# ---- iface_master_flat ----
iface_master_flat/metal_density.png
Bar = 20 µm. The die is cut into 10 by 10 equal tiles; black is low, pale yellow is high, scaled to the fullest tile. Values are wire area over tile area, all layers added.
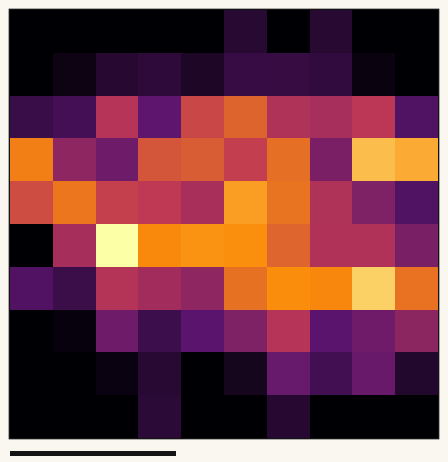
iface_master_flat/placement.png
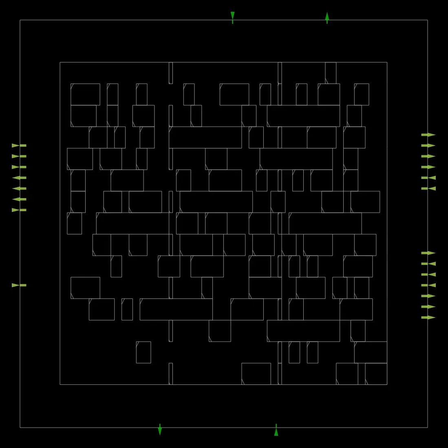
`config.mk`:
```
export PLATFORM = sky130hd
export DESIGN_NAME = iface_master_flat
export DESIGN_NICKNAME = d
export VERILOG_FILES = /design/src/rtl/iface_master_if.sv /design/src/rtl/iface_master.sv /design/src/flat_wrapper.sv
export SDC_FILE = /design/constraint.sdc
export NUM_CORES = 1
export LEC_CHECK = 0
export ABC_AREA = 1
export CAP_MARGIN = 10
export CELL_PAD_IN_SITES_DETAIL_PLACEMENT = 1
export CELL_PAD_IN_SITES_GLOBAL_PLACEMENT = 1
export CORE_MARGIN = 5
export CORE_UTILIZATION = 23
export DETAILED_ROUTE_END_ITERATION = 7
export PLACE_DENSITY_LB_ADDON = 0.12
export SLEW_MARGIN = 20
export SYNTH_ARGS = -nofsm -noshare
export SYNTH_HDL_FRONTEND = slang
export SYNTH_SLANG_ARGS = --single-unit
```
`constraint.sdc`:
```
create_clock -name clk -period 1.1 [get_ports clk]
set_input_delay 0.275 -clock clk [delete_from_list [all_inputs] [get_ports clk]]
set_output_delay 0.275 -clock clk [all_outputs]
set_load 0.005 [all_outputs]
```
`src/rtl/iface_master_if.sv`:
```
// rtl/iface_master_if.sv - command/response and DUT register-port bundle for iface_master
interface iface_master_if;
  logic       cmd_valid;
  logic       cmd_ready;
  logic       cmd_write;
  logic [2:0] cmd_addr;
  logic       cmd_wdata;
  logic       rsp_valid;
  logic       rsp_ready;
  logic       rsp_data;
  logic       rsp_err;
  logic [2:0] write_address;
  logic       write_data;
  logic       write_en;
  logic       write_rdy;
  logic [2:0] read_address;
  logic       read_en;
  logic       read_data;
  logic       read_rdy;

  modport master (
    input  cmd_valid, cmd_write, cmd_addr, cmd_wdata, rsp_ready,
           write_rdy, read_data, read_rdy,
    output cmd_ready, rsp_valid, rsp_data, rsp_err,
           write_address, write_data, write_en, read_address, read_en
  );

  modport slave (
    output cmd_valid, cmd_write, cmd_addr, cmd_wdata, rsp_ready,
           write_rdy, read_data, read_rdy,
    input  cmd_ready, rsp_valid, rsp_data, rsp_err,
           write_address, write_data, write_en, read_address, read_en
  );
endinterface

```
`src/rtl/iface_master.sv`:
```
// rtl/iface_master.sv - single-command initiator for the dut register write/read ports
// Optional timeout abort path enabled by IFACE_MASTER_TIMEOUT_EN.
module iface_master #(
  parameter int TIMEOUT = 16,
  parameter int TW      = $clog2(TIMEOUT + 1)
) (
  input  logic          clk,
  input  logic          reset_n,
  iface_master_if.master bus
);

  typedef enum logic [1:0] {S_IDLE, S_ISSUE, S_RESP} state_t;

  state_t     r_state;
  logic       r_write;
  logic [2:0] r_addr;
  logic       r_wdata;
  logic       r_rsp_data;
  logic       w_issue;
  logic       w_xfer;

  assign w_issue = (r_state == S_ISSUE);
  assign w_xfer  = w_issue & (r_write ? bus.write_rdy : bus.read_rdy);

  // Enables follow ready combinationally so a strobe never sits on a low ready.
  assign bus.write_en      = w_issue &  r_write & bus.write_rdy;
  assign bus.read_en       = w_issue & ~r_write & bus.read_rdy;
  assign bus.cmd_ready     = (r_state == S_IDLE);
  assign bus.rsp_valid     = (r_state == S_RESP);
  assign bus.rsp_data      = r_rsp_data;
  assign bus.write_address = r_addr;
  assign bus.write_data    = r_wdata;
  assign bus.read_address  = r_addr;

`ifdef IFACE_MASTER_TIMEOUT_EN
  logic [TW-1:0] r_cnt;
  logic          r_rsp_err;

  assign bus.rsp_err = r_rsp_err;

  always_ff @(posedge clk or negedge reset_n) begin
    if (!reset_n) begin
      r_state    <= S_IDLE;
      r_write    <= 1'b0;
      r_addr     <= 3'd0;
      r_wdata    <= 1'b0;
      r_rsp_data <= 1'b0;
      r_rsp_err  <= 1'b0;
      r_cnt      <= '0;
    end else begin
      case (r_state)
        S_IDLE: begin
          if (bus.cmd_valid) begin
            r_write <= bus.cmd_write;
            r_addr  <= bus.cmd_addr;
            r_wdata <= bus.cmd_wdata;
            r_cnt   <= '0;
            r_state <= S_ISSUE;
          end
        end
        S_ISSUE: begin
          // A transfer in the limit cycle takes priority over the abort.
          if (w_xfer) begin
            r_rsp_data <= r_write ? 1'b0 : bus.read_data;
            r_rsp_err  <= 1'b0;
            r_state    <= S_RESP;
          end else if (r_cnt == TW'(TIMEOUT - 1)) begin
            r_rsp_data <= 1'b0;
            r_rsp_err  <= 1'b1;
            r_state    <= S_RESP;
          end else begin
            r_cnt <= r_cnt + TW'(1);
          end
        end
        S_RESP: begin
          if (bus.rsp_ready) r_state <= S_IDLE;
        end
        default: r_state <= S_IDLE;
      endcase
    end
  end
`else
  logic [TW-1:0] w_unused_timeout;

  assign w_unused_timeout = TW'(TIMEOUT);
  assign bus.rsp_err      = 1'b0;

  always_ff @(posedge clk or negedge reset_n) begin
    if (!reset_n) begin
      r_state    <= S_IDLE;
      r_write    <= 1'b0;
      r_addr     <= 3'd0;
      r_wdata    <= 1'b0;
      r_rsp_data <= 1'b0;
    end else begin
      case (r_state)
        S_IDLE: begin
          if (bus.cmd_valid) begin
            r_write <= bus.cmd_write;
            r_addr  <= bus.cmd_addr;
            r_wdata <= bus.cmd_wdata;
            r_state <= S_ISSUE;
          end
        end
        S_ISSUE: begin
          if (w_xfer) begin
            r_rsp_data <= r_write ? 1'b0 : bus.read_data;
            r_state    <= S_RESP;
          end
        end
        S_RESP: begin
          if (bus.rsp_ready) r_state <= S_IDLE;
        end
        default: r_state <= S_IDLE;
      endcase
    end
  end
`endif

endmodule

```
`src/flat_wrapper.sv`:
```
// flat-port wrapper written by rule: the top's interface ports become plain ports
module iface_master_flat 
#(
  parameter int TIMEOUT = 16,
  parameter int TW      = $clog2(TIMEOUT + 1)
)
  (clk, reset_n, bus_cmd_valid, bus_cmd_write, bus_cmd_addr, bus_cmd_wdata, bus_rsp_ready, bus_write_rdy, bus_read_data, bus_read_rdy, bus_cmd_ready, bus_rsp_valid, bus_rsp_data, bus_rsp_err, bus_write_address, bus_write_data, bus_write_en, bus_read_address, bus_read_en);
  iface_master_if bus_i ();
  input  logic clk;
  input  logic reset_n;
  input wire logic [$bits(bus_i.cmd_valid)-1:0] bus_cmd_valid;
  input wire logic [$bits(bus_i.cmd_write)-1:0] bus_cmd_write;
  input wire logic [$bits(bus_i.cmd_addr)-1:0] bus_cmd_addr;
  input wire logic [$bits(bus_i.cmd_wdata)-1:0] bus_cmd_wdata;
  input wire logic [$bits(bus_i.rsp_ready)-1:0] bus_rsp_ready;
  input wire logic [$bits(bus_i.write_rdy)-1:0] bus_write_rdy;
  input wire logic [$bits(bus_i.read_data)-1:0] bus_read_data;
  input wire logic [$bits(bus_i.read_rdy)-1:0] bus_read_rdy;
  output wire logic [$bits(bus_i.cmd_ready)-1:0] bus_cmd_ready;
  output wire logic [$bits(bus_i.rsp_valid)-1:0] bus_rsp_valid;
  output wire logic [$bits(bus_i.rsp_data)-1:0] bus_rsp_data;
  output wire logic [$bits(bus_i.rsp_err)-1:0] bus_rsp_err;
  output wire logic [$bits(bus_i.write_address)-1:0] bus_write_address;
  output wire logic [$bits(bus_i.write_data)-1:0] bus_write_data;
  output wire logic [$bits(bus_i.write_en)-1:0] bus_write_en;
  output wire logic [$bits(bus_i.read_address)-1:0] bus_read_address;
  output wire logic [$bits(bus_i.read_en)-1:0] bus_read_en;
  assign bus_i.cmd_valid = bus_cmd_valid;
  assign bus_i.cmd_write = bus_cmd_write;
  assign bus_i.cmd_addr = bus_cmd_addr;
  assign bus_i.cmd_wdata = bus_cmd_wdata;
  assign bus_i.rsp_ready = bus_rsp_ready;
  assign bus_i.write_rdy = bus_write_rdy;
  assign bus_i.read_data = bus_read_data;
  assign bus_i.read_rdy = bus_read_rdy;
  assign bus_cmd_ready = bus_i.cmd_ready;
  assign bus_rsp_valid = bus_i.rsp_valid;
  assign bus_rsp_data = bus_i.rsp_data;
  assign bus_rsp_err = bus_i.rsp_err;
  assign bus_write_address = bus_i.write_address;
  assign bus_write_data = bus_i.write_data;
  assign bus_write_en = bus_i.write_en;
  assign bus_read_address = bus_i.read_address;
  assign bus_read_en = bus_i.read_en;
  iface_master #(.TIMEOUT(TIMEOUT), .TW(TW)) u_core (.clk(clk), .reset_n(reset_n), .bus(bus_i));
endmodule
```
==> results.toml <==
# physical design summary
[power]
p_switching_uw = 687
ir_worst_vdd_mv = 0.978
p_comb_share_pct = 61.6
power.internal_mw = 1.21

[timing]
fin_ws_ns = -0.178
setup_violations = 5
hold_ws_ns = 0.315
fmaxAchievable_mhz = 783

[final_layout]
comb_share_pct = 24.8
final_design_area_no_fill_um2 = 761
logic_area_um2 = 189
lay_top_cells = "15 x sky130_fd_sc_hd__buf_4, 12 x sky130_fd_sc_hd__nand2_1, 11 x sky130_fd_sc_hd__buf_2, 9 x sky130_fd_sc_hd__clkdlybuf4s50_1, 8 x sky130_fd_sc_hd__dfrtp_1"
layout-area-overhead-vs-synth_pct = 91.2

[setup_path]
worstPathCellList = "buf_4 > nor2_4 > buf_2"
required_ns = 0.82
cp_max_fanout = 2

[placement]
placed_cells = 92
detailed_place_hpwl_um = 841
numPortBuffers = 23

[synthesis]
async_flop_share_pct = 100
synth_nets = 61
netlist_logic_family_top = "simple AND/OR/NAND/NOR gates"
yosysWarningCount = 0
synth.ff_latch_count = 8

[global_route]
globalRouteMet2Util_pct = 18.0

[die]
io_pins = 25
floorplan.initialDensity_pct = 23.6

[run_status]
failing_checks = "negative setup slack"
run_status = "finished, violations left"

[cts]
clk_pin_slew_ns = 0.06
cts_buffers = 3

[run]
warning_count = 28
About iface_master_flat/metal_density.png:
nearly empty tiles	24%
densest ninth of the die	center
mean over tiles	0.075
vias post-DR: 447
average wire per standard cell: 11.4 µm
WL final: 1.19 mm

About iface_master_flat/placement.png:
number of filler cells placed in the layout: 216
Seq area share: 26.3%
Non-Filler Instances: 105
tap cell count: 17

## power groups by stage
stage / Combinational [mW] / Sequential (mW) / Clock (mW)
3_3_place_gp: 0.937 / 0.531 / 0
5_1_grt: 1.30 / 0.535 / 0.249
2_1_floorplan: 0.386 / 0.541 / 0
4_1_cts: 1.13 / 0.507 / 0.230
6_report: 1.17 / 0.511 / 0.218
3_5_place_dp: 0.944 / 0.531 / 0
## critical path: cells and delay by family (launching register included)
family / cells / cell delay [ns]
and+or+nand+nor: 1 / 0.10
buffers and inverters: 2 / 0.27
DFF: 1 / 0.38

# ---- charlieplex_scan ----
==> src/rtl/charlieplex_pkg.sv <==
// Shared constants, state encoding and index helpers for the charlieplexed LED scanner.
package charlieplex_pkg;

    localparam int N_MATRICES = 2;
    localparam int N_PINS     = 9;
    localparam int N_COLS     = 8;
    localparam int N_LEDS     = N_MATRICES * N_PINS * N_COLS;

    typedef enum logic [1:0] {
        IDLE,
        BLANK,
        DRIVE
    } state_e;

    // Bit position of LED (m, r, c) inside the flat on/off vector.
    function automatic logic [7:0] led_index(input int m, input logic [3:0] r, input logic [2:0] c);
        return 8'(m * N_PINS * N_COLS + int'(r) * N_COLS + int'(c));
    endfunction

    // Columns skip over the row pin, so the row pin is never used as a column.
    function automatic logic [3:0] col_to_pin(input logic [3:0] r, input logic [2:0] c);
        return ({1'b0, c} < r) ? {1'b0, c} : ({1'b0, c} + 4'd1);
    endfunction

endpackage

==> src/rtl/charlieplex_row_decode.sv <==
// One 9-pin sub-matrix: row number plus lit-column mask to per-pin enable and drive value.
module charlieplex_row_decode
    import charlieplex_pkg::*;
(
    input  logic [3:0]        row_i,
    input  logic [N_COLS-1:0] cols_i,
    output logic [N_PINS-1:0] oe_o,
    output logic [N_PINS-1:0] out_o
);

    always_comb begin
        oe_o  = '0;
        out_o = '0;
        if (row_i < 4'(N_PINS)) begin
            oe_o[row_i]  = 1'b1;
            out_o[row_i] = 1'b1;
            // Lit columns sink current: enabled and driven low.
            for (int c = 0; c < N_COLS; c++) begin
                if (cols_i[c]) begin
                    oe_o[col_to_pin(row_i, 3'(c))] = 1'b1;
                end
            end
        end
    end

endmodule

==> src/rtl/charlieplex_scan.sv <==
// Row scanner for two parallel 9-pin charlieplexed matrices with blanking between rows.
//   state | meaning
//   IDLE  | scan disabled, all pins hi-Z, row held at 0
//   BLANK | all pins hi-Z for BLANK_CYCLES before the current row is driven
//   DRIVE | row pins high, lit columns low, for DWELL_CYCLES
module charlieplex_scan
    import charlieplex_pkg::*;
#(
    parameter int DWELL_CYCLES = 256,
    parameter int BLANK_CYCLES = 4
) (
    input  logic                       clock,
    input  logic                       aclr,
    input  logic                       enable,
    input  logic [N_LEDS-1:0]          led_state,
    output logic [N_MATRICES*N_PINS-1:0] pin_out,
    output logic [N_MATRICES*N_PINS-1:0] pin_oe,
    output logic [3:0]                 row,
    output logic                       frame_start
);

    localparam int CNT_MAX = (BLANK_CYCLES > DWELL_CYCLES) ? BLANK_CYCLES : DWELL_CYCLES;
    localparam int CNT_W   = $clog2(CNT_MAX + 1);
    localparam logic [CNT_W-1:0] BLANK_LOAD = CNT_W'(BLANK_CYCLES - 1);
    localparam logic [CNT_W-1:0] DWELL_LOAD = CNT_W'(DWELL_CYCLES - 1);
    localparam logic [3:0]       LAST_ROW   = 4'(N_PINS - 1);

    state_e                               state_q, state_d;
    logic [CNT_W-1:0]                     cnt_q, cnt_d;
    logic [3:0]                           row_q, row_d;
    logic [N_MATRICES-1:0][N_COLS-1:0]    snap_q, snap_d;
    logic                                 fs_q, fs_d;
    logic [N_MATRICES-1:0][N_PINS-1:0]    pin_oe_q, pin_oe_d;
    logic [N_MATRICES-1:0][N_PINS-1:0]    pin_out_q, pin_out_d;
    logic [N_MATRICES-1:0][N_PINS-1:0]    dec_oe, dec_out;

    always_ff @(posedge clock) begin
        if (aclr) begin
            state_q   <= IDLE;
            cnt_q     <= '0;
            row_q     <= '0;
            snap_q    <= '0;
            fs_q      <= 1'b0;
            pin_oe_q  <= '0;
            pin_out_q <= '0;
        end else begin
            state_q   <= state_d;
            cnt_q     <= cnt_d;
            row_q     <= row_d;
            snap_q    <= snap_d;
            fs_q      <= fs_d;
            pin_oe_q  <= pin_oe_d;
            pin_out_q <= pin_out_d;
        end
    end

    always_comb begin
        state_d = state_q;
        cnt_d   = cnt_q;
        row_d   = row_q;
        snap_d  = snap_q;
        fs_d    = 1'b0;
        if (!enable) begin
            state_d = IDLE;
            cnt_d   = '0;
            row_d   = '0;
        end else begin
            case (state_q)
                IDLE: begin
                    state_d = BLANK;
                    cnt_d   = BLANK_LOAD;
                    row_d   = '0;
                    fs_d    = 1'b1;
                end
                BLANK: begin
                    if (cnt_q == '0) begin
                        state_d = DRIVE;
                        cnt_d   = DWELL_LOAD;
                        // Row pattern is frozen here so a row never tears mid-dwell.
                        for (int m = 0; m < N_MATRICES; m++) begin
                            snap_d[m] = led_state[led_index(m, row_q, 3'd0) +: N_COLS];
                        end
                    end else begin
                        cnt_d = cnt_q - CNT_W'(1);
                    end
                end
                DRIVE: begin
                    if (cnt_q == '0) begin
                        state_d = BLANK;
                        cnt_d   = BLANK_LOAD;
                        row_d   = (row_q == LAST_ROW) ? 4'd0 : row_q + 4'd1;
                        fs_d    = (row_q == LAST_ROW);
                    end else begin
                        cnt_d = cnt_q - CNT_W'(1);
                    end
                end
                default: begin
                    state_d = IDLE;
                    cnt_d   = '0;
                    row_d   = '0;
                end
            endcase
        end
    end

    for (genvar m = 0; m < N_MATRICES; m++) begin : g_dec
        charlieplex_row_decode u_dec (
            .row_i  (row_d),
            .cols_i (snap_d[m]),
            .oe_o   (dec_oe[m]),
            .out_o  (dec_out[m])
        );
    end

    always_comb begin
        pin_oe_d  = '0;
        pin_out_d = '0;
        if (state_d == DRIVE) begin
            pin_oe_d  = dec_oe;
            pin_out_d = dec_out;
        end
    end

    assign pin_oe      = pin_oe_q;
    assign pin_out     = pin_out_q;
    assign row         = row_q;
    assign frame_start = fs_q;

endmodule

==> config.mk <==
export PLATFORM = sky130hd
export DESIGN_NAME = charlieplex_scan
export DESIGN_NICKNAME = d
export VERILOG_FILES = /design/src/rtl/charlieplex_pkg.sv /design/src/rtl/charlieplex_row_decode.sv /design/src/rtl/charlieplex_scan.sv
export SDC_FILE = /design/constraint.sdc
export NUM_CORES = 1
export LEC_CHECK = 0
export CAP_MARGIN = 20
export CORE_ASPECT_RATIO = 1.4
export CORE_MARGIN = 5
export CORE_UTILIZATION = 44
export DETAILED_ROUTE_END_ITERATION = 8
export GPL_ROUTABILITY_DRIVEN = 0
export PLACE_DENSITY = 0.83
export SYNTH_ARGS = -nofsm -noshare
export SYNTH_HDL_FRONTEND = slang
export SYNTH_SLANG_ARGS = --single-unit
==> constraint.sdc <==
create_clock -name clock -period 3.65 [get_ports clock]
set_clock_uncertainty 0.2 [all_clocks]
set_input_delay 0.73 -clock clock [delete_from_list [all_inputs] [get_ports clock]]
set_output_delay 0.73 -clock clock [all_outputs]
set_load 0.02 [all_outputs]
==> results.toml <==
# physical design summary
[final_layout]
layout-area-overhead-vs-synth_pct = 49.4
stdcell_count = 754
lay_top_count = "sky130_fd_sc_hd__clkdlybuf4s50_1"
finish.net_count = 769
clkbuf_count = 10
ff_latch_area_um2 = 1190
n_all_buffers = 202
logic_area_um2 = 2940
fraction_of_layout_cells_with_a_size_suffix_above_1_pct = 16.2
diode_count = 0

[synthesis]
synth.yosys.num_cells = 442
yosys.cell_count.top_type = "sky130_fd_sc_hd__dfxtp_1"
synthDominantCellAreaShare_pct = 26.8
synth_nets = 597
fraction_of_the_mapped_netlist_area_in_adder_cells_pct = 2.27
synth.ff_latch_count = 59
synth.top_cells.by_count = "59 x sky130_fd_sc_hd__dfxtp_1, 40 x sky130_fd_sc_hd__mux4_2, 34 x sky130_fd_sc_hd__nor2_1"
synth_cell_type_count = 70

[timing]
slew_violations = 0
timing_worst_slew_pin_value_ns = 0.795
timing.max_slew.rel_slack_pct = 46.8
final_min_period_over_clock_period_pct = 86.6
rsz_0062_raised_after_global_routing = "false"

[placement]
post-place-ws_ns = 0.226
detailed_place_hpwl_mm = 12.4

[detailed_routing]
drtIter0Drc = 365
met3RoutedLength_mm = 1.26
drt-met1-wl_mm = 5.28
dr.max_layer_used = "met4"

[die]
chip_area_um2 = 12100
chipHeight_um = 128

[setup_path]
worstPathCellList = "clkdlybuf4s50_1 > and2_0 > a41oi_1 > a2bb2oi_1 > a2111oi_2 > o21ai_0 > a31oi_1"
timing.setup.critical_path_class = "in -> reg"
timing.reg2reg.worst_path_depth = 7
rr_startpoint = "row[0]"

[cts]
clock-root-buffer = "sky130_fd_sc_hd__clkbuf_16"
clk_pin_slew_ns = 0.05
number_of_buffers_inserted_for_hold_repair_after_clock_tree_synthesis = 0
cts_buffers = 9

[run_status]
run_status = "finished, final reports clean"

[worst_hold_path]
worstHoldPathType = "reg -> reg"

[power]
p_leak_nw = 2.17
pwr.group.sequential_uw = 663

[global_route]
grt_max_degree = 43
[worst reg2reg max path: stages (launching register included)]
cell,delay [ns]
sky130_fd_sc_hd__dfxtp_4,0.66
sky130_fd_sc_hd__inv_1,0.17
sky130_fd_sc_hd__ha_1,0.33
sky130_fd_sc_hd__nand4_1,0.33
sky130_fd_sc_hd__nor2_1,0.19
sky130_fd_sc_hd__o21ai_0,0.57
sky130_fd_sc_hd__nand2_1,0.19
sky130_fd_sc_hd__a221oi_1,0.34
[registers in the layout, summed over array words and instances (netlist names)]
signal	cells
cnt_q	9
pin_oe	18
pin_out	9
row	4
state_q	2
frame_start	1
snap_q	16
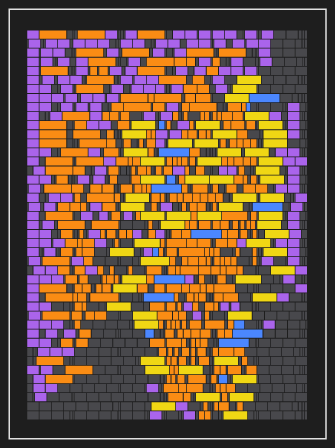
charlieplex_scan/placement_by_type.png
Fill, decap, tap and diode cells in gray.
color	class	cells	share of their area
yellow	sequential cells	59	19%
blue	clock drivers and dummy loads	16	4.2%
purple	remaining buffers and delay cells	202	31%
orange	combinational and other logic	342	46%

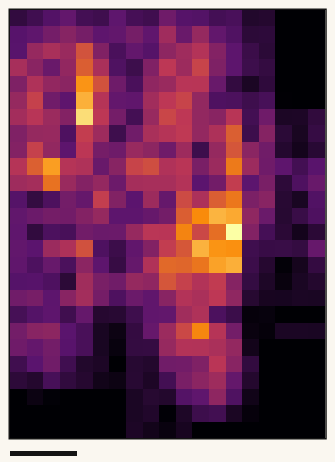
charlieplex_scan/metal_density.png
Bar = 20 µm. The die is cut into 19 by 26 equal tiles; black is low, pale yellow is high, scaled to the fullest tile. Values are wire area over tile area, all layers added.
nearly empty tiles	15%
mean over tiles	0.21
tiles over half the peak	10%
fullest tile	0.81
emptiest ninth of the die	lower right
WL final: 15.4 mm
vias post-DR: 4577
average wire per standard cell: 20.5 µm
Overall Global Routing Usage: 25.2%


# ---- fifo_sync_flat ----
fifo_sync_flat/placement.png
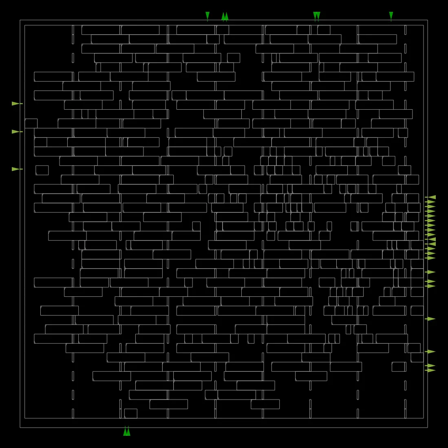
[src/rtl/fifo_sync_if.sv]
// Producer/consumer handshake bundle for fifo_sync: write port, read port and status.
interface fifo_sync_if #(
    parameter int unsigned WIDTH  = 8,
    parameter int unsigned ADDR_W = 4
) ();
    logic              w_en;
    logic [WIDTH-1:0]  w_data;
    logic              r_en;
    logic [WIDTH-1:0]  r_data;
    logic              r_valid;
    logic [ADDR_W:0]   count;
    logic              full;
    logic              empty;
    logic              almost_full;
    logic              almost_empty;
    logic              overflow;
    logic              underflow;

    modport master (
        output w_en, w_data, r_en,
        input  r_data, r_valid, count, full, empty,
        input  almost_full, almost_empty, overflow, underflow
    );

    modport slave (
        input  w_en, w_data, r_en,
        output r_data, r_valid, count, full, empty,
        output almost_full, almost_empty, overflow, underflow
    );
endinterface

[src/rtl/fifo_sync.sv]
// Single-clock FIFO on a simple dual-port register array, one-cycle read latency,
// with occupancy count, threshold flags and registered overflow/underflow pulses.
module fifo_sync #(
    parameter int unsigned WIDTH    = 8,
    parameter int unsigned ADDR_W   = 4,
    parameter int unsigned AF_LEVEL = 14,
    parameter int unsigned AE_LEVEL = 2
) (
    input logic         clk,
    input logic         rst,
    fifo_sync_if.slave  bus
);
    localparam int unsigned DEPTH = 2 ** ADDR_W;
    localparam int unsigned CNT_W = ADDR_W + 1;

    logic [WIDTH-1:0]  mem [DEPTH];
    logic [ADDR_W-1:0] wp;
    logic [ADDR_W-1:0] rp;
    logic [CNT_W-1:0]  count_q;
    logic [WIDTH-1:0]  r_data_q;
    logic              r_valid_q;
    logic              overflow_q;
    logic              underflow_q;

    logic full_c;
    logic empty_c;
    logic rd_ok;
    logic wr_ok;

    // Status decodes of the registered occupancy.
    assign full_c  = (count_q == CNT_W'(DEPTH));
    assign empty_c = (count_q == '0);

    // A full FIFO still accepts a write when a read frees a slot in the same cycle.
    assign rd_ok = bus.r_en && !empty_c;
    assign wr_ok = bus.w_en && (!full_c || rd_ok);

    // Storage is not reset; stale words are unreachable once the pointers clear.
    always_ff @(posedge clk) begin
        if (wr_ok) begin
            mem[wp] <= bus.w_data;
        end
    end

    always_ff @(posedge clk or posedge rst) begin
        if (rst) begin
            wp          <= '0;
            rp          <= '0;
            count_q     <= '0;
            r_data_q    <= '0;
            r_valid_q   <= 1'b0;
            overflow_q  <= 1'b0;
            underflow_q <= 1'b0;
        end else begin
            r_valid_q   <= rd_ok;
            overflow_q  <= bus.w_en && !wr_ok;
            underflow_q <= bus.r_en && !rd_ok;
            if (wr_ok) begin
                wp <= wp + ADDR_W'(1);
            end
            // At equal pointers (only when full) this reads the old word before the write lands.
            if (rd_ok) begin
                r_data_q <= mem[rp];
                rp       <= rp + ADDR_W'(1);
            end
            case ({wr_ok, rd_ok})
                2'b10:   count_q <= count_q + CNT_W'(1);
                2'b01:   count_q <= count_q - CNT_W'(1);
                default: count_q <= count_q;
            endcase
        end
    end

    assign bus.r_data       = r_data_q;
    assign bus.r_valid      = r_valid_q;
    assign bus.count        = count_q;
    assign bus.full         = full_c;
    assign bus.empty        = empty_c;
    assign bus.almost_full  = (count_q >= CNT_W'(AF_LEVEL));
    assign bus.almost_empty = (count_q <= CNT_W'(AE_LEVEL));
    assign bus.overflow     = overflow_q;
    assign bus.underflow    = underflow_q;
endmodule

[src/flat_wrapper.sv]
// flat-port wrapper written by rule: the top's interface ports become plain ports
module fifo_sync_flat 
#(
    parameter int unsigned WIDTH    = 8,
    parameter int unsigned ADDR_W   = 4,
    parameter int unsigned AF_LEVEL = 14,
    parameter int unsigned AE_LEVEL = 2
)
  (clk, rst, bus_w_en, bus_w_data, bus_r_en, bus_r_data, bus_r_valid, bus_count, bus_full, bus_empty, bus_almost_full, bus_almost_empty, bus_overflow, bus_underflow);
  fifo_sync_if #(.WIDTH(WIDTH), .ADDR_W(ADDR_W)) bus_i ();
  input logic clk;
  input logic rst;
  input wire logic [$bits(bus_i.w_en)-1:0] bus_w_en;
  input wire logic [$bits(bus_i.w_data)-1:0] bus_w_data;
  input wire logic [$bits(bus_i.r_en)-1:0] bus_r_en;
  output wire logic [$bits(bus_i.r_data)-1:0] bus_r_data;
  output wire logic [$bits(bus_i.r_valid)-1:0] bus_r_valid;
  output wire logic [$bits(bus_i.count)-1:0] bus_count;
  output wire logic [$bits(bus_i.full)-1:0] bus_full;
  output wire logic [$bits(bus_i.empty)-1:0] bus_empty;
  output wire logic [$bits(bus_i.almost_full)-1:0] bus_almost_full;
  output wire logic [$bits(bus_i.almost_empty)-1:0] bus_almost_empty;
  output wire logic [$bits(bus_i.overflow)-1:0] bus_overflow;
  output wire logic [$bits(bus_i.underflow)-1:0] bus_underflow;
  assign bus_i.w_en = bus_w_en;
  assign bus_i.w_data = bus_w_data;
  assign bus_i.r_en = bus_r_en;
  assign bus_r_data = bus_i.r_data;
  assign bus_r_valid = bus_i.r_valid;
  assign bus_count = bus_i.count;
  assign bus_full = bus_i.full;
  assign bus_empty = bus_i.empty;
  assign bus_almost_full = bus_i.almost_full;
  assign bus_almost_empty = bus_i.almost_empty;
  assign bus_overflow = bus_i.overflow;
  assign bus_underflow = bus_i.underflow;
  fifo_sync #(.WIDTH(WIDTH), .ADDR_W(ADDR_W), .AF_LEVEL(AF_LEVEL), .AE_LEVEL(AE_LEVEL)) u_core (.clk(clk), .rst(rst), .bus(bus_i));
endmodule
[config.mk]
export PLATFORM = sky130hd
export DESIGN_NAME = fifo_sync_flat
export DESIGN_NICKNAME = d
export VERILOG_FILES = /design/src/rtl/fifo_sync_if.sv /design/src/rtl/fifo_sync.sv /design/src/flat_wrapper.sv
export SDC_FILE = /design/constraint.sdc
export NUM_CORES = 1
export LEC_CHECK = 0
export CORE_UTILIZATION = 45
export DETAILED_ROUTE_END_ITERATION = 12
export HOLD_SLACK_MARGIN = 0.1
export SYNTH_ARGS = -nofsm -noshare
export SYNTH_HDL_FRONTEND = slang
export SYNTH_SLANG_ARGS = --single-unit
export TNS_END_PERCENT = 50
[constraint.sdc]
create_clock -name clk -period 6.95 [get_ports clk]
set_input_delay 2.085 -clock clk [delete_from_list [all_inputs] [get_ports clk]]
set_output_delay 2.085 -clock clk [all_outputs]
set_load 0.1 [all_outputs]
==> results.toml <==
# physical design summary
[run_status]
run_status = "finished, final reports clean"

[final_layout]
ff_latch_area_um2 = 4450

[power]
p_comb_share_pct = 34.4
switching_share_pct = 36.3
pwr.group.sequential_mw = 1.27

[synthesis]
async_flop_share_pct = 15.8
synthesis.instances = 313
fraction_of_the_mapped_netlist_area_in_adder_cells_pct = 2.17
yosys.area.top_type = "sky130_fd_sc_hd__edfxtp_1"
netlist_logic_family_top = "multiplexers"

[run]
timing.max_cap.violations = 0

[detailed_routing]
met3RoutedLength_um = 568
drtIter0Drc = 166

[setup_path]
critical_path.reg2reg.endpoint = "u_core.bus.count[4]"
worstPathCellList = "clkdlybuf4s50_1 > inv_1 > a21oi_2 > ha_1 > inv_1 > fa_1 > nor2b_1 > o21ai_0 > nand3_1 > or3b_2 > xnor2_1"
path_common_cell = "sky130_fd_sc_hd__inv_1"

[placement]
dpl_cell_area_um2 = 6570

[die]
dieWidth_um = 118

[worst_hold_path]
timing.hold.worst_endpoint = "u_core.wp[3]"

[cts]
postCtsSetupRepairBufs = 0

[timing]
timing.max_slew.rel_slack_pct = 29.3
## Picture notes: fifo_sync_flat/placement.png
post-route core utilization: 53.7%
Seq area share: 62.5%
Non-Filler Instances: 539
cell row count: 42
sequential cell count of the final layout: 152

-- cells in the final DEF (no fill, tap or decap), drive strengths merged, types with 4 or more instances in the layout --
| cell type | Yosys | routed |
|---|---|---|
| a21oi | 11 | 11 |
| inv | 11 | 11 |
| ha | 9 | 9 |
| xnor2 | 7 | 7 |
| nand2 | 8 | 8 |
| and2 | 17 | 17 |
| clkbuf | 6 | 20 |
| mux4 | 32 | 32 |
| o21ai | 4 | 4 |
| o22ai | 16 | 16 |
| dfrtp | 24 | 24 |
| mux2 | 9 | 9 |
| clkdlybuf4s50 | 0 | 31 |
| edfxtp | 128 | 128 |
| clkinv | 0 | 9 |

# ---- line_follow_ctrl ----
[src/rtl/path_sensor_pkg.sv]
// Shared encodings for the path-sensor controller: FSM states, motor codes,
// colour ids and TCS3200 filter selects.
package path_sensor_pkg;

  typedef enum logic [2:0] {
    ST_IDLE   = 3'd0,
    ST_FWD    = 3'd1,
    ST_LEFT   = 3'd2,
    ST_RIGHT  = 3'd3,
    ST_SEARCH = 3'd4,
    ST_STOP   = 3'd5
  } state_t;

  typedef enum logic {
    SIDE_RIGHT = 1'b0,
    SIDE_LEFT  = 1'b1
  } side_t;

  typedef enum logic [1:0] {
    COL_NONE  = 2'b00,
    COL_RED   = 2'b01,
    COL_GREEN = 2'b10,
    COL_BLUE  = 2'b11
  } color_t;

  typedef enum logic [1:0] {
    FLT_RED   = 2'b00,
    FLT_GREEN = 2'b11,
    FLT_BLUE  = 2'b01
  } filter_t;

  localparam logic [3:0] MOT_OFF   = 4'b0000;
  localparam logic [3:0] MOT_FWD   = 4'b1010;
  localparam logic [3:0] MOT_LEFT  = 4'b0110;
  localparam logic [3:0] MOT_RIGHT = 4'b1001;
  localparam logic [1:0] SCALE_20  = 2'b10;

  // SEARCH pivots towards the side the line was last seen on
  function automatic logic [3:0] motor_code(input state_t s, input side_t side);
    logic [3:0] code;
    case (s)
      ST_FWD:    code = MOT_FWD;
      ST_LEFT:   code = MOT_LEFT;
      ST_RIGHT:  code = MOT_RIGHT;
      ST_SEARCH: code = (side == SIDE_LEFT) ? MOT_LEFT : MOT_RIGHT;
      default:   code = MOT_OFF;
    endcase
    return code;
  endfunction

endpackage

[src/rtl/color_freq_meter.sv]
// TCS3200 frequency meter: cycles R/G/B filters, counts rising edges per
// window with saturation and classifies the dominant colour after BLUE.
module color_freq_meter
  import path_sensor_pkg::*;
#(
  parameter int unsigned COLOR_WIN = 100000,
  parameter int unsigned CNT_W     = 16,
  parameter int unsigned MIN_CNT   = 50
) (
  input  logic       i_clk,
  input  logic       i_rst_n,
  input  logic       i_freq,
  output logic [3:0] o_color_s,
  output logic [1:0] o_color_id,
  output logic       o_color_valid
);

  localparam int unsigned WIN_W = $clog2(COLOR_WIN);
  localparam logic [WIN_W-1:0] WIN_LAST = WIN_W'(COLOR_WIN - 1);
  localparam logic [CNT_W-1:0] MIN_C    = CNT_W'(MIN_CNT);

  logic [2:0]       r_sync;
  logic [WIN_W-1:0] r_win;
  logic [CNT_W-1:0] r_cnt, r_cnt_r, r_cnt_g;
  filter_t          r_filt;
  logic [1:0]       r_id;
  logic             r_valid;

  logic             w_edge, w_win_end;
  logic [CNT_W-1:0] w_cnt_inc, w_max;
  color_t           w_class;

  assign w_edge    = r_sync[1] & ~r_sync[2];
  assign w_win_end = (r_win == WIN_LAST);
  assign w_cnt_inc = (r_cnt == '1) ? r_cnt : r_cnt + 1'b1;

  // r_cnt holds the BLUE count while the last BLUE cycle is being classified
  always_comb begin
    w_max   = r_cnt_r;
    w_class = COL_RED;
    if (r_cnt_r >= r_cnt_g && r_cnt_r >= r_cnt) begin
      w_max   = r_cnt_r;
      w_class = COL_RED;
    end else if (r_cnt_g >= r_cnt) begin
      w_max   = r_cnt_g;
      w_class = COL_GREEN;
    end else begin
      w_max   = r_cnt;
      w_class = COL_BLUE;
    end
    if (w_max < MIN_C) w_class = COL_NONE;
  end

  always_ff @(posedge i_clk or negedge i_rst_n) begin
    if (!i_rst_n) begin
      r_sync  <= '0;
      r_win   <= '0;
      r_cnt   <= '0;
      r_cnt_r <= '0;
      r_cnt_g <= '0;
      r_filt  <= FLT_RED;
      r_id    <= COL_NONE;
      r_valid <= 1'b0;
    end else begin
      r_sync  <= {r_sync[1:0], i_freq};
      r_valid <= 1'b0;
      if (w_win_end) begin
        r_win <= '0;
        r_cnt <= CNT_W'(w_edge);
        case (r_filt)
          FLT_RED: begin
            r_cnt_r <= r_cnt;
            r_filt  <= FLT_GREEN;
          end
          FLT_GREEN: begin
            r_cnt_g <= r_cnt;
            r_filt  <= FLT_BLUE;
          end
          default: begin
            r_filt  <= FLT_RED;
            r_id    <= w_class;
            r_valid <= 1'b1;
          end
        endcase
      end else begin
        r_win <= r_win + 1'b1;
        if (w_edge) r_cnt <= w_cnt_inc;
      end
    end
  end

  assign o_color_s     = {SCALE_20, r_filt};
  assign o_color_id    = r_id;
  assign o_color_valid = r_valid;

endmodule

[src/rtl/line_follow_ctrl.sv]
// Line-following car controller: synchronises and debounces sensors, steers
// with a registered FSM, drives L298 PWM, and stops on obstacle or red marker.
module line_follow_ctrl
  import path_sensor_pkg::*;
#(
  parameter int unsigned NUM_LINE     = 3,
  parameter int unsigned DEBOUNCE_CYC = 16,
  parameter int unsigned COLOR_WIN    = 100000,
  parameter int unsigned CNT_W        = 16,
  parameter int unsigned MIN_CNT      = 50,
  parameter int unsigned PWM_W        = 8,
  parameter int unsigned SPEED_FWD    = 200,
  parameter int unsigned SPEED_TURN   = 120,
  parameter int unsigned STOP_ON_RED  = 1
) (
  input  logic                clock,
  input  logic                reset_n,
  input  logic [NUM_LINE-1:0] line_in,
  input  logic                object_in,
  input  logic                color_freq,
  output logic [3:0]          color_s,
  output logic [3:0]          in,
  output logic                en_a,
  output logic                en_b,
  output logic [3:0]          led,
  output logic [1:0]          color_id,
  output logic                color_valid
);

  localparam int unsigned NB   = NUM_LINE + 1;
  localparam int unsigned CTR  = NUM_LINE / 2;
  localparam int unsigned DB_W = $clog2(DEBOUNCE_CYC + 1);
  localparam logic [DB_W-1:0]  DB_LAST   = DB_W'(DEBOUNCE_CYC - 1);
  localparam logic [PWM_W-1:0] DUTY_FWD  = PWM_W'(SPEED_FWD);
  localparam logic [PWM_W-1:0] DUTY_TURN = PWM_W'(SPEED_TURN);

  logic [NB-1:0]    r_s1, r_s2, r_flt;
  logic [DB_W-1:0]  r_db [NB];
  state_t           r_state;
  side_t            r_side;
  logic [3:0]       r_in;
  logic             r_led_stop, r_led_search, r_red_stop;
  logic [PWM_W-1:0] r_pwm_cnt, r_duty;

  logic [NUM_LINE-1:0] w_line_f;
  logic                w_obj_f, w_c, w_lft, w_rgt, w_run;
  state_t              w_dec, w_next;
  side_t               w_side_next;
  logic [PWM_W-1:0]    w_duty_tgt;
  logic [1:0]          w_col_id;
  logic                w_col_valid;

  color_freq_meter #(
    .COLOR_WIN (COLOR_WIN),
    .CNT_W     (CNT_W),
    .MIN_CNT   (MIN_CNT)
  ) u_meter (
    .i_clk         (clock),
    .i_rst_n       (reset_n),
    .i_freq        (color_freq),
    .o_color_s     (color_s),
    .o_color_id    (w_col_id),
    .o_color_valid (w_col_valid)
  );

  // Filtered bit flips on the DEBOUNCE_CYC-th consecutive differing cycle
  always_ff @(posedge clock or negedge reset_n) begin
    if (!reset_n) begin
      r_s1  <= '0;
      r_s2  <= '0;
      r_flt <= '0;
      for (int unsigned i = 0; i < NB; i++) r_db[i] <= '0;
    end else begin
      r_s1 <= {object_in, line_in};
      r_s2 <= r_s1;
      for (int unsigned i = 0; i < NB; i++) begin
        if (r_s2[i] == r_flt[i]) begin
          r_db[i] <= '0;
        end else if (r_db[i] == DB_LAST) begin
          r_flt[i] <= r_s2[i];
          r_db[i]  <= '0;
        end else begin
          r_db[i] <= r_db[i] + 1'b1;
        end
      end
    end
  end

  assign w_line_f = r_flt[NUM_LINE-1:0];
  assign w_obj_f  = r_flt[NUM_LINE];
  assign w_c      = w_line_f[CTR];
  assign w_lft    = |w_line_f[NUM_LINE-1:CTR+1];
  assign w_rgt    = |w_line_f[CTR-1:0];

  always_comb begin
    w_dec = ST_SEARCH;
    if (w_c || (w_lft && w_rgt)) w_dec = ST_FWD;
    else if (w_lft)              w_dec = ST_LEFT;
    else if (w_rgt)              w_dec = ST_RIGHT;

    w_next = w_dec;
    if (w_obj_f || r_red_stop) w_next = ST_STOP;
    else if (r_state == ST_IDLE) w_next = ST_FWD;

    w_side_next = r_side;
    if (w_next == ST_LEFT)       w_side_next = SIDE_LEFT;
    else if (w_next == ST_RIGHT) w_side_next = SIDE_RIGHT;
  end

  always_ff @(posedge clock or negedge reset_n) begin
    if (!reset_n) begin
      r_state      <= ST_IDLE;
      r_side       <= SIDE_RIGHT;
      r_in         <= MOT_OFF;
      r_led_stop   <= 1'b0;
      r_led_search <= 1'b0;
      r_red_stop   <= 1'b0;
    end else begin
      r_state      <= w_next;
      r_side       <= w_side_next;
      r_in         <= motor_code(w_next, w_side_next);
      r_led_stop   <= (w_next == ST_STOP);
      r_led_search <= (w_next == ST_SEARCH);
      if (w_col_valid)
        r_red_stop <= (STOP_ON_RED != 0) && (w_col_id == COL_RED);
    end
  end

  always_comb begin
    case (r_state)
      ST_FWD:                       w_duty_tgt = DUTY_FWD;
      ST_LEFT, ST_RIGHT, ST_SEARCH: w_duty_tgt = DUTY_TURN;
      default:                      w_duty_tgt = '0;
    endcase
  end

  // Duty is latched only at the wrap; STOP/IDLE gate the enables immediately
  always_ff @(posedge clock or negedge reset_n) begin
    if (!reset_n) begin
      r_pwm_cnt <= '0;
      r_duty    <= '0;
    end else begin
      r_pwm_cnt <= r_pwm_cnt + 1'b1;
      if (r_pwm_cnt == '1) r_duty <= w_duty_tgt;
    end
  end

  assign w_run       = (r_state != ST_STOP) && (r_state != ST_IDLE);
  assign en_a        = w_run && (r_pwm_cnt < r_duty);
  assign en_b        = w_run && (r_pwm_cnt < r_duty);
  assign in          = r_in;
  assign led         = {r_led_stop, r_led_search, w_col_id};
  assign color_id    = w_col_id;
  assign color_valid = w_col_valid;

endmodule

[config.mk]
export PLATFORM = sky130hd
export DESIGN_NAME = line_follow_ctrl
export DESIGN_NICKNAME = d
export VERILOG_FILES = /design/src/rtl/path_sensor_pkg.sv /design/src/rtl/color_freq_meter.sv /design/src/rtl/line_follow_ctrl.sv
export SDC_FILE = /design/constraint.sdc
export NUM_CORES = 1
export LEC_CHECK = 0
export CORE_ASPECT_RATIO = 1.5
export CORE_MARGIN = 5
export CORE_UTILIZATION = 40
export CTS_CLUSTER_DIAMETER = 50
export DETAILED_ROUTE_END_ITERATION = 7
export SYNTH_ARGS = -nofsm -noshare
export SYNTH_HDL_FRONTEND = slang
export SYNTH_SLANG_ARGS = --single-unit
export TNS_END_PERCENT = 20
[constraint.sdc]
create_clock -name clock -period 6.25 [get_ports clock]
set_input_delay 0.625 -clock clock [delete_from_list [all_inputs] [get_ports clock]]
set_output_delay 0.625 -clock clock [all_outputs]
set_load 0.02 [all_outputs]
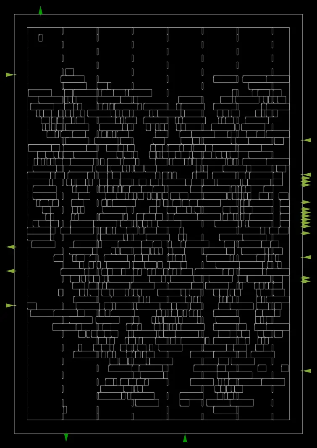
line_follow_ctrl/placement.png
number of filler cells placed in the layout: 1511
post-route core utilization: 46.6%
cell row count: 57
Non-Filler Instances: 881

==> results.toml <==
# physical design summary
[setup_path]
standard_cell_with_the_maximum_stage_delay_on_the_critical_path = "sky130_fd_sc_hd__clkdlybuf4s50_1"
timing.reg2reg.worst_path_depth = 5
path_common_cell = "sky130_fd_sc_hd__o21ai_0"

[detailed_routing]
met3RoutedLength_um = 538

[final_layout]
comb_share_pct = 39.7
fraction_of_layout_cells_with_a_size_suffix_above_1_pct = 6.07
lay_top_count = "sky130_fd_sc_hd__dfrtp_1"
lay_top_cells = "127 x sky130_fd_sc_hd__dfrtp_1, 63 x sky130_fd_sc_hd__nor2_1, 62 x sky130_fd_sc_hd__ha_1, 56 x sky130_fd_sc_hd__nand2_1, 54 x sky130_fd_sc_hd__inv_1"

[worst_hold_path]
worstHoldPathType = "in -> async"

[power]
power_mw = 2.10
p_leak_nw = 3.52
pwr-share-seq_pct = 42.0

[cts]
postCtsSetupRepairBufs = 0
cts_buffers = 17

[timing]
final.setup.tns_ns = 0
timing_worst_slew_pin_value_ns = 0.990

[synthesis]
synth.top_cells.by_count = "127 x sky130_fd_sc_hd__dfrtp_1, 63 x sky130_fd_sc_hd__nor2_1, 62 x sky130_fd_sc_hd__ha_1"
synth_nets = 709
synth.ff_latch_count = 127
synth_top_flop_cell = "sky130_fd_sc_hd__dfrtp_1"
yosys_area_um2 = 6460

[run_status]
run_status = "finished, final reports clean"

[placement]
post-place-ws_ns = 3.38

[run]
warning_count = 28
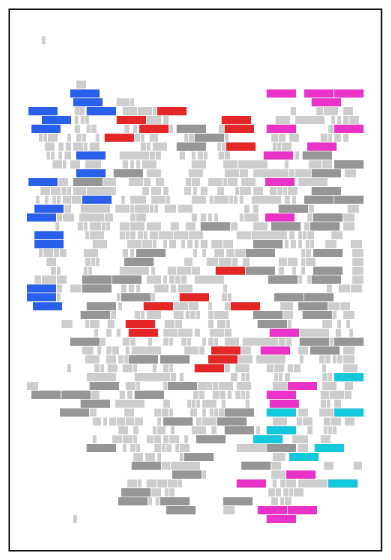
line_follow_ctrl/flops_by_reg.png
Other sequential cells in the stronger gray, the rest of the logic in the fainter gray.
color	signal	sequential cells
red	u_meter.r_cnt_r	16
cyan	r_pwm_cnt	8
magenta	r_db	20
blue	u_meter.r_win	17
not colored	66

-- layer usage --
metal  up-vias  GRT usage, %
li1       2237             -
met5         -             0
met3        39          4.27
met2        94          24.9
met1      2221          15.6
met4         0          9.82
-- flip-flops by register name, indices dropped and copies added, names as in the netlist, 2 cells and up --
register            flops
in                      4
r_db                   20
r_duty                  3
r_flt                   4
r_pwm_cnt               8
r_s1                    4
r_s2                    4
r_state                 3
u_meter.o_color_id      2
u_meter.r_cnt          16
u_meter.r_cnt_g        16
u_meter.r_cnt_r        16
u_meter.r_filt          2
u_meter.r_sync          3
u_meter.r_win          17

# ---- serial_adder ----
==> config.mk <==
export PLATFORM = sky130hd
export DESIGN_NAME = serial_adder
export DESIGN_NICKNAME = d
export VERILOG_FILES = /design/src/rtl/serial_adder_pkg.sv /design/src/rtl/serial_fa_cell.sv /design/src/rtl/serial_adder.sv
export SDC_FILE = /design/constraint.sdc
export NUM_CORES = 1
export LEC_CHECK = 0
export CAP_MARGIN = 20
export CORE_ASPECT_RATIO = 0.9
export CORE_MARGIN = 1.5
export CORE_UTILIZATION = 45
export CTS_CLUSTER_DIAMETER = 150
export DETAILED_ROUTE_END_ITERATION = 8
export PLACE_DENSITY = 0.8
export SLEW_MARGIN = 40
export SYNTH_ARGS = -nofsm -noshare
export SYNTH_HDL_FRONTEND = slang
export SYNTH_SLANG_ARGS = --single-unit
==> constraint.sdc <==
create_clock -name i_clk -period 2.1 [get_ports i_clk]
set_clock_uncertainty 0.2 [all_clocks]
set_input_delay 0.315 -clock i_clk [delete_from_list [all_inputs] [get_ports i_clk]]
set_output_delay 0.315 -clock i_clk [all_outputs]
set_load 0.02 [all_outputs]
==> src/rtl/serial_adder_pkg.sv <==
// Shared types and constants for the bit-serial adder.
package serial_adder_pkg;

    typedef enum logic [1:0] {
        IDLE  = 2'd0,
        SHIFT = 2'd1,
        DONE  = 2'd2
    } state_e;

    localparam int DEFAULT_WIDTH = 8;

endpackage

==> src/rtl/serial_fa_cell.sv <==
// Purely combinational 1-bit full adder; the single arithmetic cell that the
// serial adder reuses for every bit position.
module serial_fa_cell (
    input  logic i_a,
    input  logic i_b,
    input  logic i_cin,
    output logic o_sum,
    output logic o_carry
);

    logic w_p;

    // Propagate term shared by the sum and the carry.
    assign w_p     = i_a ^ i_b;
    assign o_sum   = w_p ^ i_cin;
    assign o_carry = (i_a & i_b) | (i_cin & w_p);

endmodule

==> src/rtl/serial_adder.sv <==
// Bit-serial ripple adder: operands are captured on an accepted start, added
// LSB-first one bit per clock through one full-adder cell, and the registered
// sum/carry-out are published with a one-cycle done pulse.
// Optional build macro SERIAL_ADDER_SUB_EN adds the i_sub port (A-B mode).
//
// state | meaning
// IDLE  | waiting for start
// SHIFT | one operand bit processed per cycle, busy=1
// DONE  | one-cycle result pulse, start accepted here too
module serial_adder
    import serial_adder_pkg::*;
#(
    parameter int WIDTH = DEFAULT_WIDTH
) (
    input  logic             i_clk,
    input  logic             i_rst,
    input  logic             i_start,
    input  logic [WIDTH-1:0] i_a,
    input  logic [WIDTH-1:0] i_b,
    input  logic             i_cin,
`ifdef SERIAL_ADDER_SUB_EN
    input  logic             i_sub,
`endif
    output logic             o_busy,
    output logic             o_done,
    output logic [WIDTH-1:0] o_sum,
    output logic             o_cout
);

    localparam int CNT_W = $clog2(WIDTH);
    localparam logic [CNT_W-1:0] CNT_LAST = CNT_W'(WIDTH - 1);

    state_e           r_state;
    state_e           w_next;
    logic             w_load;
    logic             w_last;
    logic             w_busy;
    logic             w_done;

    logic [WIDTH-1:0] r_a_sh;
    logic [WIDTH-1:0] r_b_sh;
    logic [WIDTH-1:0] r_sum_sh;
    logic [WIDTH-1:0] r_sum;
    logic             r_carry;
    logic             r_cout;
    logic [CNT_W-1:0] r_cnt;

    logic [WIDTH-1:0] w_b_load;
    logic             w_carry_load;
    logic             w_s;
    logic             w_c;

    // Subtraction is A + ~B + 1, so the loaded B and initial carry differ.
`ifdef SERIAL_ADDER_SUB_EN
    assign w_b_load     = i_sub ? ~i_b : i_b;
    assign w_carry_load = i_sub ? 1'b1 : i_cin;
`else
    assign w_b_load     = i_b;
    assign w_carry_load = i_cin;
`endif

    serial_fa_cell u_fa (
        .i_a     (r_a_sh[0]),
        .i_b     (r_b_sh[0]),
        .i_cin   (r_carry),
        .o_sum   (w_s),
        .o_carry (w_c)
    );

    // State register.
    always_ff @(posedge i_clk) begin
        if (i_rst) begin
            r_state <= IDLE;
        end else begin
            r_state <= w_next;
        end
    end

    // Next-state decode and status outputs, all derived from registered state.
    always_comb begin
        w_next = r_state;
        w_load = 1'b0;
        w_last = 1'b0;
        w_busy = 1'b0;
        w_done = 1'b0;
        case (r_state)
            IDLE, DONE: begin
                w_done = (r_state == DONE);
                if (i_start) begin
                    w_next = SHIFT;
                    w_load = 1'b1;
                end else begin
                    w_next = IDLE;
                end
            end
            SHIFT: begin
                w_busy = 1'b1;
                if (r_cnt == '0) begin
                    w_last = 1'b1;
                    w_next = DONE;
                end
            end
            default: w_next = IDLE;
        endcase
    end

    // Operand shifting, carry chain and result capture on the last bit.
    always_ff @(posedge i_clk) begin
        if (i_rst) begin
            r_a_sh   <= '0;
            r_b_sh   <= '0;
            r_sum_sh <= '0;
            r_sum    <= '0;
            r_carry  <= 1'b0;
            r_cout   <= 1'b0;
            r_cnt    <= '0;
        end else if (w_load) begin
            r_a_sh   <= i_a;
            r_b_sh   <= w_b_load;
            r_sum_sh <= '0;
            r_carry  <= w_carry_load;
            r_cnt    <= CNT_LAST;
        end else if (w_busy) begin
            r_a_sh   <= r_a_sh >> 1;
            r_b_sh   <= r_b_sh >> 1;
            r_sum_sh <= {w_s, r_sum_sh[WIDTH-1:1]};
            r_carry  <= w_c;
            r_cnt    <= r_cnt - CNT_W'(1);
            if (w_last) begin
                r_sum  <= {w_s, r_sum_sh[WIDTH-1:1]};
                r_cout <= w_c;
            end
        end
    end

    assign o_busy = w_busy;
    assign o_done = w_done;
    assign o_sum  = r_sum;
    assign o_cout = r_cout;

endmodule

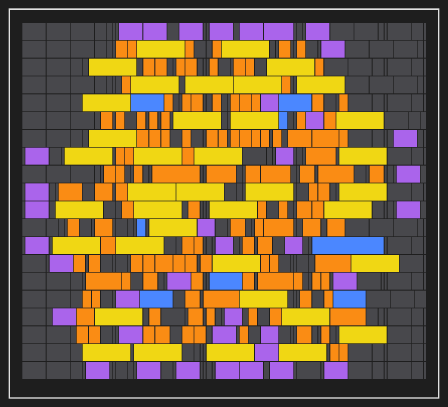
serial_adder/placement_by_type.png
Fill, decap, tap and diode cells in gray.
color	class	cells	share of their area
yellow	sequential cells	38	39%
orange	combinational and other logic	127	37%
purple	remaining buffers and delay cells	38	19%
blue	clock drivers and dummy loads	8	5.5%

==> results.toml <==
# physical design summary
[cts]
clock.latency.late_pin_ns = 0.29

[power]
ir_worst_vdd_mv = 0.382
largestPowerGroup = "registers"
pg_comb_uw = 247

[global_route]
overflow = 0
globalRoute.busiestLayer = "met2"

[setup_path]
standard_cell_with_the_maximum_stage_delay_on_the_critical_path = "sky130_fd_sc_hd__clkdlybuf4s50_1"
required_ns = 1.58

[run_status]
run_status = "finished, final reports clean"

[synthesis]
fraction_of_the_mapped_netlist_area_in_adder_cells_pct = 2.87
netlist_logic_family_top = "simple AND/OR/NAND/NOR gates"

[final_layout]
layout-area-overhead-vs-synth_pct = 27.8
finish.net_count = 233

[die]
dieWidth_um = 65.2

[timing]
final_min_period_over_clock_period_pct = 90.9
timing_worst_slew_pin_value_ns = 0.429
post-route-min-period_ns = 1.91
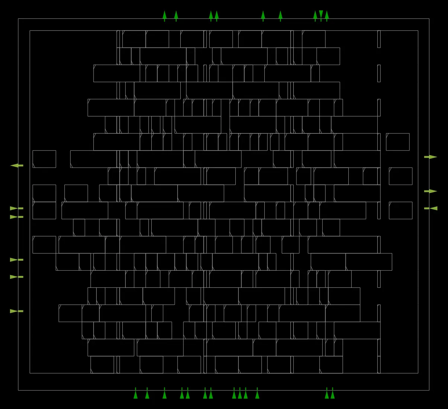
serial_adder/placement.png
cell row count: 20
number of filler cells placed in the layout: 311
sequential cell count of the final layout: 38
core area: 3350 µm²
post-route core utilization: 59.8%

-- how the worst max path moves through the flow --
stage,end,slack (ns),cells past startpoint
floorplan,o_sum[0],0.70,6
global placement,r_a_sh[3],0.26,5
detailed placement,r_a_sh[3],0.20,5
CTS,o_busy,0.06,3
global route,o_done,0.11,2
finish,o_done,0.19,2
-- state kept, by name (all words and copies together), names as in the netlist --
name and count:
o_cout 1, o_sum 8, r_a_sh 8, r_b_sh 8, r_carry 1, r_cnt 3, r_state 2, r_sum_sh 7

# ---- uart_tx_fifo ----
uart_tx_fifo/flops_by_reg.png
Other sequential cells in the stronger gray, the rest of the logic in the fainter gray.
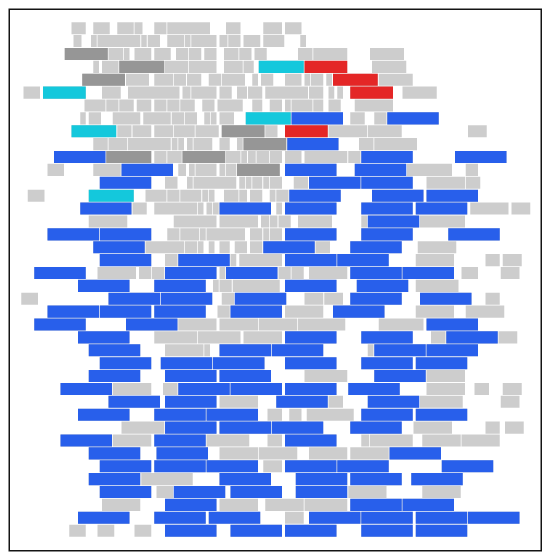
uart_tx_fifo/placement_by_type.png
Fill, decap, tap and diode cells in gray.
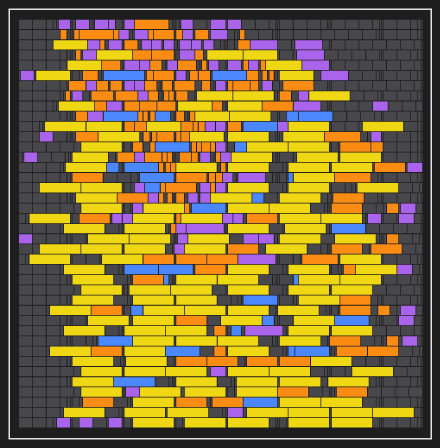
## src/rtl/uart_tx_fifo.sv

```systemverilog
// rtl/uart_tx_fifo.sv - show-ahead byte FIFO feeding the UART transmitter
// Registered count and flags; the head word is read combinationally and masked to zero while empty.
module uart_tx_fifo #(
  parameter int P_UART_DATA_WIDTH = 8,
  parameter int P_FIFO_ADDR_WIDTH = 4,
  parameter int P_ALMOST_FULL     = 12
) (
  input  logic                         i_u_clk,
  input  logic                         i_u_rst,
  input  logic                         i_flush,
  input  logic [P_UART_DATA_WIDTH-1:0] i_wr_data,
  input  logic                         i_wr_valid,
  output logic                         o_wr_ready,
  output logic [P_UART_DATA_WIDTH-1:0] o_uart_tx_data,
  output logic                         o_uart_tx_valid,
  input  logic                         i_uart_tx_ready,
  output logic [P_FIFO_ADDR_WIDTH:0]   o_count,
  output logic                         o_empty,
  output logic                         o_full,
  output logic                         o_almost_full,
  output logic                         o_overflow,
  input  logic                         i_clr_err
);

  localparam int AW = P_FIFO_ADDR_WIDTH;
  localparam int DEPTH = 1 << AW;
  localparam logic [AW:0] DEPTH_CNT = {1'b1, {AW{1'b0}}};
  localparam logic [AW:0] AF_LVL = P_ALMOST_FULL[AW:0];

  logic [P_UART_DATA_WIDTH-1:0] mem [DEPTH];
  logic [AW:0] wr_ptr;
  logic [AW:0] rd_ptr;
  logic [AW:0] count;
  logic [AW:0] count_next;
  logic        empty;
  logic        full;
  logic        almost_full;
  logic        overflow;
  logic        wr_fire;
  logic        rd_fire;

  // Flush suppresses both fires so pointers and storage see no traffic that cycle.
  assign wr_fire = i_wr_valid & ~full & ~i_flush;
  assign rd_fire = ~empty & i_uart_tx_ready & ~i_flush;

  always_comb begin
    count_next = count;
    if (i_flush) begin
      count_next = '0;
    end else begin
      case ({wr_fire, rd_fire})
        2'b10:   count_next = count + 1'b1;
        2'b01:   count_next = count - 1'b1;
        default: count_next = count;
      endcase
    end
  end

  always_ff @(posedge i_u_clk or posedge i_u_rst) begin
    if (i_u_rst) begin
      wr_ptr      <= '0;
      rd_ptr      <= '0;
      count       <= '0;
      empty       <= 1'b1;
      full        <= 1'b0;
      almost_full <= 1'b0;
    end else begin
      if (i_flush) begin
        wr_ptr <= '0;
        rd_ptr <= '0;
      end else begin
        if (wr_fire) wr_ptr <= wr_ptr + 1'b1;
        if (rd_fire) rd_ptr <= rd_ptr + 1'b1;
      end
      count       <= count_next;
      empty       <= (count_next == '0);
      full        <= (count_next == DEPTH_CNT);
      almost_full <= (count_next >= AF_LVL);
    end
  end

  // Sticky error: a new overflow takes priority over a same-cycle clear.
  always_ff @(posedge i_u_clk or posedge i_u_rst) begin
    if (i_u_rst) begin
      overflow <= 1'b0;
    end else if (i_wr_valid && full) begin
      overflow <= 1'b1;
    end else if (i_clr_err) begin
      overflow <= 1'b0;
    end
  end

  always_ff @(posedge i_u_clk) begin
    if (wr_fire) mem[wr_ptr[AW-1:0]] <= i_wr_data;
  end

  assign o_uart_tx_data  = empty ? '0 : mem[rd_ptr[AW-1:0]];
  assign o_uart_tx_valid = ~empty;
  assign o_wr_ready      = ~full;
  assign o_count         = count;
  assign o_empty         = empty;
  assign o_full          = full;
  assign o_almost_full   = almost_full;
  assign o_overflow      = overflow;

endmodule

```

## config.mk

```make
export PLATFORM = sky130hd
export DESIGN_NAME = uart_tx_fifo
export DESIGN_NICKNAME = d
export VERILOG_FILES = /design/src/rtl/uart_tx_fifo.sv
export SDC_FILE = /design/constraint.sdc
export NUM_CORES = 1
export LEC_CHECK = 0
export CAP_MARGIN = 20
export CORE_AREA = 2 2 110 112
export CTS_CLUSTER_DIAMETER = 120
export DETAILED_ROUTE_END_ITERATION = 7
export DIE_AREA = 0 0 112 114
export GPL_ROUTABILITY_DRIVEN = 0
export PLACE_DENSITY = 0.76
export SETUP_SLACK_MARGIN = 0.5
export SYNTH_ARGS = -nofsm -noshare
export SYNTH_HDL_FRONTEND = slang
export SYNTH_SLANG_ARGS = --single-unit
```

## constraint.sdc

```tcl
create_clock -name i_u_clk -period 2.7 [get_ports i_u_clk]
set_clock_uncertainty 0.05 [all_clocks]
set_input_delay 0.675 -clock i_u_clk [delete_from_list [all_inputs] [get_ports i_u_clk]]
set_output_delay 0.675 -clock i_u_clk [all_outputs]
set_load 0.01 [all_outputs]
```

==> results.toml <==
# physical design summary
[worst_hold_path]
worstHoldPathCells = 2

[global_route]
globalRoute.busiestLayer = "met2"

[detailed_routing]
avgRoutedWirePerCell_um = 24.1

[timing]
slew_violations = 0
fmaxAchievable_mhz = 302
fin_ws_ns = -0.614
setup_violations = 8

[setup_path]
critical_path.reg2reg.endpoint = "o_almost_full"
timing.reg2reg.worst_path_depth = 11
cp_max_fanout = 6
worstPathCellList = "buf_12 > buf_12 > buf_12 > buf_6 > mux4_2 > mux4_2 > and2_4 > buf_6"
standard_cell_with_the_maximum_stage_delay_on_the_critical_path = "sky130_fd_sc_hd__mux4_2"

[power]
p_leak_nw = 2.74
power_mw = 5.36
switching_share_pct = 22.5
largestPowerGroup = "registers"

[run_status]
run_status = "finished, violations left"
failing_checks = "negative setup slack"

[synthesis]
synth.yosys.num_cells = 308
post_synth_instance_area_um2 = 6030
fraction_of_the_mapped_netlist_area_in_adder_cells_pct = 1.66
synth_top_flop_cell = "sky130_fd_sc_hd__edfxtp_1"
synthXorXnorAreaFrac_pct = 1.45
yosys.cell_count.top_type = "sky130_fd_sc_hd__edfxtp_1"
netlist_logic_family_top = "multiplexers"
fraction_of_the_mapped_netlist_area_in_simple_logic_gates_pct = 5.37

[cts]
cts_buffer_depth = 2

[placement]
numPortBuffers = 32

[final_layout]
lay_top_count = "sky130_fd_sc_hd__edfxtp_1"
layout-area-overhead-vs-synth_pct = 28.1
Notes on uart_tx_fifo/flops_by_reg.png above:
color	signal	sequential cells
red	rd_ptr	4
blue	mem	128
cyan	o_count	5
not colored	8

Notes on uart_tx_fifo/placement_by_type.png above:
color	class	cells	share of their area
yellow	sequential cells	145	57%
blue	clock drivers and dummy loads	32	7.7%
purple	remaining buffers and delay cells	93	13%
orange	combinational and other logic	147	23%
cell row count: 40
core area: 11700 µm²
post-route core utilization: 66.0%
Seq area share: 55.4%

==> per-stage QoR <==
stage | setup TNS [ns] | hold slack, ns | setup WS (ns) | std cells
CTS | -4.50 | 0.480 | -0.630 | 562
global route | -4.79 | 0.506 | -0.661 | 564
global placement | -4.72 | 0.463 | -0.510 | 513
detailed placement | -5.20 | 0.470 | -0.570 | 513
finish | -4.46 | 0.477 | -0.614 | 564
floorplan | -0.101 | 0.499 | -0.0707 | 308

# ---- seven_seg_scanner ----
===== config.mk =====
export PLATFORM = sky130hd
export DESIGN_NAME = seven_seg_scanner
export DESIGN_NICKNAME = d
export VERILOG_FILES = /design/src/rtl/seven_seg_scanner.sv
export SDC_FILE = /design/constraint.sdc
export NUM_CORES = 1
export LEC_CHECK = 0
export ABC_AREA = 0
export CORE_AREA = 2 2 84 86
export CTS_BUF_LIST = sky130_fd_sc_hd__clkbuf_4
export DETAILED_ROUTE_END_ITERATION = 16
export DIE_AREA = 0 0 86 88
export GPL_ROUTABILITY_DRIVEN = 1
export PLACE_DENSITY_LB_ADDON = 0.3
export SLEW_MARGIN = 20
export SYNTH_ARGS = -nofsm -noshare
export SYNTH_HDL_FRONTEND = slang
export SYNTH_SLANG_ARGS = --single-unit

===== constraint.sdc =====
create_clock -name clk -period 2.6 [get_ports clk]
set_input_delay 0.52 -clock clk [delete_from_list [all_inputs] [get_ports clk]]
set_output_delay 0.52 -clock clk [all_outputs]
set_load 0.03 [all_outputs]

===== src/rtl/seven_seg_scanner.sv =====
// Time-multiplexed scanner for a common-anode 4-digit 7-segment display.
// Digits are snapshotted on load; each slot opens with a blanked guard cycle.
module seven_seg_scanner #(
   parameter int REFRESH_DIV = 100000
) (
   input  logic        clk,
   input  logic        reset_n,
   input  logic [15:0] digits,
   input  logic        load,
   input  logic        blank_lz,
   input  logic [3:0]  dp_mask,
   output logic [3:0]  an,
   output logic [6:0]  seg,
   output logic        dp,
   output logic        frame
);

   localparam int               DIV_W    = (REFRESH_DIV > 2) ? $clog2(REFRESH_DIV) : 1;
   localparam logic [DIV_W-1:0] DIV_LAST = DIV_W'(REFRESH_DIV - 1);

   logic [15:0]      r_hold;
   logic [DIV_W-1:0] r_div;
   logic [1:0]       r_slot;
   logic             r_guard;
   logic [3:0]       r_an;
   logic [6:0]       r_seg;
   logic             r_dp;
   logic             r_frame;

   logic             w_wrap;
   logic [3:0]       w_digit;
   logic             w_blank;
   logic [6:0]       w_seg_dec;
   logic [3:0]       w_an_nxt;
   logic [6:0]       w_seg_nxt;
   logic             w_dp_nxt;
   logic             w_z3;
   logic             w_z2;
   logic             w_z1;

   assign w_wrap = (r_div == DIV_LAST);
   assign w_z3   = (r_hold[15:12] == 4'd0);
   assign w_z2   = (r_hold[11:8]  == 4'd0);
   assign w_z1   = (r_hold[7:4]   == 4'd0);

   always_comb begin
      w_digit = r_hold[3:0];
      w_blank = 1'b0;
      case (r_slot)
         2'd0: begin
            w_digit = r_hold[3:0];
            w_blank = 1'b0;
         end
         2'd1: begin
            w_digit = r_hold[7:4];
            w_blank = blank_lz & w_z3 & w_z2 & w_z1;
         end
         2'd2: begin
            w_digit = r_hold[11:8];
            w_blank = blank_lz & w_z3 & w_z2;
         end
         default: begin
            w_digit = r_hold[15:12];
            w_blank = blank_lz & w_z3;
         end
      endcase
   end

   // Active-low {g,f,e,d,c,b,a}; codes above 9 show a dash.
   always_comb begin
      w_seg_dec = 7'b0111111;
      case (w_digit)
         4'd0:    w_seg_dec = 7'b1000000;
         4'd1:    w_seg_dec = 7'b1111001;
         4'd2:    w_seg_dec = 7'b0100100;
         4'd3:    w_seg_dec = 7'b0110000;
         4'd4:    w_seg_dec = 7'b0011001;
         4'd5:    w_seg_dec = 7'b0010010;
         4'd6:    w_seg_dec = 7'b0000010;
         4'd7:    w_seg_dec = 7'b1111000;
         4'd8:    w_seg_dec = 7'b0000000;
         4'd9:    w_seg_dec = 7'b0010000;
         default: w_seg_dec = 7'b0111111;
      endcase
   end

   always_comb begin
      w_an_nxt  = 4'b1111;
      w_seg_nxt = 7'b1111111;
      w_dp_nxt  = 1'b1;
      if (!r_guard) begin
         w_an_nxt  = ~(4'b0001 << r_slot);
         w_seg_nxt = w_blank ? 7'b1111111 : w_seg_dec;
         w_dp_nxt  = ~dp_mask[r_slot];
      end
   end

   // Guard is set on every slot change and out of reset, so it tracks r_div == 0.
   always_ff @(posedge clk or negedge reset_n) begin
      if (!reset_n) begin
         r_hold  <= 16'd0;
         r_div   <= '0;
         r_slot  <= 2'd0;
         r_guard <= 1'b1;
         r_an    <= 4'b1111;
         r_seg   <= 7'b1111111;
         r_dp    <= 1'b1;
         r_frame <= 1'b0;
      end else begin
         if (load) begin
            r_hold <= digits;
         end
         if (w_wrap) begin
            r_div  <= '0;
            r_slot <= r_slot + 2'd1;
         end else begin
            r_div  <= r_div + DIV_W'(1);
         end
         r_guard <= w_wrap;
         r_frame <= w_wrap && (r_slot == 2'd3);
         r_an    <= w_an_nxt;
         r_seg   <= w_seg_nxt;
         r_dp    <= w_dp_nxt;
      end
   end

   assign an    = r_an;
   assign seg   = r_seg;
   assign dp    = r_dp;
   assign frame = r_frame;

endmodule


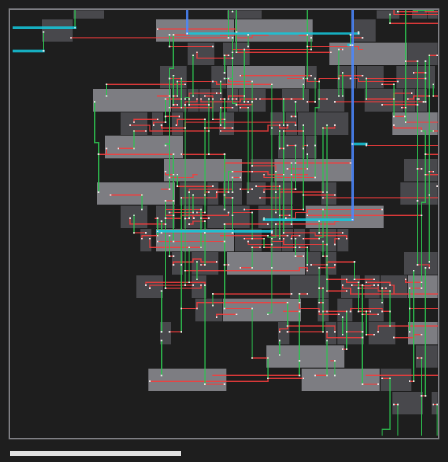
seven_seg_scanner/detail.png
Bar = 20 µm. Region (0, 0) to (50, 50) µm. Cells in gray, sequential cells in the stronger gray; small squares are vias.
color	layer
red	metal 1
blue	metal 4
cyan	metal 3
green	metal 2
netlist names of flops here include	r_div (15), r_slot (2)
cells with their middle in the window	92
sequential cells in the window	17
most frequent	dfrtp_1 (17), nor2_1 (12), xnor2_1 (9)

==> results.toml <==
# physical design summary
[cts]
cts_buffers = 5
clock.latency.late_pin_ns = 0.36
cts_tree = "done"

[synthesis]
topCellsByArea = "sky130_fd_sc_hd__dfrtp_1 40%, sky130_fd_sc_hd__dfstp_2 15%, sky130_fd_sc_hd__mux2_2 7.0%"
fraction_of_the_mapped_netlist_area_in_adder_cells_pct = 5.00
yosys_area_um2 = 2250
synth.top_cells.by_count = "36 x sky130_fd_sc_hd__dfrtp_1, 18 x sky130_fd_sc_hd__nand2_1, 15 x sky130_fd_sc_hd__nor2_1"
synth.yosys.num_cells = 195
yosys.area.top_type = "sky130_fd_sc_hd__dfrtp_1"

[setup_path]
timing.reg2reg.worst_path_depth = 8
cp_max_fanout = 5
standard_cell_with_the_maximum_stage_delay_on_the_critical_path = "sky130_fd_sc_hd__dfrtp_1"
signal_arrival_time_at_the_worst_endpoint_ns = 2.41
rr_startpoint = "r_slot[0]"
critical_path.reg2reg.endpoint = "seg[5]"
timing.setup.critical_path_class = "reg -> reg"

[detailed_routing]
number_of_antenna_violating_nets_in_the_routed_design = 0
detail_route.wirelength_mm = 4.11
detail_route.vias_per_cell = 4.86
detail_route.first_pass.iterations = 6
dr.max_layer_used = "met4"
drt-met1-wl_mm = 2.01

[die]
dieWidth_um = 86
floorplan.tapcells = 80
std_cell_rows = 30

[global_route]
m3_gr_usage_pct = 3.30
grt_pass1_wl_mm = 7.26
overflow = 0

[run]
warning_count = 32

[power]
p_per_area_nw_per_um2 = 511
power_mw = 1.41

[final_layout]
lay_top_cells = "36 x sky130_fd_sc_hd__dfrtp_1, 35 x sky130_fd_sc_hd__clkdlybuf4s50_1, 18 x sky130_fd_sc_hd__nand2_1, 15 x sky130_fd_sc_hd__nor2_1, 14 x sky130_fd_sc_hd__mux2_2"
multi_input_comb_cells = 132
diode_count = 0
clkbuf_count = 7
postLayoutCoreUtil_pct = 41.6
stdcell_count = 318
seq_cell_count = 49
final_design_area_no_fill_um2 = 2760

[timing]
finClkSkew_ns = 0.0113
post-route-min-period_ns = 2.15
timing.max_slew.rel_slack_pct = 52.5
final_min_period_over_clock_period_pct = 82.6

[placement]
placed_cells = 310

[run_status]
run_status = "finished, final reports clean"
==> flip-flops by register name, summed over array words and instances (netlist names) <==
signal	cells
an	4
dp	1
seg	7
r_slot	2
frame	1
r_hold	16
r_guard	1
r_div	17
==> power groups by stage <==
stage	clock, mW	combinational, mW	sequential (mW)
final	0.350	0.221	0.840
after global routing	0.400	0.245	0.846
after CTS	0.368	0.224	0.841
after detailed placement	0	0.223	0.855
after global placement	0	0.221	0.855
after floorplan	0	0.0818	0.888

# ---- load_fsm ----
[config.mk]
export PLATFORM = sky130hd
export DESIGN_NAME = load_fsm
export DESIGN_NICKNAME = d
export VERILOG_FILES = /design/src/rtl/load_fsm_pkg.sv /design/src/rtl/load_fsm_reg_sel_decoder.sv /design/src/rtl/load_fsm.sv
export SDC_FILE = /design/constraint.sdc
export NUM_CORES = 1
export LEC_CHECK = 0
export ABC_CLOCK_PERIOD_IN_PS = 6100
export CORE_MARGIN = 1.5
export CORE_UTILIZATION = 64
export DETAILED_ROUTE_END_ITERATION = 7
export DONT_BUFFER_PORTS = 1
export GPL_ROUTABILITY_DRIVEN = 0
export HOLD_SLACK_MARGIN = 0.02
export PLACE_DENSITY = 0.83
export SLEW_MARGIN = 20
export SYNTH_ARGS = -nofsm -noshare
export SYNTH_HDL_FRONTEND = slang
export SYNTH_SLANG_ARGS = --single-unit
[constraint.sdc]
create_clock -name clk -period 6.1 [get_ports clk]
set_input_delay 1.22 -clock clk [delete_from_list [all_inputs] [get_ports clk]]
set_output_delay 1.22 -clock clk [all_outputs]
set_load 0.05 [all_outputs]
[src/rtl/load_fsm_pkg.sv]
// Shared definitions for the LOAD/STORE/FETCH sequencers: register codes,
// sequencer state encoding and bus-control bit positions.
package load_fsm_pkg;

  localparam int unsigned REG_R0   = 0;
  localparam int unsigned REG_R1   = 1;
  localparam int unsigned REG_R2   = 2;
  localparam int unsigned REG_R3   = 3;
  localparam int unsigned REG_P0   = 4;
  localparam int unsigned REG_MAX  = 4;
  localparam int unsigned NUM_REGS = REG_MAX + 1;

  typedef enum logic [2:0] {
    ST_IDLE  = 3'd0,
    ST_CHK   = 3'd1,
    ST_ADDR  = 3'd2,
    ST_RD    = 3'd3,
    ST_LATCH = 3'd4,
    ST_WB    = 3'd5,
    ST_DONE  = 3'd6,
    ST_ERR   = 3'd7
  } state_e;

  localparam int unsigned CTL_MARIN  = 0;
  localparam int unsigned CTL_MDRFM  = 1;
  localparam int unsigned CTL_MDROUT = 2;
  localparam int unsigned CTL_EN     = 3;
  localparam int unsigned CTL_RW     = 4;
  localparam int unsigned CTL_W      = 5;

endpackage

[src/rtl/load_fsm_reg_sel_decoder.sv]
// Register-select decoder: turns a register code into a gated one-hot enable
// and flags codes outside the register file.
module reg_sel_decoder
  import load_fsm_pkg::*;
#(
  parameter int SEL_W = 6
) (
  input  logic [SEL_W-1:0]    code_i,
  input  logic                en_i,
  output logic [NUM_REGS-1:0] onehot_o,
  output logic                illegal_o
);

  assign illegal_o = (code_i > SEL_W'(REG_MAX));

  // Illegal codes match no entry, so the one-hot stays all-zero for them.
  always_comb begin
    onehot_o = '0;
    for (int i = 0; i < NUM_REGS; i++) begin
      if (code_i == SEL_W'(i)) onehot_o[i] = en_i;
    end
  end

endmodule

[src/rtl/load_fsm.sv]
// LOAD Ri,[Rj] sequencer: drives Rj onto the bus into MAR, reads memory into
// MDR, then writes MDR into Ri. Moore outputs decoded from the state register.
module load_fsm
  import load_fsm_pkg::*;
#(
  parameter int SEL_W    = 6,
  parameter int MEM_WAIT = 1
) (
  input  logic             clk,
  input  logic             rst,
  input  logic             start,
  input  logic             donefetch,
  input  logic [SEL_W-1:0] param_dst,
  input  logic [SEL_W-1:0] param_addr,
  output logic             R0OutEn,
  output logic             R1OutEn,
  output logic             R2OutEn,
  output logic             R3OutEn,
  output logic             P0OutEn,
  output logic             R0InEn,
  output logic             R1InEn,
  output logic             R2InEn,
  output logic             R3InEn,
  output logic             P0InEn,
  output logic             MARin,
  output logic             MDR_frommemin,
  output logic             MDRout,
  output logic             EN,
  output logic             RW,
  output logic             busy,
  output logic             done,
  output logic             err
);

  state_e               state_q, state_d;
  logic [SEL_W-1:0]     dst_q, addr_q;
  logic [3:0]           wait_q, wait_d;
  logic [NUM_REGS-1:0]  src_oh, dst_oh;
  logic                 src_ill, dst_ill;
  logic [CTL_W-1:0]     ctl;

  always_ff @(posedge clk) begin
    if (rst) begin
      state_q <= ST_IDLE;
      wait_q  <= '0;
    end else begin
      state_q <= state_d;
      wait_q  <= wait_d;
    end
  end

  // Codes are captured only on an accepted request, so the running op is immune to later changes.
  always_ff @(posedge clk) begin
    if (state_q == ST_IDLE && start && !donefetch) begin
      dst_q  <= param_dst;
      addr_q <= param_addr;
    end
  end

  reg_sel_decoder #(.SEL_W(SEL_W)) u_src_dec (
    .code_i    (addr_q),
    .en_i      (state_q == ST_ADDR),
    .onehot_o  (src_oh),
    .illegal_o (src_ill)
  );

  reg_sel_decoder #(.SEL_W(SEL_W)) u_dst_dec (
    .code_i    (dst_q),
    .en_i      (state_q == ST_WB),
    .onehot_o  (dst_oh),
    .illegal_o (dst_ill)
  );

  always_comb begin
    state_d = state_q;
    wait_d  = wait_q;
    ctl     = '0;
    done    = 1'b0;
    err     = 1'b0;
    busy    = (state_q != ST_IDLE);
    unique case (state_q)
      ST_IDLE:  if (start) state_d = ST_CHK;
      ST_CHK:   state_d = (src_ill || dst_ill) ? ST_ERR : ST_ADDR;
      ST_ADDR: begin
        ctl[CTL_MARIN] = 1'b1;
        wait_d         = '0;
        state_d        = ST_RD;
      end
      ST_RD: begin
        ctl[CTL_EN] = 1'b1;
        ctl[CTL_RW] = 1'b1;
        if (wait_q == 4'(MEM_WAIT - 1)) state_d = ST_LATCH;
        else                            wait_d  = wait_q + 4'd1;
      end
      ST_LATCH: begin
        ctl[CTL_EN]    = 1'b1;
        ctl[CTL_RW]    = 1'b1;
        ctl[CTL_MDRFM] = 1'b1;
        state_d        = ST_WB;
      end
      ST_WB: begin
        ctl[CTL_MDROUT] = 1'b1;
        state_d         = ST_DONE;
      end
      ST_DONE: begin
        done    = 1'b1;
        state_d = ST_IDLE;
      end
      ST_ERR: begin
        err     = 1'b1;
        state_d = ST_IDLE;
      end
      default: state_d = ST_IDLE;
    endcase
    if (donefetch) state_d = ST_IDLE;
  end

  assign R0OutEn       = src_oh[REG_R0];
  assign R1OutEn       = src_oh[REG_R1];
  assign R2OutEn       = src_oh[REG_R2];
  assign R3OutEn       = src_oh[REG_R3];
  assign P0OutEn       = src_oh[REG_P0];
  assign R0InEn        = dst_oh[REG_R0];
  assign R1InEn        = dst_oh[REG_R1];
  assign R2InEn        = dst_oh[REG_R2];
  assign R3InEn        = dst_oh[REG_R3];
  assign P0InEn        = dst_oh[REG_P0];
  assign MARin         = ctl[CTL_MARIN];
  assign MDR_frommemin = ctl[CTL_MDRFM];
  assign MDRout        = ctl[CTL_MDROUT];
  assign EN            = ctl[CTL_EN];
  assign RW            = ctl[CTL_RW];

endmodule

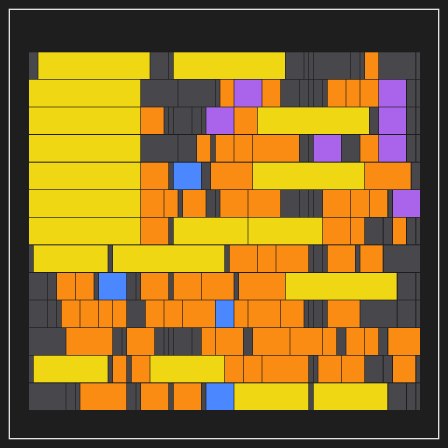
load_fsm/placement_by_type.png
Fill, decap, tap and diode cells in gray.
color	class	cells	share of their area
yellow	sequential cells	19	48%
purple	remaining buffers and delay cells	7	5.0%
orange	combinational and other logic	71	45%
blue	clock drivers and dummy loads	4	2.6%
Seq area share: 46.9%
cell area after layout: 1070 µm²
cell row count: 13
core area: 1370 µm²

==> results.toml <==
# physical design summary
[setup_path]
worstPathCellList = "or3b_1 > or3_4 > nor3b_2"
worst_path_largest_cell_delay_ns = 0.75
timing.setup.critical_path_class = "reg -> out"
rr_startpoint = "state_q[2]"

[power]
p_comb_share_pct = 6.1

[cts]
post_cts_resize_count = 0
postCtsSetupRepairBufs = 0

[global_route]
globalRouteMet2Util_pct = 36.9
grt_util_all_layers_pct = 22.3

[synthesis]
post_synth.cell_area_avg_um2 = 10.4
compound_area_share_pct = 12.2
synth.yosys.num_cells = 95

[timing]
final.setup.tns_ns = 0
setup_violations = 0
fmaxAchievable_mhz = 259

[detailed_routing]
drtIter0Drc = 16
drt-met1-wl_um = 753

[placement]
dpl_cell_area_um2 = 1040

[die]
chipHeight_um = 42.2
io_pins = 34

[final_layout]
lay_top_cells = "12 x sky130_fd_sc_hd__edfxtp_1, 7 x sky130_fd_sc_hd__nor3_1, 7 x sky130_fd_sc_hd__buf_4, 7 x sky130_fd_sc_hd__dfxtp_1, 6 x sky130_fd_sc_hd__inv_1"
lay_top_count = "sky130_fd_sc_hd__edfxtp_1"
clockNetworkAreaShare_pct = 2.58

[run_status]
run_status = "finished, final reports clean"
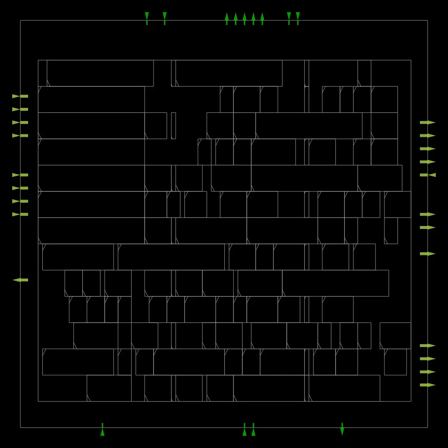
load_fsm/placement.png
sequential cell count of the final layout: 19
number of filler cells placed in the layout: 96
tap cell count: 15

[flip-flops by register name, summed over array words and instances, names as in the netlist]
signal / cells
dst_q: 6
state_q: 3
addr_q: 6
wait_q: 4
[power by group through the flow]
| stage | sequential, mW | clock (mW) | combinational, mW |
|---|---|---|---|
| floorplan | 0.147 | 0 | 0.0134 |
| global placement | 0.149 | 0 | 0.0135 |
| detailed placement | 0.149 | 0 | 0.0137 |
| CTS | 0.146 | 0.0649 | 0.0137 |
| global route | 0.147 | 0.0683 | 0.0149 |
| finish | 0.146 | 0.0651 | 0.0137 |

# ---- mod_mul_seq ----
mod_mul_seq/metal_density.png
Bar = 50 µm. The die is cut into 26 by 33 equal tiles; black is low, pale yellow is high, scaled to the fullest tile. Values are wire area over tile area, all layers added.
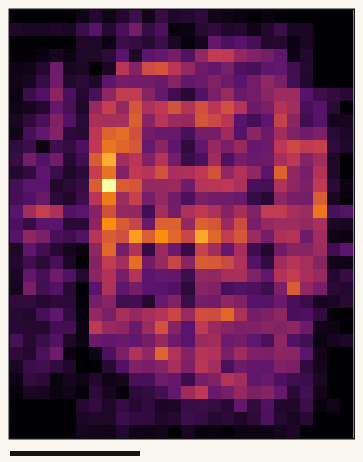
mod_mul_seq/detail.png
Bar = 20 µm. Region (8, 16) to (58, 66) µm. Cells in gray, sequential cells in the stronger gray; small squares are vias.
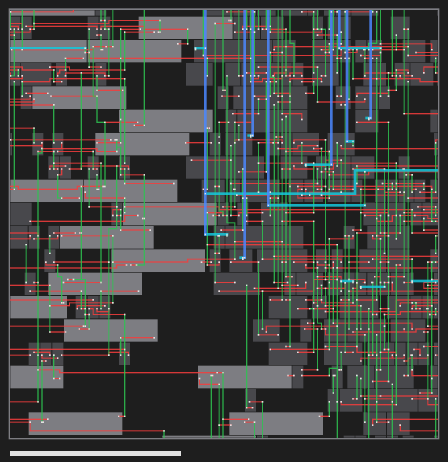
File: src/rtl/pq_pkg.sv
// Shared definitions for the coefficient datapath: modulus constants and the
// sequencer state encoding used by the modular multiplier.
package pq_pkg;

  localparam int Q_WIDTH = 23;
  localparam logic [Q_WIDTH-1:0] DILITHIUM_Q = 23'd8380417;

  typedef enum logic [1:0] {
    IDLE = 2'd0,
    RUN  = 2'd1,
    DONE = 2'd2
  } state_t;

  // Number of iterations needed to consume an nb-bit multiplier, radix_bits per cycle.
  function automatic int steps_for(input int nb, input int radix_bits);
    return (nb + radix_bits - 1) / radix_bits;
  endfunction

endpackage

File: src/rtl/mod_dbl_add.sv
// One combinational double-and-add step of MSB-first modular multiplication:
// r_next = (2*r + b_bit*a) mod q, given r < q and a < q.
module mod_dbl_add #(
  parameter int NB_BIT = 23
) (
  input  logic [NB_BIT-1:0] r,
  input  logic              b_bit,
  input  logic [NB_BIT-1:0] a,
  input  logic [NB_BIT-1:0] q,
  output logic [NB_BIT-1:0] r_next
);

  logic [NB_BIT:0]   q_ext;
  logic [NB_BIT:0]   dbl;
  logic [NB_BIT-1:0] dbl_red;
  logic [NB_BIT:0]   sum;

  // Both intermediates stay below 2q, so a single conditional subtract reduces them.
  always_comb begin
    q_ext   = {1'b0, q};
    dbl     = {r, 1'b0};
    dbl_red = (dbl >= q_ext) ? NB_BIT'(dbl - q_ext) : dbl[NB_BIT-1:0];
    sum     = {1'b0, dbl_red} + (b_bit ? {1'b0, a} : '0);
    r_next  = (sum >= q_ext) ? NB_BIT'(sum - q_ext) : sum[NB_BIT-1:0];
  end

endmodule

File: src/rtl/mod_mul_seq.sv
// Sequential modular multiplier c = (a*b) mod q, one operation in flight.
// Define MOD_MUL_RADIX4_EN to consume two multiplier bits per cycle.
module mod_mul_seq
  import pq_pkg::*;
#(
  parameter int NB_BIT = Q_WIDTH
) (
  input  logic              clk_i,
  input  logic              rst_i,
  input  logic              in_valid_i,
  output logic              in_ready_o,
  input  logic [NB_BIT-1:0] a_i,
  input  logic [NB_BIT-1:0] b_i,
  input  logic [NB_BIT-1:0] q_i,
  output logic              out_valid_o,
  input  logic              out_ready_i,
  output logic [NB_BIT-1:0] c_o
);

`ifdef MOD_MUL_RADIX4_EN
  localparam int RADIX_BITS = 2;
`else
  localparam int RADIX_BITS = 1;
`endif
  localparam int N     = steps_for(NB_BIT, RADIX_BITS);
  localparam int BW    = N * RADIX_BITS;
  localparam int CNT_W = (N > 1) ? $clog2(N) : 1;

  state_t            state, state_next;
  logic [CNT_W-1:0]  cnt;
  logic [NB_BIT-1:0] r;
  logic [NB_BIT-1:0] r_step;
  logic [NB_BIT-1:0] a_q;
  logic [NB_BIT-1:0] q_q;
  logic [BW-1:0]     b_sh;
  logic              accept;

  assign accept = (state == IDLE) && in_valid_i;

  always_comb begin
    state_next = state;
    case (state)
      IDLE:    if (in_valid_i)      state_next = RUN;
      RUN:     if (cnt == '0)       state_next = DONE;
      DONE:    if (out_ready_i)     state_next = IDLE;
      default:                      state_next = IDLE;
    endcase
  end

  // Control and the accumulator are cleared by reset; operand registers are not.
  always_ff @(posedge clk_i or posedge rst_i) begin
    if (rst_i) begin
      state <= IDLE;
      r     <= '0;
      cnt   <= '0;
    end else begin
      state <= state_next;
      if (accept) begin
        r   <= '0;
        cnt <= CNT_W'(N - 1);
      end else if (state == RUN) begin
        r   <= r_step;
        cnt <= cnt - CNT_W'(1);
      end
    end
  end

  // Multiplier is zero-padded at the top so an odd width still splits into whole digits.
  always_ff @(posedge clk_i) begin
    if (accept) begin
      a_q  <= a_i;
      q_q  <= q_i;
      b_sh <= BW'(b_i);
    end else if (state == RUN) begin
      b_sh <= b_sh << RADIX_BITS;
    end
  end

`ifdef MOD_MUL_RADIX4_EN
  logic [NB_BIT-1:0] r_mid;

  mod_dbl_add #(.NB_BIT(NB_BIT)) u_step_hi (
    .r      (r),
    .b_bit  (b_sh[BW-1]),
    .a      (a_q),
    .q      (q_q),
    .r_next (r_mid)
  );

  mod_dbl_add #(.NB_BIT(NB_BIT)) u_step_lo (
    .r      (r_mid),
    .b_bit  (b_sh[BW-2]),
    .a      (a_q),
    .q      (q_q),
    .r_next (r_step)
  );
`else
  mod_dbl_add #(.NB_BIT(NB_BIT)) u_step (
    .r      (r),
    .b_bit  (b_sh[BW-1]),
    .a      (a_q),
    .q      (q_q),
    .r_next (r_step)
  );
`endif

  assign in_ready_o  = (state == IDLE);
  assign out_valid_o = (state == DONE);
  assign c_o         = r;

endmodule

File: config.mk
export PLATFORM = sky130hd
export DESIGN_NAME = mod_mul_seq
export DESIGN_NICKNAME = d
export VERILOG_FILES = /design/src/rtl/pq_pkg.sv /design/src/rtl/mod_dbl_add.sv /design/src/rtl/mod_mul_seq.sv
export SDC_FILE = /design/constraint.sdc
export NUM_CORES = 1
export LEC_CHECK = 0
export ABC_AREA = 1
export ABC_CLOCK_PERIOD_IN_PS = 5600
export CORE_ASPECT_RATIO = 1.25
export CORE_UTILIZATION = 40
export DETAILED_ROUTE_END_ITERATION = 7
export SLEW_MARGIN = 15
export SYNTH_ARGS = -nofsm -noshare
export SYNTH_HDL_FRONTEND = slang
export SYNTH_SLANG_ARGS = --single-unit
File: constraint.sdc
create_clock -name clk_i -period 5.6 [get_ports clk_i]
set_clock_uncertainty 0.2 [all_clocks]
set_input_delay 0.84 -clock clk_i [delete_from_list [all_inputs] [get_ports clk_i]]
set_output_delay 0.84 -clock clk_i [all_outputs]
set_load 0.02 [all_outputs]
==> results.toml <==
# physical design summary
[final_layout]
fraction_of_layout_cells_with_a_size_suffix_above_1_pct = 16.8
clockNetworkAreaShare_pct = 2.67
finish.net_count = 1544
lay_top_count = "sky130_fd_sc_hd__nand2_1"

[die]
dieWidth_um = 132
design.core.area_um2 = 20700
floorplan.initialDensity_pct = 40.8

[global_route]
grt_util_all_layers_pct = 25.5
grt_max_degree = 49

[detailed_routing]
met3RoutedLength_mm = 1.50
detail_route.drc_violations = 0
wl_met2_mm = 13.0

[synthesis]
synthDominantCellAreaShare_pct = 24.5
netlist_logic_family_top = "simple AND/OR/NAND/NOR gates"
yosysSeqAreaShare_pct = 33.4
fraction_of_the_mapped_netlist_area_in_simple_logic_gates_pct = 30.1

[setup_path]
required_ns = 5.65

[timing]
final_min_period_over_clock_period_pct = 95.8
setup_violations = 0
post-route-min-period_ns = 5.37

[run_status]
run_status = "finished, final reports clean"

[worst_hold_path]
timing.hold.worst_endpoint = "cnt[0]"

[cts]
postCtsSetupRepairBufs = 0
Notes on mod_mul_seq/metal_density.png above:
nearly empty tiles	9.9%
densest ninth of the die	center
mean over tiles	0.21
emptiest ninth of the die	lower left
tiles over half the peak	10%
fullest tile	0.85

Notes on mod_mul_seq/detail.png above:
color	layer
blue	metal 4
cyan	metal 3
green	metal 2
red	metal 1
sequential cells in the window	18
netlist names of flops here include	b_sh (12), a_q (5)
most frequent	nand2_1 (52), buf_4 (22), edfxtp_1 (18)
cells with their middle in the window	162

[worst max-delay path: cells and delay by family, from the launching register on]
family / cells / cell delay [ns]
AND-OR/OR-AND: 7 / 1.19
AND/OR/NAND/NOR: 15 / 1.40
XOR/XNOR: 1 / 0.14
adder cells (fa/ha/maj): 3 / 0.89
flip-flops: 1 / 0.46
buffers and inverters: 9 / 0.94
[flip-flops by register name (all words and copies together), names as in the netlist]
name,count
cnt,5
a_q,23
c_o,23
b_sh,23
q_q,23
state,2

# ---- add_sub_cla_pipe ----
add_sub_cla_pipe/placement_by_type.png
Fill, decap, tap and diode cells in gray.
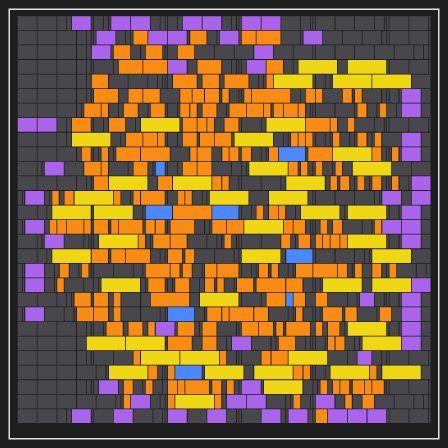
add_sub_cla_pipe/flops_by_reg.png
Other sequential cells in the stronger gray, the rest of the logic in the fainter gray.
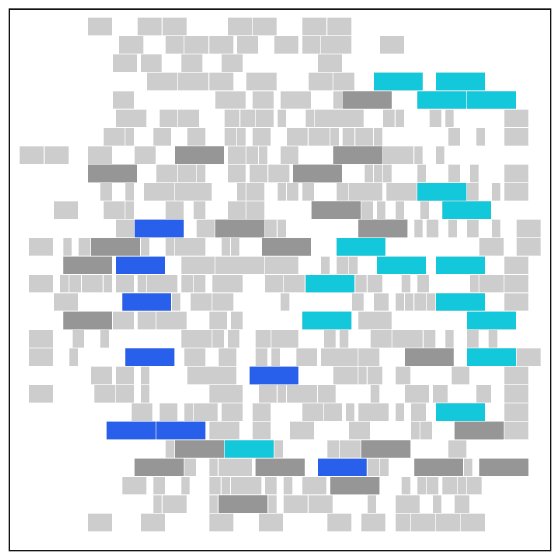
add_sub_cla_pipe/placement.png
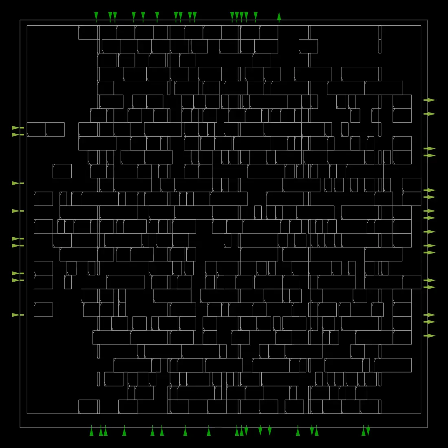
===== src/rtl/add_sub_cla_pipe.sv =====
// add_sub_cla_pipe: two's-complement adder/subtractor built from 4-bit
// carry-lookahead groups and split into a 2-stage valid/ready pipeline.
// Stage 1 adds the lower half and registers its carry-out. Stage 2 adds the
// upper half and registers the sum and flags.
//
// Build option: define ADD_SAT_EN to saturate the sum on signed overflow.
// When it is undefined, the sum wraps modulo 2^WIDTH.
//
// Ports:
//   clk, rst_n           clock; synchronous active-low reset
//   in_valid / in_ready  operand beat handshake (in_ready is combinational)
//   sub, a, b            0: a+b, 1: a-b
//   out_valid/out_ready  result beat handshake
//   sum, c_out, ovf      result, unsigned carry (1 = no borrow on sub), overflow
//   zero, neg            sum == 0, sum sign bit
module add_sub_cla_pipe #(
  parameter int unsigned WIDTH = 16
) (
  input  logic             clk,
  input  logic             rst_n,
  input  logic             in_valid,
  output logic             in_ready,
  input  logic             sub,
  input  logic [WIDTH-1:0] a,
  input  logic [WIDTH-1:0] b,
  output logic             out_valid,
  input  logic             out_ready,
  output logic [WIDTH-1:0] sum,
  output logic             c_out,
  output logic             ovf,
  output logic             zero,
  output logic             neg
);

  localparam int unsigned HW = WIDTH / 2;
  localparam int unsigned NG = HW / 4;

  // Half-width add built from 4-bit lookahead groups; returns {carry, sum}.
  function automatic logic [HW:0] cla_add(input logic [HW-1:0] x,
                                          input logic [HW-1:0] y,
                                          input logic          cin);
    logic [HW-1:0] g, p, s;
    logic [NG:0]   gc;
    logic [3:0]    gg, pp, c4;
    logic          grp_g, grp_p;
    g     = x & y;
    p     = x ^ y;
    s     = '0;
    gc    = '0;
    gc[0] = cin;
    for (int unsigned k = 0; k < NG; k++) begin
      gg    = g[4*k +: 4];
      pp    = p[4*k +: 4];
      c4[0] = gc[k];
      c4[1] = gg[0] | (pp[0] & gc[k]);
      c4[2] = gg[1] | (pp[1] & gg[0]) | (pp[1] & pp[0] & gc[k]);
      c4[3] = gg[2] | (pp[2] & gg[1]) | (pp[2] & pp[1] & gg[0])
            | (pp[2] & pp[1] & pp[0] & gc[k]);
      s[4*k +: 4] = pp ^ c4;
      grp_g = gg[3] | (pp[3] & gg[2]) | (pp[3] & pp[2] & gg[1])
            | (pp[3] & pp[2] & pp[1] & gg[0]);
      grp_p = &pp;
      gc[k+1] = grp_g | (grp_p & gc[k]);
    end
    return {gc[NG], s};
  endfunction

  logic             r_s1_valid;
  logic [HW-1:0]    r_s1_sum_lo;
  logic             r_s1_c_lo;
  logic [HW-1:0]    r_s1_a_hi;
  logic [HW-1:0]    r_s1_b_hi;

  logic             r_out_valid;
  logic [WIDTH-1:0] r_sum;
  logic             r_c_out;
  logic             r_ovf;
  logic             r_zero;
  logic             r_neg;

  logic             w_s2_adv;
  logic             w_accept;
  logic [WIDTH-1:0] w_b_eff;
  logic [HW:0]      w_lo;
  logic [HW:0]      w_hi;
  logic [WIDTH-1:0] w_sum_raw;
  logic [WIDTH-1:0] w_sum_fin;
  logic             w_ovf;

  // Handshake: stage 2 advances when its slot is free or being drained.
  assign w_s2_adv = r_s1_valid && (!r_out_valid || out_ready);
  assign in_ready = !r_s1_valid || w_s2_adv;
  assign w_accept = in_valid && in_ready;

  // Subtract is a + ~b + 1; the +1 enters as the lower-half carry-in.
  assign w_b_eff = sub ? ~b : b;
  assign w_lo    = cla_add(a[HW-1:0], w_b_eff[HW-1:0], sub);

  // Stage 1: lower-half sum/carry and the upper operand halves.
  always_ff @(posedge clk) begin
    if (!rst_n) begin
      r_s1_valid  <= 1'b0;
      r_s1_sum_lo <= '0;
      r_s1_c_lo   <= 1'b0;
      r_s1_a_hi   <= '0;
      r_s1_b_hi   <= '0;
    end else begin
      if (w_accept) begin
        r_s1_valid  <= 1'b1;
        r_s1_sum_lo <= w_lo[HW-1:0];
        r_s1_c_lo   <= w_lo[HW];
        r_s1_a_hi   <= a[WIDTH-1:HW];
        r_s1_b_hi   <= w_b_eff[WIDTH-1:HW];
      end else if (w_s2_adv) begin
        r_s1_valid  <= 1'b0;
      end
    end
  end

  // Stage 2 combinational: upper half, overflow from operand/result sign bits.
  assign w_hi      = cla_add(r_s1_a_hi, r_s1_b_hi, r_s1_c_lo);
  assign w_sum_raw = {w_hi[HW-1:0], r_s1_sum_lo};
  assign w_ovf     = (r_s1_a_hi[HW-1] == r_s1_b_hi[HW-1]) &&
                     (w_sum_raw[WIDTH-1] != r_s1_a_hi[HW-1]);

`ifdef ADD_SAT_EN
  // On overflow clamp toward the sign of a (positive max or negative min).
  assign w_sum_fin = !w_ovf ? w_sum_raw :
                     (r_s1_a_hi[HW-1] ? {1'b1, {(WIDTH-1){1'b0}}}
                                      : {1'b0, {(WIDTH-1){1'b1}}});
`else
  assign w_sum_fin = w_sum_raw;
`endif

  // Stage 2 / output registers; data holds while stalled or empty.
  always_ff @(posedge clk) begin
    if (!rst_n) begin
      r_out_valid <= 1'b0;
      r_sum       <= '0;
      r_c_out     <= 1'b0;
      r_ovf       <= 1'b0;
      r_zero      <= 1'b0;
      r_neg       <= 1'b0;
    end else begin
      if (w_s2_adv) begin
        r_out_valid <= 1'b1;
        r_sum       <= w_sum_fin;
        r_c_out     <= w_hi[HW];
        r_ovf       <= w_ovf;
        r_zero      <= (w_sum_fin == '0);
        r_neg       <= w_sum_fin[WIDTH-1];
      end else if (out_ready) begin
        r_out_valid <= 1'b0;
      end
    end
  end

  assign out_valid = r_out_valid;
  assign sum       = r_sum;
  assign c_out     = r_c_out;
  assign ovf       = r_ovf;
  assign zero      = r_zero;
  assign neg       = r_neg;

endmodule


===== config.mk =====
export PLATFORM = sky130hd
export DESIGN_NAME = add_sub_cla_pipe
export DESIGN_NICKNAME = d
export VERILOG_FILES = /design/src/rtl/add_sub_cla_pipe.sv
export SDC_FILE = /design/constraint.sdc
export NUM_CORES = 1
export LEC_CHECK = 0
export CORE_UTILIZATION = 41
export CTS_CLUSTER_SIZE = 28
export DETAILED_ROUTE_END_ITERATION = 7
export PLACE_DENSITY = 0.68
export REMOVE_ABC_BUFFERS = 1
export SLEW_MARGIN = 10
export SYNTH_ARGS = -nofsm -noshare
export SYNTH_HDL_FRONTEND = slang
export SYNTH_SLANG_ARGS = --single-unit

===== constraint.sdc =====
create_clock -name clk -period 7.65 [get_ports clk]
set_input_delay 1.53 -clock clk [delete_from_list [all_inputs] [get_ports clk]]
set_output_delay 1.53 -clock clk [all_outputs]
set_load 0.05 [all_outputs]

==> results.toml <==
# physical design summary
[run_status]
run_status = "finished, final reports clean"

[synthesis]
yosys_area_um2 = 2490
synth-edff-count = 0
topCellsByArea = "sky130_fd_sc_hd__dfxtp_1 37%, sky130_fd_sc_hd__ha_1 8.0%, sky130_fd_sc_hd__nand2_1 7.7%"
fraction_of_the_mapped_netlist_area_in_adder_cells_pct = 10.4
async_flop_share_pct = 0
post_synth.cell_area_avg_um2 = 8.65
fraction_of_the_mapped_netlist_area_in_simple_logic_gates_pct = 17.4
synth_top_flop_cell = "sky130_fd_sc_hd__dfxtp_1"

[worst_hold_path]
worstHoldPathType = "reg -> reg"

[final_layout]
finish.net_count = 394
layout.nonclk_buf_share_pct = 18.7
clkbuf_count = 7
lay_top_cells = "58 x sky130_fd_sc_hd__clkdlybuf4s50_1, 51 x sky130_fd_sc_hd__nand2_1, 46 x sky130_fd_sc_hd__dfxtp_1, 25 x sky130_fd_sc_hd__a21oi_1, 20 x sky130_fd_sc_hd__nor2_1"
lay_top_count = "sky130_fd_sc_hd__clkdlybuf4s50_1"

[cts]
clock.latency.late_pin_ns = 0.29
post_cts_resize_count = 0
clock-root-buffer = "sky130_fd_sc_hd__clkbuf_8"
postCtsSetupRepairBufs = 0

[detailed_routing]
route.vias.total = 2107
detail_route.first_pass.iterations = 5
drt-met1-wl_mm = 2.66

[timing]
timing.max_slew.rel_slack_pct = 28.7
post-route-min-period_ns = 4.54
final_min_period_over_clock_period_pct = 59.3
rsz_0062_raised_after_global_routing = "false"

[global_route]
grt_pass1_wl_mm = 8.65
globalRouteMet2Util_pct = 28.6
m3_gr_usage_pct = 2.40

[setup_path]
cp_max_fanout = 5
path_common_cell = "sky130_fd_sc_hd__clkdlybuf4s50_1"
critPathTopFamily = "buffers and inverters"
standard_cell_with_the_maximum_stage_delay_on_the_critical_path = "sky130_fd_sc_hd__clkdlybuf4s50_1"
signal_arrival_time_at_the_worst_endpoint_ns = 3.01

[power]
p_switching_uw = 180
power.share.clock_pct = 25.9
p_leak_nw = 1.25
power.clock.total_uw = 151
ir_worst_vdd_mv = 0.116

[die]
io_pins = 59

[placement]
detailed_place_hpwl_mm = 4.02
## Picture notes: add_sub_cla_pipe/placement_by_type.png
color	class	cells	share of their area
blue	clock drivers and dummy loads	8	3.0%
purple	remaining buffers and delay cells	60	19%
yellow	sequential cells	46	30%
orange	combinational and other logic	225	48%
cell row count: 28
Seq area share: 29.0%

## Picture notes: add_sub_cla_pipe/flops_by_reg.png
color	signal	sequential cells
cyan	sum	16
blue	r_s1_b_hi	8
not colored	22
post-route core utilization: 54.0%
Seq group: 269 µW

## Picture notes: add_sub_cla_pipe/placement.png
number of filler cells placed in the layout: 573
core area: 5890 µm²
Non-Filler Instances: 414
tap cell count: 75
sequential cell count of the final layout: 46

[worst paths after layout]
path                      from  cells after the start  slack, ns       end
setup reg to reg  r_s1_a_hi[0]                     10       4.62      zero
setup / recovery     out_ready                      4       3.11  in_ready
hold / removal         sum[11]                      2       0.46   sum[11]
hold reg to reg        sum[11]                      2       0.46   sum[11]
[metrics by stage]
step | utilization [%] | total power, mW | instances
after floorplan | - | 0.380 | 271
after global placement | 52.5 | 0.434 | 406
after detailed placement | 52.5 | 0.437 | 406
after CTS | 54.0 | 0.588 | 414
after global routing | 54.0 | 0.615 | 414
final | 54.0 | 0.583 | 414

# ---- mem_wb_stage_flat ----
mem_wb_stage_flat/placement_by_type.png
Fill, decap, tap and diode cells in gray.
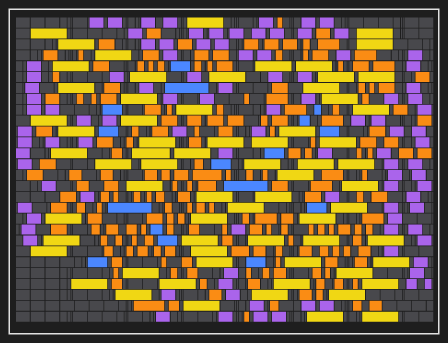
### src/rtl/mem_wb_stage_if.sv
// rtl/mem_wb_stage_if.sv - MEM/WB stage bus bundle
// Purpose: groups the MEM-stage capture inputs, data-memory load return and
//          register-file write port of mem_wb_stage.
// Ports (slave = stage view):
//   in : mem_valid, mem_flush, mem_reg_write, mem_dst_reg[3:0], mem_wb_sel[1:0],
//        mem_alu_result[15:0], mem_pc_plus2[15:0], dmem_rvalid, dmem_rdata[15:0]
//   out: DstReg[3:0], DstData[15:0], WriteReg, wb_stall, halt, load_err,
//        retired_count[CNT_W-1:0]
interface mem_wb_stage_if #(
   parameter int CNT_W = 16
);
   logic             mem_valid;
   logic             mem_flush;
   logic             mem_reg_write;
   logic [3:0]       mem_dst_reg;
   logic [1:0]       mem_wb_sel;
   logic [15:0]      mem_alu_result;
   logic [15:0]      mem_pc_plus2;
   logic             dmem_rvalid;
   logic [15:0]      dmem_rdata;
   logic [3:0]       DstReg;
   logic [15:0]      DstData;
   logic             WriteReg;
   logic             wb_stall;
   logic             halt;
   logic             load_err;
   logic [CNT_W-1:0] retired_count;

   modport slave (
      input  mem_valid, mem_flush, mem_reg_write, mem_dst_reg, mem_wb_sel,
             mem_alu_result, mem_pc_plus2, dmem_rvalid, dmem_rdata,
      output DstReg, DstData, WriteReg, wb_stall, halt, load_err, retired_count
   );

   modport master (
      output mem_valid, mem_flush, mem_reg_write, mem_dst_reg, mem_wb_sel,
             mem_alu_result, mem_pc_plus2, dmem_rvalid, dmem_rdata,
      input  DstReg, DstData, WriteReg, wb_stall, halt, load_err, retired_count
   );
endinterface

### src/rtl/mem_wb_stage.sv
// rtl/mem_wb_stage.sv - MEM/WB pipeline register and writeback controller
// Purpose: captures retiring instructions, selects ALU / load / PC+2 writeback
//          data, stalls while a load is outstanding (with timeout) and latches halt.
// Ports:
//   clk  : rising-edge clock
//   rst  : asynchronous active-low reset
//   bus  : mem_wb_stage_if.slave (capture inputs, load return, regfile write port,
//          stall / halt / load_err / retired_count status)
module mem_wb_stage #(
   parameter int LOAD_TIMEOUT = 16,
   parameter int CNT_W        = 16
) (
   input  logic           clk,
   input  logic           rst,
   mem_wb_stage_if.slave  bus
);

   typedef enum logic [1:0] {
      S_RUN,
      S_WAIT_LOAD,
      S_LOAD_WB,
      S_HALTED
   } state_t;

   localparam logic [1:0] SEL_LOAD = 2'b01;
   localparam logic [1:0] SEL_PC   = 2'b10;
   localparam logic [1:0] SEL_HALT = 2'b11;
   localparam logic [7:0] TMO_LAST = 8'(LOAD_TIMEOUT - 1);

   state_t           state;
   logic             wb_valid;
   logic             wb_reg_write;
   logic [3:0]       wb_dst;
   logic [1:0]       wb_sel;
   logic [15:0]      wb_data;
   logic [15:0]      load_data;
   logic [7:0]       tmo_cnt;
   logic             load_err_q;
   logic [CNT_W-1:0] retired_q;

   logic             capture;
   logic             cap_valid;
   logic             retire_run;
   logic             retire_lwb;
   logic             retire_halt;
   logic [CNT_W-1:0] retire_inc;

   // The stage captures on every edge where it is not stalling.
   assign capture   = (state == S_RUN) || (state == S_LOAD_WB);
   assign cap_valid = bus.mem_valid & ~bus.mem_flush;

   // A RUN-state ALU/PC+2 op retires as it is replaced; a halt counts as it is
   // captured, so an ALU op followed by halt bumps the count by two at one edge.
   assign retire_run  = (state == S_RUN) && wb_valid && (wb_sel != SEL_LOAD);
   assign retire_lwb  = (state == S_LOAD_WB);
   assign retire_halt = capture && cap_valid && (bus.mem_wb_sel == SEL_HALT);
   assign retire_inc  = CNT_W'(retire_run | retire_lwb) + CNT_W'(retire_halt);

   always_ff @(posedge clk or negedge rst) begin
      if (!rst) begin
         state        <= S_RUN;
         wb_valid     <= 1'b0;
         wb_reg_write <= 1'b0;
         wb_dst       <= 4'd0;
         wb_sel       <= 2'b00;
         wb_data      <= 16'd0;
         load_data    <= 16'd0;
         tmo_cnt      <= 8'd0;
         load_err_q   <= 1'b0;
         retired_q    <= '0;
      end else begin
         retired_q <= retired_q + retire_inc;
         case (state)
            S_RUN, S_LOAD_WB: begin
               wb_valid     <= cap_valid;
               wb_reg_write <= bus.mem_reg_write;
               wb_dst       <= bus.mem_dst_reg;
               wb_sel       <= bus.mem_wb_sel;
               wb_data      <= (bus.mem_wb_sel == SEL_PC) ? bus.mem_pc_plus2
                                                          : bus.mem_alu_result;
               tmo_cnt      <= 8'd0;
               if (cap_valid && bus.mem_wb_sel == SEL_HALT)
                  state <= S_HALTED;
               else if (cap_valid && bus.mem_wb_sel == SEL_LOAD)
                  state <= S_WAIT_LOAD;
               else
                  state <= S_RUN;
            end
            S_WAIT_LOAD: begin
               if (bus.dmem_rvalid) begin
                  load_data <= bus.dmem_rdata;
                  state     <= S_LOAD_WB;
               end else if (tmo_cnt == TMO_LAST) begin
                  // Abandon the load: it is neither written nor counted.
                  load_err_q <= 1'b1;
                  wb_valid   <= 1'b0;
                  state      <= S_RUN;
               end else begin
                  tmo_cnt <= tmo_cnt + 8'd1;
               end
            end
            default: state <= S_HALTED;
         endcase
      end
   end

   always_comb begin
      bus.WriteReg = 1'b0;
      bus.DstData  = wb_data;
      case (state)
         S_RUN:     bus.WriteReg = wb_valid & wb_reg_write & (wb_sel != SEL_LOAD) &
                                   (wb_dst != 4'd0);
         S_LOAD_WB: begin
            bus.WriteReg = wb_reg_write & (wb_dst != 4'd0);
            bus.DstData  = load_data;
         end
         default:   bus.WriteReg = 1'b0;
      endcase
   end

   assign bus.DstReg        = wb_dst;
   assign bus.wb_stall      = (state == S_WAIT_LOAD) || (state == S_HALTED);
   assign bus.halt          = (state == S_HALTED);
   assign bus.load_err      = load_err_q;
   assign bus.retired_count = retired_q;

endmodule

### src/flat_wrapper.sv
// flat-port wrapper written by rule: the top's interface ports become plain ports
module mem_wb_stage_flat 
#(
   parameter int LOAD_TIMEOUT = 16,
   parameter int CNT_W        = 16
)
  (clk, rst, bus_mem_valid, bus_mem_flush, bus_mem_reg_write, bus_mem_dst_reg, bus_mem_wb_sel, bus_mem_alu_result, bus_mem_pc_plus2, bus_dmem_rvalid, bus_dmem_rdata, bus_DstReg, bus_DstData, bus_WriteReg, bus_wb_stall, bus_halt, bus_load_err, bus_retired_count);
  mem_wb_stage_if #(.CNT_W(CNT_W)) bus_i ();
  input  logic clk;
  input  logic rst;
  input wire logic [$bits(bus_i.mem_valid)-1:0] bus_mem_valid;
  input wire logic [$bits(bus_i.mem_flush)-1:0] bus_mem_flush;
  input wire logic [$bits(bus_i.mem_reg_write)-1:0] bus_mem_reg_write;
  input wire logic [$bits(bus_i.mem_dst_reg)-1:0] bus_mem_dst_reg;
  input wire logic [$bits(bus_i.mem_wb_sel)-1:0] bus_mem_wb_sel;
  input wire logic [$bits(bus_i.mem_alu_result)-1:0] bus_mem_alu_result;
  input wire logic [$bits(bus_i.mem_pc_plus2)-1:0] bus_mem_pc_plus2;
  input wire logic [$bits(bus_i.dmem_rvalid)-1:0] bus_dmem_rvalid;
  input wire logic [$bits(bus_i.dmem_rdata)-1:0] bus_dmem_rdata;
  output wire logic [$bits(bus_i.DstReg)-1:0] bus_DstReg;
  output wire logic [$bits(bus_i.DstData)-1:0] bus_DstData;
  output wire logic [$bits(bus_i.WriteReg)-1:0] bus_WriteReg;
  output wire logic [$bits(bus_i.wb_stall)-1:0] bus_wb_stall;
  output wire logic [$bits(bus_i.halt)-1:0] bus_halt;
  output wire logic [$bits(bus_i.load_err)-1:0] bus_load_err;
  output wire logic [$bits(bus_i.retired_count)-1:0] bus_retired_count;
  assign bus_i.mem_valid = bus_mem_valid;
  assign bus_i.mem_flush = bus_mem_flush;
  assign bus_i.mem_reg_write = bus_mem_reg_write;
  assign bus_i.mem_dst_reg = bus_mem_dst_reg;
  assign bus_i.mem_wb_sel = bus_mem_wb_sel;
  assign bus_i.mem_alu_result = bus_mem_alu_result;
  assign bus_i.mem_pc_plus2 = bus_mem_pc_plus2;
  assign bus_i.dmem_rvalid = bus_dmem_rvalid;
  assign bus_i.dmem_rdata = bus_dmem_rdata;
  assign bus_DstReg = bus_i.DstReg;
  assign bus_DstData = bus_i.DstData;
  assign bus_WriteReg = bus_i.WriteReg;
  assign bus_wb_stall = bus_i.wb_stall;
  assign bus_halt = bus_i.halt;
  assign bus_load_err = bus_i.load_err;
  assign bus_retired_count = bus_i.retired_count;
  mem_wb_stage #(.LOAD_TIMEOUT(LOAD_TIMEOUT), .CNT_W(CNT_W)) u_core (.clk(clk), .rst(rst), .bus(bus_i));
endmodule
### config.mk
export PLATFORM = sky130hd
export DESIGN_NAME = mem_wb_stage_flat
export DESIGN_NICKNAME = d
export VERILOG_FILES = /design/src/rtl/mem_wb_stage_if.sv /design/src/rtl/mem_wb_stage.sv /design/src/flat_wrapper.sv
export SDC_FILE = /design/constraint.sdc
export NUM_CORES = 1
export LEC_CHECK = 0
export CELL_PAD_IN_SITES_DETAIL_PLACEMENT = 1
export CELL_PAD_IN_SITES_GLOBAL_PLACEMENT = 1
export CORE_ASPECT_RATIO = 0.75
export CORE_UTILIZATION = 39
export DETAILED_ROUTE_END_ITERATION = 10
export MAX_ROUTING_LAYER = met4
export PLACE_DENSITY = 0.91
export SYNTH_ARGS = -nofsm -noshare
export SYNTH_HDL_FRONTEND = slang
export SYNTH_SLANG_ARGS = --single-unit
### constraint.sdc
create_clock -name clk -period 7.1 [get_ports clk]
set_clock_uncertainty 0.2 [all_clocks]
set_input_delay 1.42 -clock clk [delete_from_list [all_inputs] [get_ports clk]]
set_output_delay 1.42 -clock clk [all_outputs]
set_load 0.005 [all_outputs]
==> results.toml <==
# physical design summary
[power]
ir_worst_vdd_mv = 0.119
p_per_area_nw_per_um2 = 294
power.internal_uw = 962
pwr.group.sequential_uw = 561
p_switching_uw = 362

[synthesis]
yosysWarningCount = 0
synth.top_cells.by_count = "67 x sky130_fd_sc_hd__dfrtp_1, 29 x sky130_fd_sc_hd__mux2_2, 25 x sky130_fd_sc_hd__nand2_1"
synthXorXnorAreaFrac_pct = 3.81
yosys_area_um2 = 3220
async_flop_share_pct = 100
synth-edff-count = 0
post_synth_instance_area_um2 = 3220

[timing]
setup_violations = 0
timing.max_slew.rel_slack_pct = 24.3
fmaxAchievable_mhz = 223
post-route-min-period_ns = 4.48
rsz_0062_raised_after_global_routing = "false"
timing_worst_slew_pin_value_ns = 1.13
fin_ws_ns = 2.62
final.setup.tns_ns = 0

[final_layout]
layout.non_clock_inverters = 10
n_fill_cell = 858
multi_input_comb_cells = 179
lay_top_count = "sky130_fd_sc_hd__clkdlybuf4s50_1"
ff_latch_area_um2 = 1680
stdcell_count = 477
diode_count = 0
finish.net_count = 430
seq_cell_count = 67
clkbuf_count = 10

[setup_path]
setup.worst_path.start = "u_core.state[0]"
worst_path_largest_cell_delay_ns = 0.86
timing.reg2reg.worst_path_depth = 8

[run]
timing.max_cap.violations = 0

[cts]
ctsHtreeMaxLevel = 3

[global_route]
grt_max_degree = 68
m3_gr_usage_pct = 5.76
overflow = 0

[detailed_routing]
detail_route.drc_violations = 0
drt-met1-wl_mm = 3.65
detail_route.wirelength_mm = 8.66
detail_route.first_pass.iterations = 4
met3RoutedLength_um = 427

[worst_hold_path]
hold_path.startpoint = "u_core.bus.retired_count[15]"

[run_status]
run_status = "finished, final reports clean"
## Picture notes: mem_wb_stage_flat/placement_by_type.png
color	class	cells	share of their area
blue	clock drivers and dummy loads	16	5.7%
yellow	sequential cells	67	38%
purple	remaining buffers and delay cells	100	23%
orange	combinational and other logic	189	33%

worst reg2reg max path: stages (launching register included):
cell and delay [ns]:
sky130_fd_sc_hd__dfrtp_2 0.74, sky130_fd_sc_hd__nor4bb_1 0.50, sky130_fd_sc_hd__nand2_1 0.18, sky130_fd_sc_hd__fa_1 0.42
sky130_fd_sc_hd__inv_1 0.08, sky130_fd_sc_hd__ha_1 0.22, sky130_fd_sc_hd__nand3_1 0.18, sky130_fd_sc_hd__nor4_1 0.39
sky130_fd_sc_hd__xor2_1 0.17

# ---- fiber_dram_responder ----
fiber_dram_responder/placement_by_type.png
Fill, decap, tap and diode cells in gray.
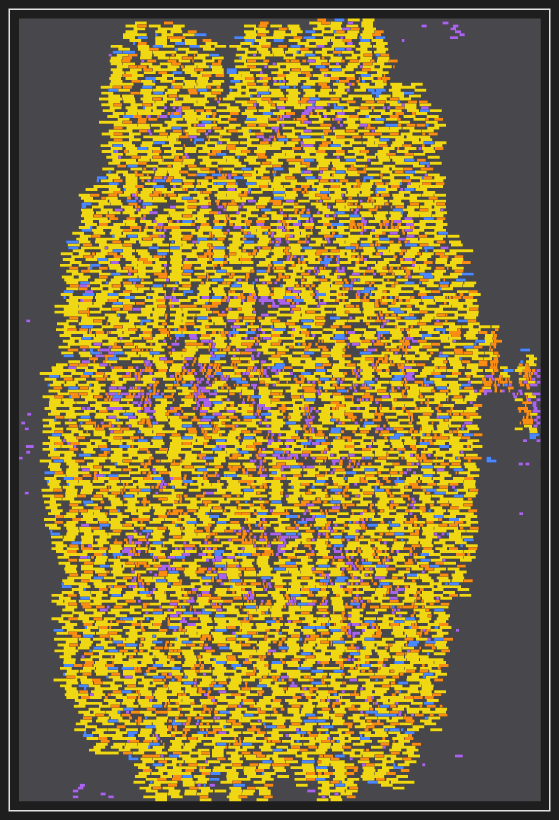
`config.mk`:
```
export PLATFORM = sky130hd
export DESIGN_NAME = fiber_dram_responder
export DESIGN_NICKNAME = d
export VERILOG_FILES = /design/src/rtl/fiber_dram_responder.sv
export SDC_FILE = /design/constraint.sdc
export NUM_CORES = 2
export LEC_CHECK = 0
export CAP_MARGIN = 15
export CORE_ASPECT_RATIO = 1.5
export CORE_MARGIN = 8
export CORE_UTILIZATION = 45
export DETAILED_ROUTE_END_ITERATION = 10
export PLACE_DENSITY = 0.65
export SLEW_MARGIN = 20
export SYNTH_ARGS = -nofsm -noshare
export SYNTH_HDL_FRONTEND = slang
export SYNTH_SLANG_ARGS = --single-unit
```
`constraint.sdc`:
```
create_clock -name i_clk -period 3.8 [get_ports i_clk]
set_clock_uncertainty 0.05 [all_clocks]
set_input_delay 0.76 -clock i_clk [delete_from_list [all_inputs] [get_ports i_clk]]
set_output_delay 0.76 -clock i_clk [all_outputs]
set_load 0.03 [all_outputs]
```
`src/rtl/fiber_dram_responder.sv`:
```
// DRAM-side responder for the fiber cache: word-addressed backing store that
// absorbs writebacks and returns line-fill words after a programmable latency.
module fiber_dram_responder #(
   parameter int DATA_WIDTH = 16,
   parameter int ADDR_WIDTH = 64,
   parameter int MEM_AW     = 8,
   parameter int LATENCY    = 4,
   parameter int CNT_WIDTH  = 8
) (
   input  logic                  i_clk,
   input  logic                  i_reset,
   input  logic [ADDR_WIDTH-1:0] i_addr,
   input  logic                  i_fill_ready,
   output logic [DATA_WIDTH-1:0] o_fill_data,
   output logic                  o_fill_valid,
   input  logic [DATA_WIDTH-1:0] i_wb_data,
   input  logic                  i_wb_valid,
   output logic                  o_wb_ready,
   output logic                  o_busy,
   output logic [CNT_WIDTH-1:0]  o_rd_cnt,
   output logic [CNT_WIDTH-1:0]  o_wr_cnt
);

   typedef enum logic [1:0] {
      IDLE    = 2'd0,
      RD_WAIT = 2'd1,
      RD_RESP = 2'd2
   } state_t;

   localparam logic [7:0] LP_LAT_INIT = 8'(LATENCY - 1);

   logic [DATA_WIDTH-1:0] r_mem [0:(2**MEM_AW)-1];
   state_t                r_state;
   logic [MEM_AW-1:0]     r_idx;
   logic [7:0]            r_lat;
   logic [DATA_WIDTH-1:0] r_fill_data;
   logic                  r_fill_valid;
   logic [CNT_WIDTH-1:0]  r_rd_cnt;
   logic [CNT_WIDTH-1:0]  r_wr_cnt;

   logic [MEM_AW-1:0]     w_idx;
   logic                  w_wb_ready;
   logic                  w_wb_fire;
   logic                  w_unused_addr;

   // Upper address bits alias onto the same word.
   assign w_idx         = i_addr[MEM_AW-1:0];
   assign w_unused_addr = ^i_addr[ADDR_WIDTH-1:MEM_AW];
   assign w_wb_ready    = (r_state == IDLE) && !i_reset;
   assign w_wb_fire     = i_wb_valid && w_wb_ready;

   // Backing store has no reset so its contents survive a reset pulse.
   always_ff @(posedge i_clk) begin
      if (w_wb_fire) begin
         r_mem[w_idx] <= i_wb_data;
      end
   end

   always_ff @(posedge i_clk) begin
      if (i_reset) begin
         r_state      <= IDLE;
         r_idx        <= {MEM_AW{1'b0}};
         r_lat        <= 8'd0;
         r_fill_data  <= {DATA_WIDTH{1'b0}};
         r_fill_valid <= 1'b0;
         r_rd_cnt     <= {CNT_WIDTH{1'b0}};
         r_wr_cnt     <= {CNT_WIDTH{1'b0}};
      end else begin
         case (r_state)
            IDLE: begin
               if (w_wb_fire) begin
                  r_wr_cnt <= r_wr_cnt + CNT_WIDTH'(1);
               end else if (i_fill_ready) begin
                  r_idx   <= w_idx;
                  r_lat   <= LP_LAT_INIT;
                  r_state <= RD_WAIT;
               end else begin
                  r_state <= IDLE;
               end
            end
            RD_WAIT: begin
               // Data is read at response time so prior writes are always seen.
               if (r_lat == 8'd0) begin
                  r_fill_data  <= r_mem[r_idx];
                  r_fill_valid <= 1'b1;
                  r_state      <= RD_RESP;
               end else begin
                  r_lat <= r_lat - 8'd1;
               end
            end
            RD_RESP: begin
               if (i_fill_ready) begin
                  r_fill_valid <= 1'b0;
                  r_rd_cnt     <= r_rd_cnt + CNT_WIDTH'(1);
                  r_state      <= IDLE;
               end else begin
                  r_state <= RD_RESP;
               end
            end
            default: begin
               r_fill_valid <= 1'b0;
               r_state      <= IDLE;
            end
         endcase
      end
   end

   assign o_fill_data  = r_fill_data;
   assign o_fill_valid = r_fill_valid;
   assign o_wb_ready   = w_wb_ready;
   assign o_busy       = (r_state != IDLE);
   assign o_rd_cnt     = r_rd_cnt;
   assign o_wr_cnt     = r_wr_cnt;

endmodule

```
==> results.toml <==
# physical design summary
[timing]
setup_violations = 0
final_min_period_over_clock_period_pct = 99.4

[final_layout]
top_register = "r_mem"
stdcell_count = 13400
lay_top_cells = "4096 x sky130_fd_sc_hd__edfxtp_1, 854 x sky130_fd_sc_hd__mux4_2, 698 x sky130_fd_sc_hd__buf_4, 446 x sky130_fd_sc_hd__mux2i_1, 384 x sky130_fd_sc_hd__clkbuf_16"
layout-area-overhead-vs-synth_pct = 16.0

[run_status]
run_status = "finished, final reports clean"

[detailed_routing]
detail_route.vias_per_cell = 6.18
avgRoutedWirePerCell_um = 35.2
detail_route.wirelength_mm = 473
number_of_antenna_violating_nets_in_the_routed_design = 0
met3RoutedLength_mm = 40.1

[synthesis]
netlist_logic_family_top = "multiplexers"
synthXorXnorAreaFrac_pct = 0.0988
fraction_of_the_mapped_netlist_area_in_adder_cells_pct = 0.0314
yosysSeqAreaShare_pct = 77.8
synth_nets = 7599
synth.top_cells.by_count = "4096 x sky130_fd_sc_hd__edfxtp_1, 854 x sky130_fd_sc_hd__mux4_2, 446 x sky130_fd_sc_hd__mux2i_1"
yosys.cell_count.top_type = "sky130_fd_sc_hd__edfxtp_1"
yosysWarningCount = 0
post_synth_instance_area_um2 = 159000
synth.yosys.num_cells = 7511

[global_route]
grt_util_all_layers_pct = 24.7
globalRouteMet2Util_pct = 41.7

[placement]
detailed_place_hpwl_mm = 308
placed_cells = 12700
weighted_congestion_at_the_end_of_routability_driven_global_placement = 0.928

[setup_path]
required_ns = 4.62
setup.worst_path.start = "r_idx[1]"
worst_path_largest_cell_delay_ns = 0.77
path_common_cell = "sky130_fd_sc_hd__buf_12"
rr_startpoint = "r_idx[1]"
worstPathCellList = "buf_12 > buf_12 > mux2i_1 > a221oi_1 > o21ai_0 > a2111oi_1 > buf_4 > nand4_1 > o31a_1 > o31ai_1"

[die]
design.core.area_um2 = 354000
chip_area_um2 = 374000

[worst_hold_path]
hold_path.startpoint = "i_wb_data[15]"

[power]
power_mw = 97.1

[cts]
cts_buffer_depth = 4
cts_buffers = 378
clock-root-buffer = "sky130_fd_sc_hd__clkbuf_16"
postCtsSetupRepairBufs = 1
## Picture notes: fiber_dram_responder/placement_by_type.png
color	class	cells	share of their area
blue	clock drivers and dummy loads	681	6.8%
yellow	sequential cells	4147	69%
purple	remaining buffers and delay cells	936	5.3%
orange	combinational and other logic	2926	19%

==> area by class of cell <==
cell class                      instances  area, µm²  area share, %
Sequential cell                      4147     124000           67.0
Multi-Input combinational cell       2920      33400           18.0
Clock buffer                          448       9890           5.34
Timing Repair Buffer                  936       9470           5.12
Tap cell                             4725       5910           3.19
Clock inverter                        233       2310           1.25
Antenna cell                           18       45.0         0.0243
Inverter                                6       32.5         0.0176
==> power by group <==
part | total [mW] | internal (mW) | switching, mW
combinational | 8.48 | 3.13 | 5.35
clock | 38.2 | 21.3 | 16.9
sequential | 50.5 | 50.3 | 0.185


==> gallery <==
Cell classes on the final placement.
Fill, decap, tap and diode cells in gray.
shot_01.png
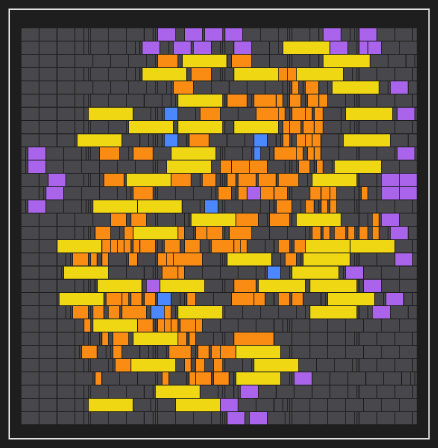
shot_02.png
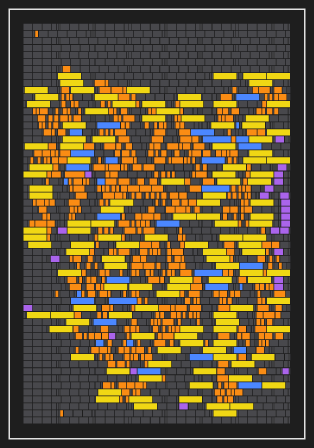
shot_03.png
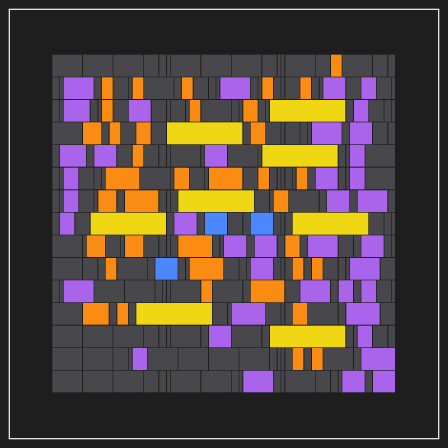
shot_04.png
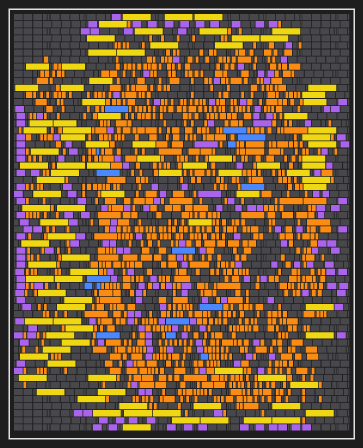
shot_05.png
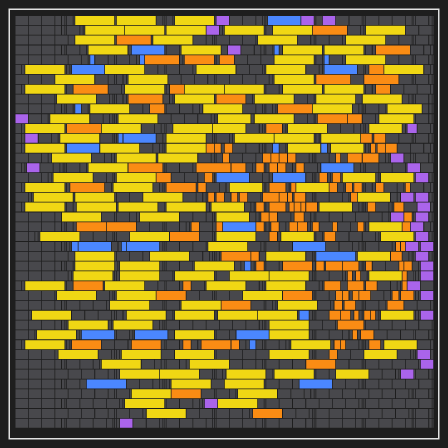
The one with the fewest sequential cells is shot_03.png.
The one with the most sequential cells is shot_05.png.
iface_master_flat is shot_03.png.
fifo_sync_flat is shot_05.png.
seven_seg_scanner is shot_01.png.
line_follow_ctrl is shot_02.png.
mod_mul_seq is shot_04.png.

Key to shot_04.png:
color	class	cells	share of their area
purple	remaining buffers and delay cells	210	17%
blue	clock drivers and dummy loads	16	2.8%
orange	combinational and other logic	1076	54%
yellow	sequential cells	99	26%


==> layout pictures side by side <==
Wire density map.
panel A
Bar = 20 µm. The die is cut into 16 by 16 equal tiles; black is low, pale yellow is high, scaled to the fullest tile. Values are wire area over tile area, all layers added.
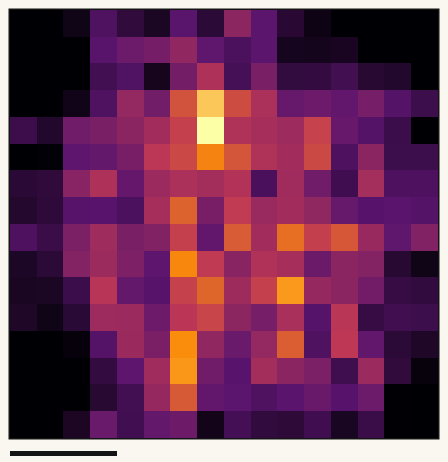
panel B
Bar = 10 µm. The die is cut into 8 by 8 equal tiles; black is low, pale yellow is high, scaled to the fullest tile. Values are wire area over tile area, all layers added.
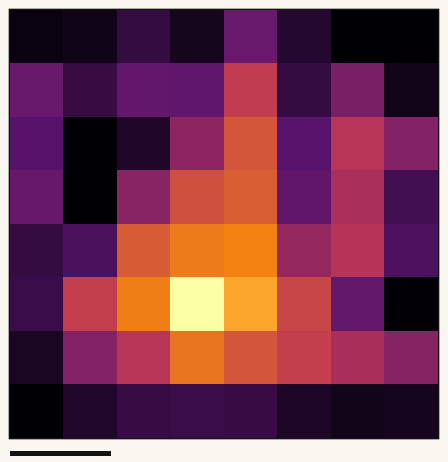
panel C
Bar = 20 µm. The die is cut into 22 by 23 equal tiles; black is low, pale yellow is high, scaled to the fullest tile. Values are wire area over tile area, all layers added.
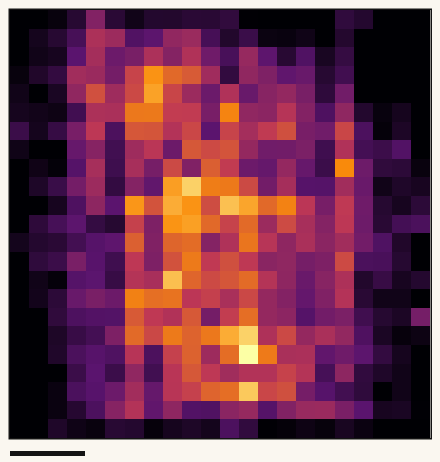
panel D
Bar = 20 µm. The die is cut into 23 by 33 equal tiles; black is low, pale yellow is high, scaled to the fullest tile. Values are wire area over tile area, all layers added.
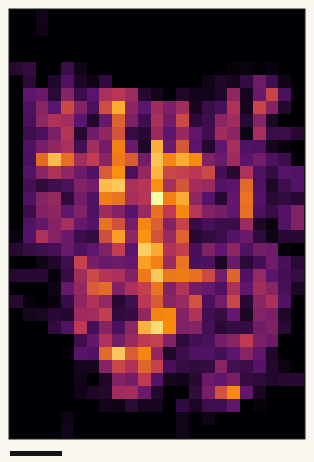
panel E
Bar = 20 µm. The die is cut into 21 by 16 equal tiles; black is low, pale yellow is high, scaled to the fullest tile. Values are wire area over tile area, all layers added.
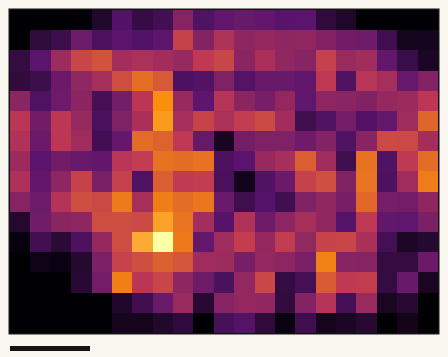
panel F
Bar = 20 µm. The die is cut into 17 by 18 equal tiles; black is low, pale yellow is high, scaled to the fullest tile. Values are wire area over tile area, all layers added.
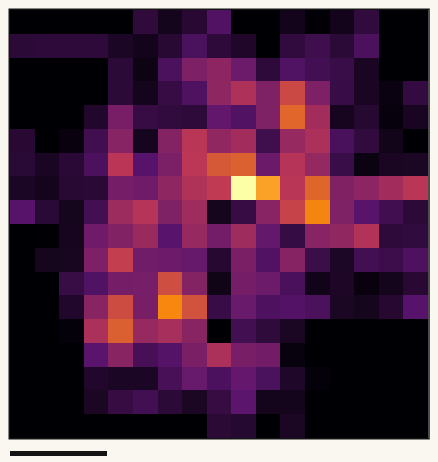
uart_tx_fifo: panel C
mem_wb_stage_flat: panel E
seven_seg_scanner: panel F
load_fsm: panel B
line_follow_ctrl: panel D
add_sub_cla_pipe: panel A

Key to panel C:
fullest tile	0.59
nearly empty tiles	15%
densest ninth of the die	center
tiles over half the peak	19%
mean over tiles	0.17
emptiest ninth of the die	upper right

No activity file was given, so power comes from the tool's default toggle rates.
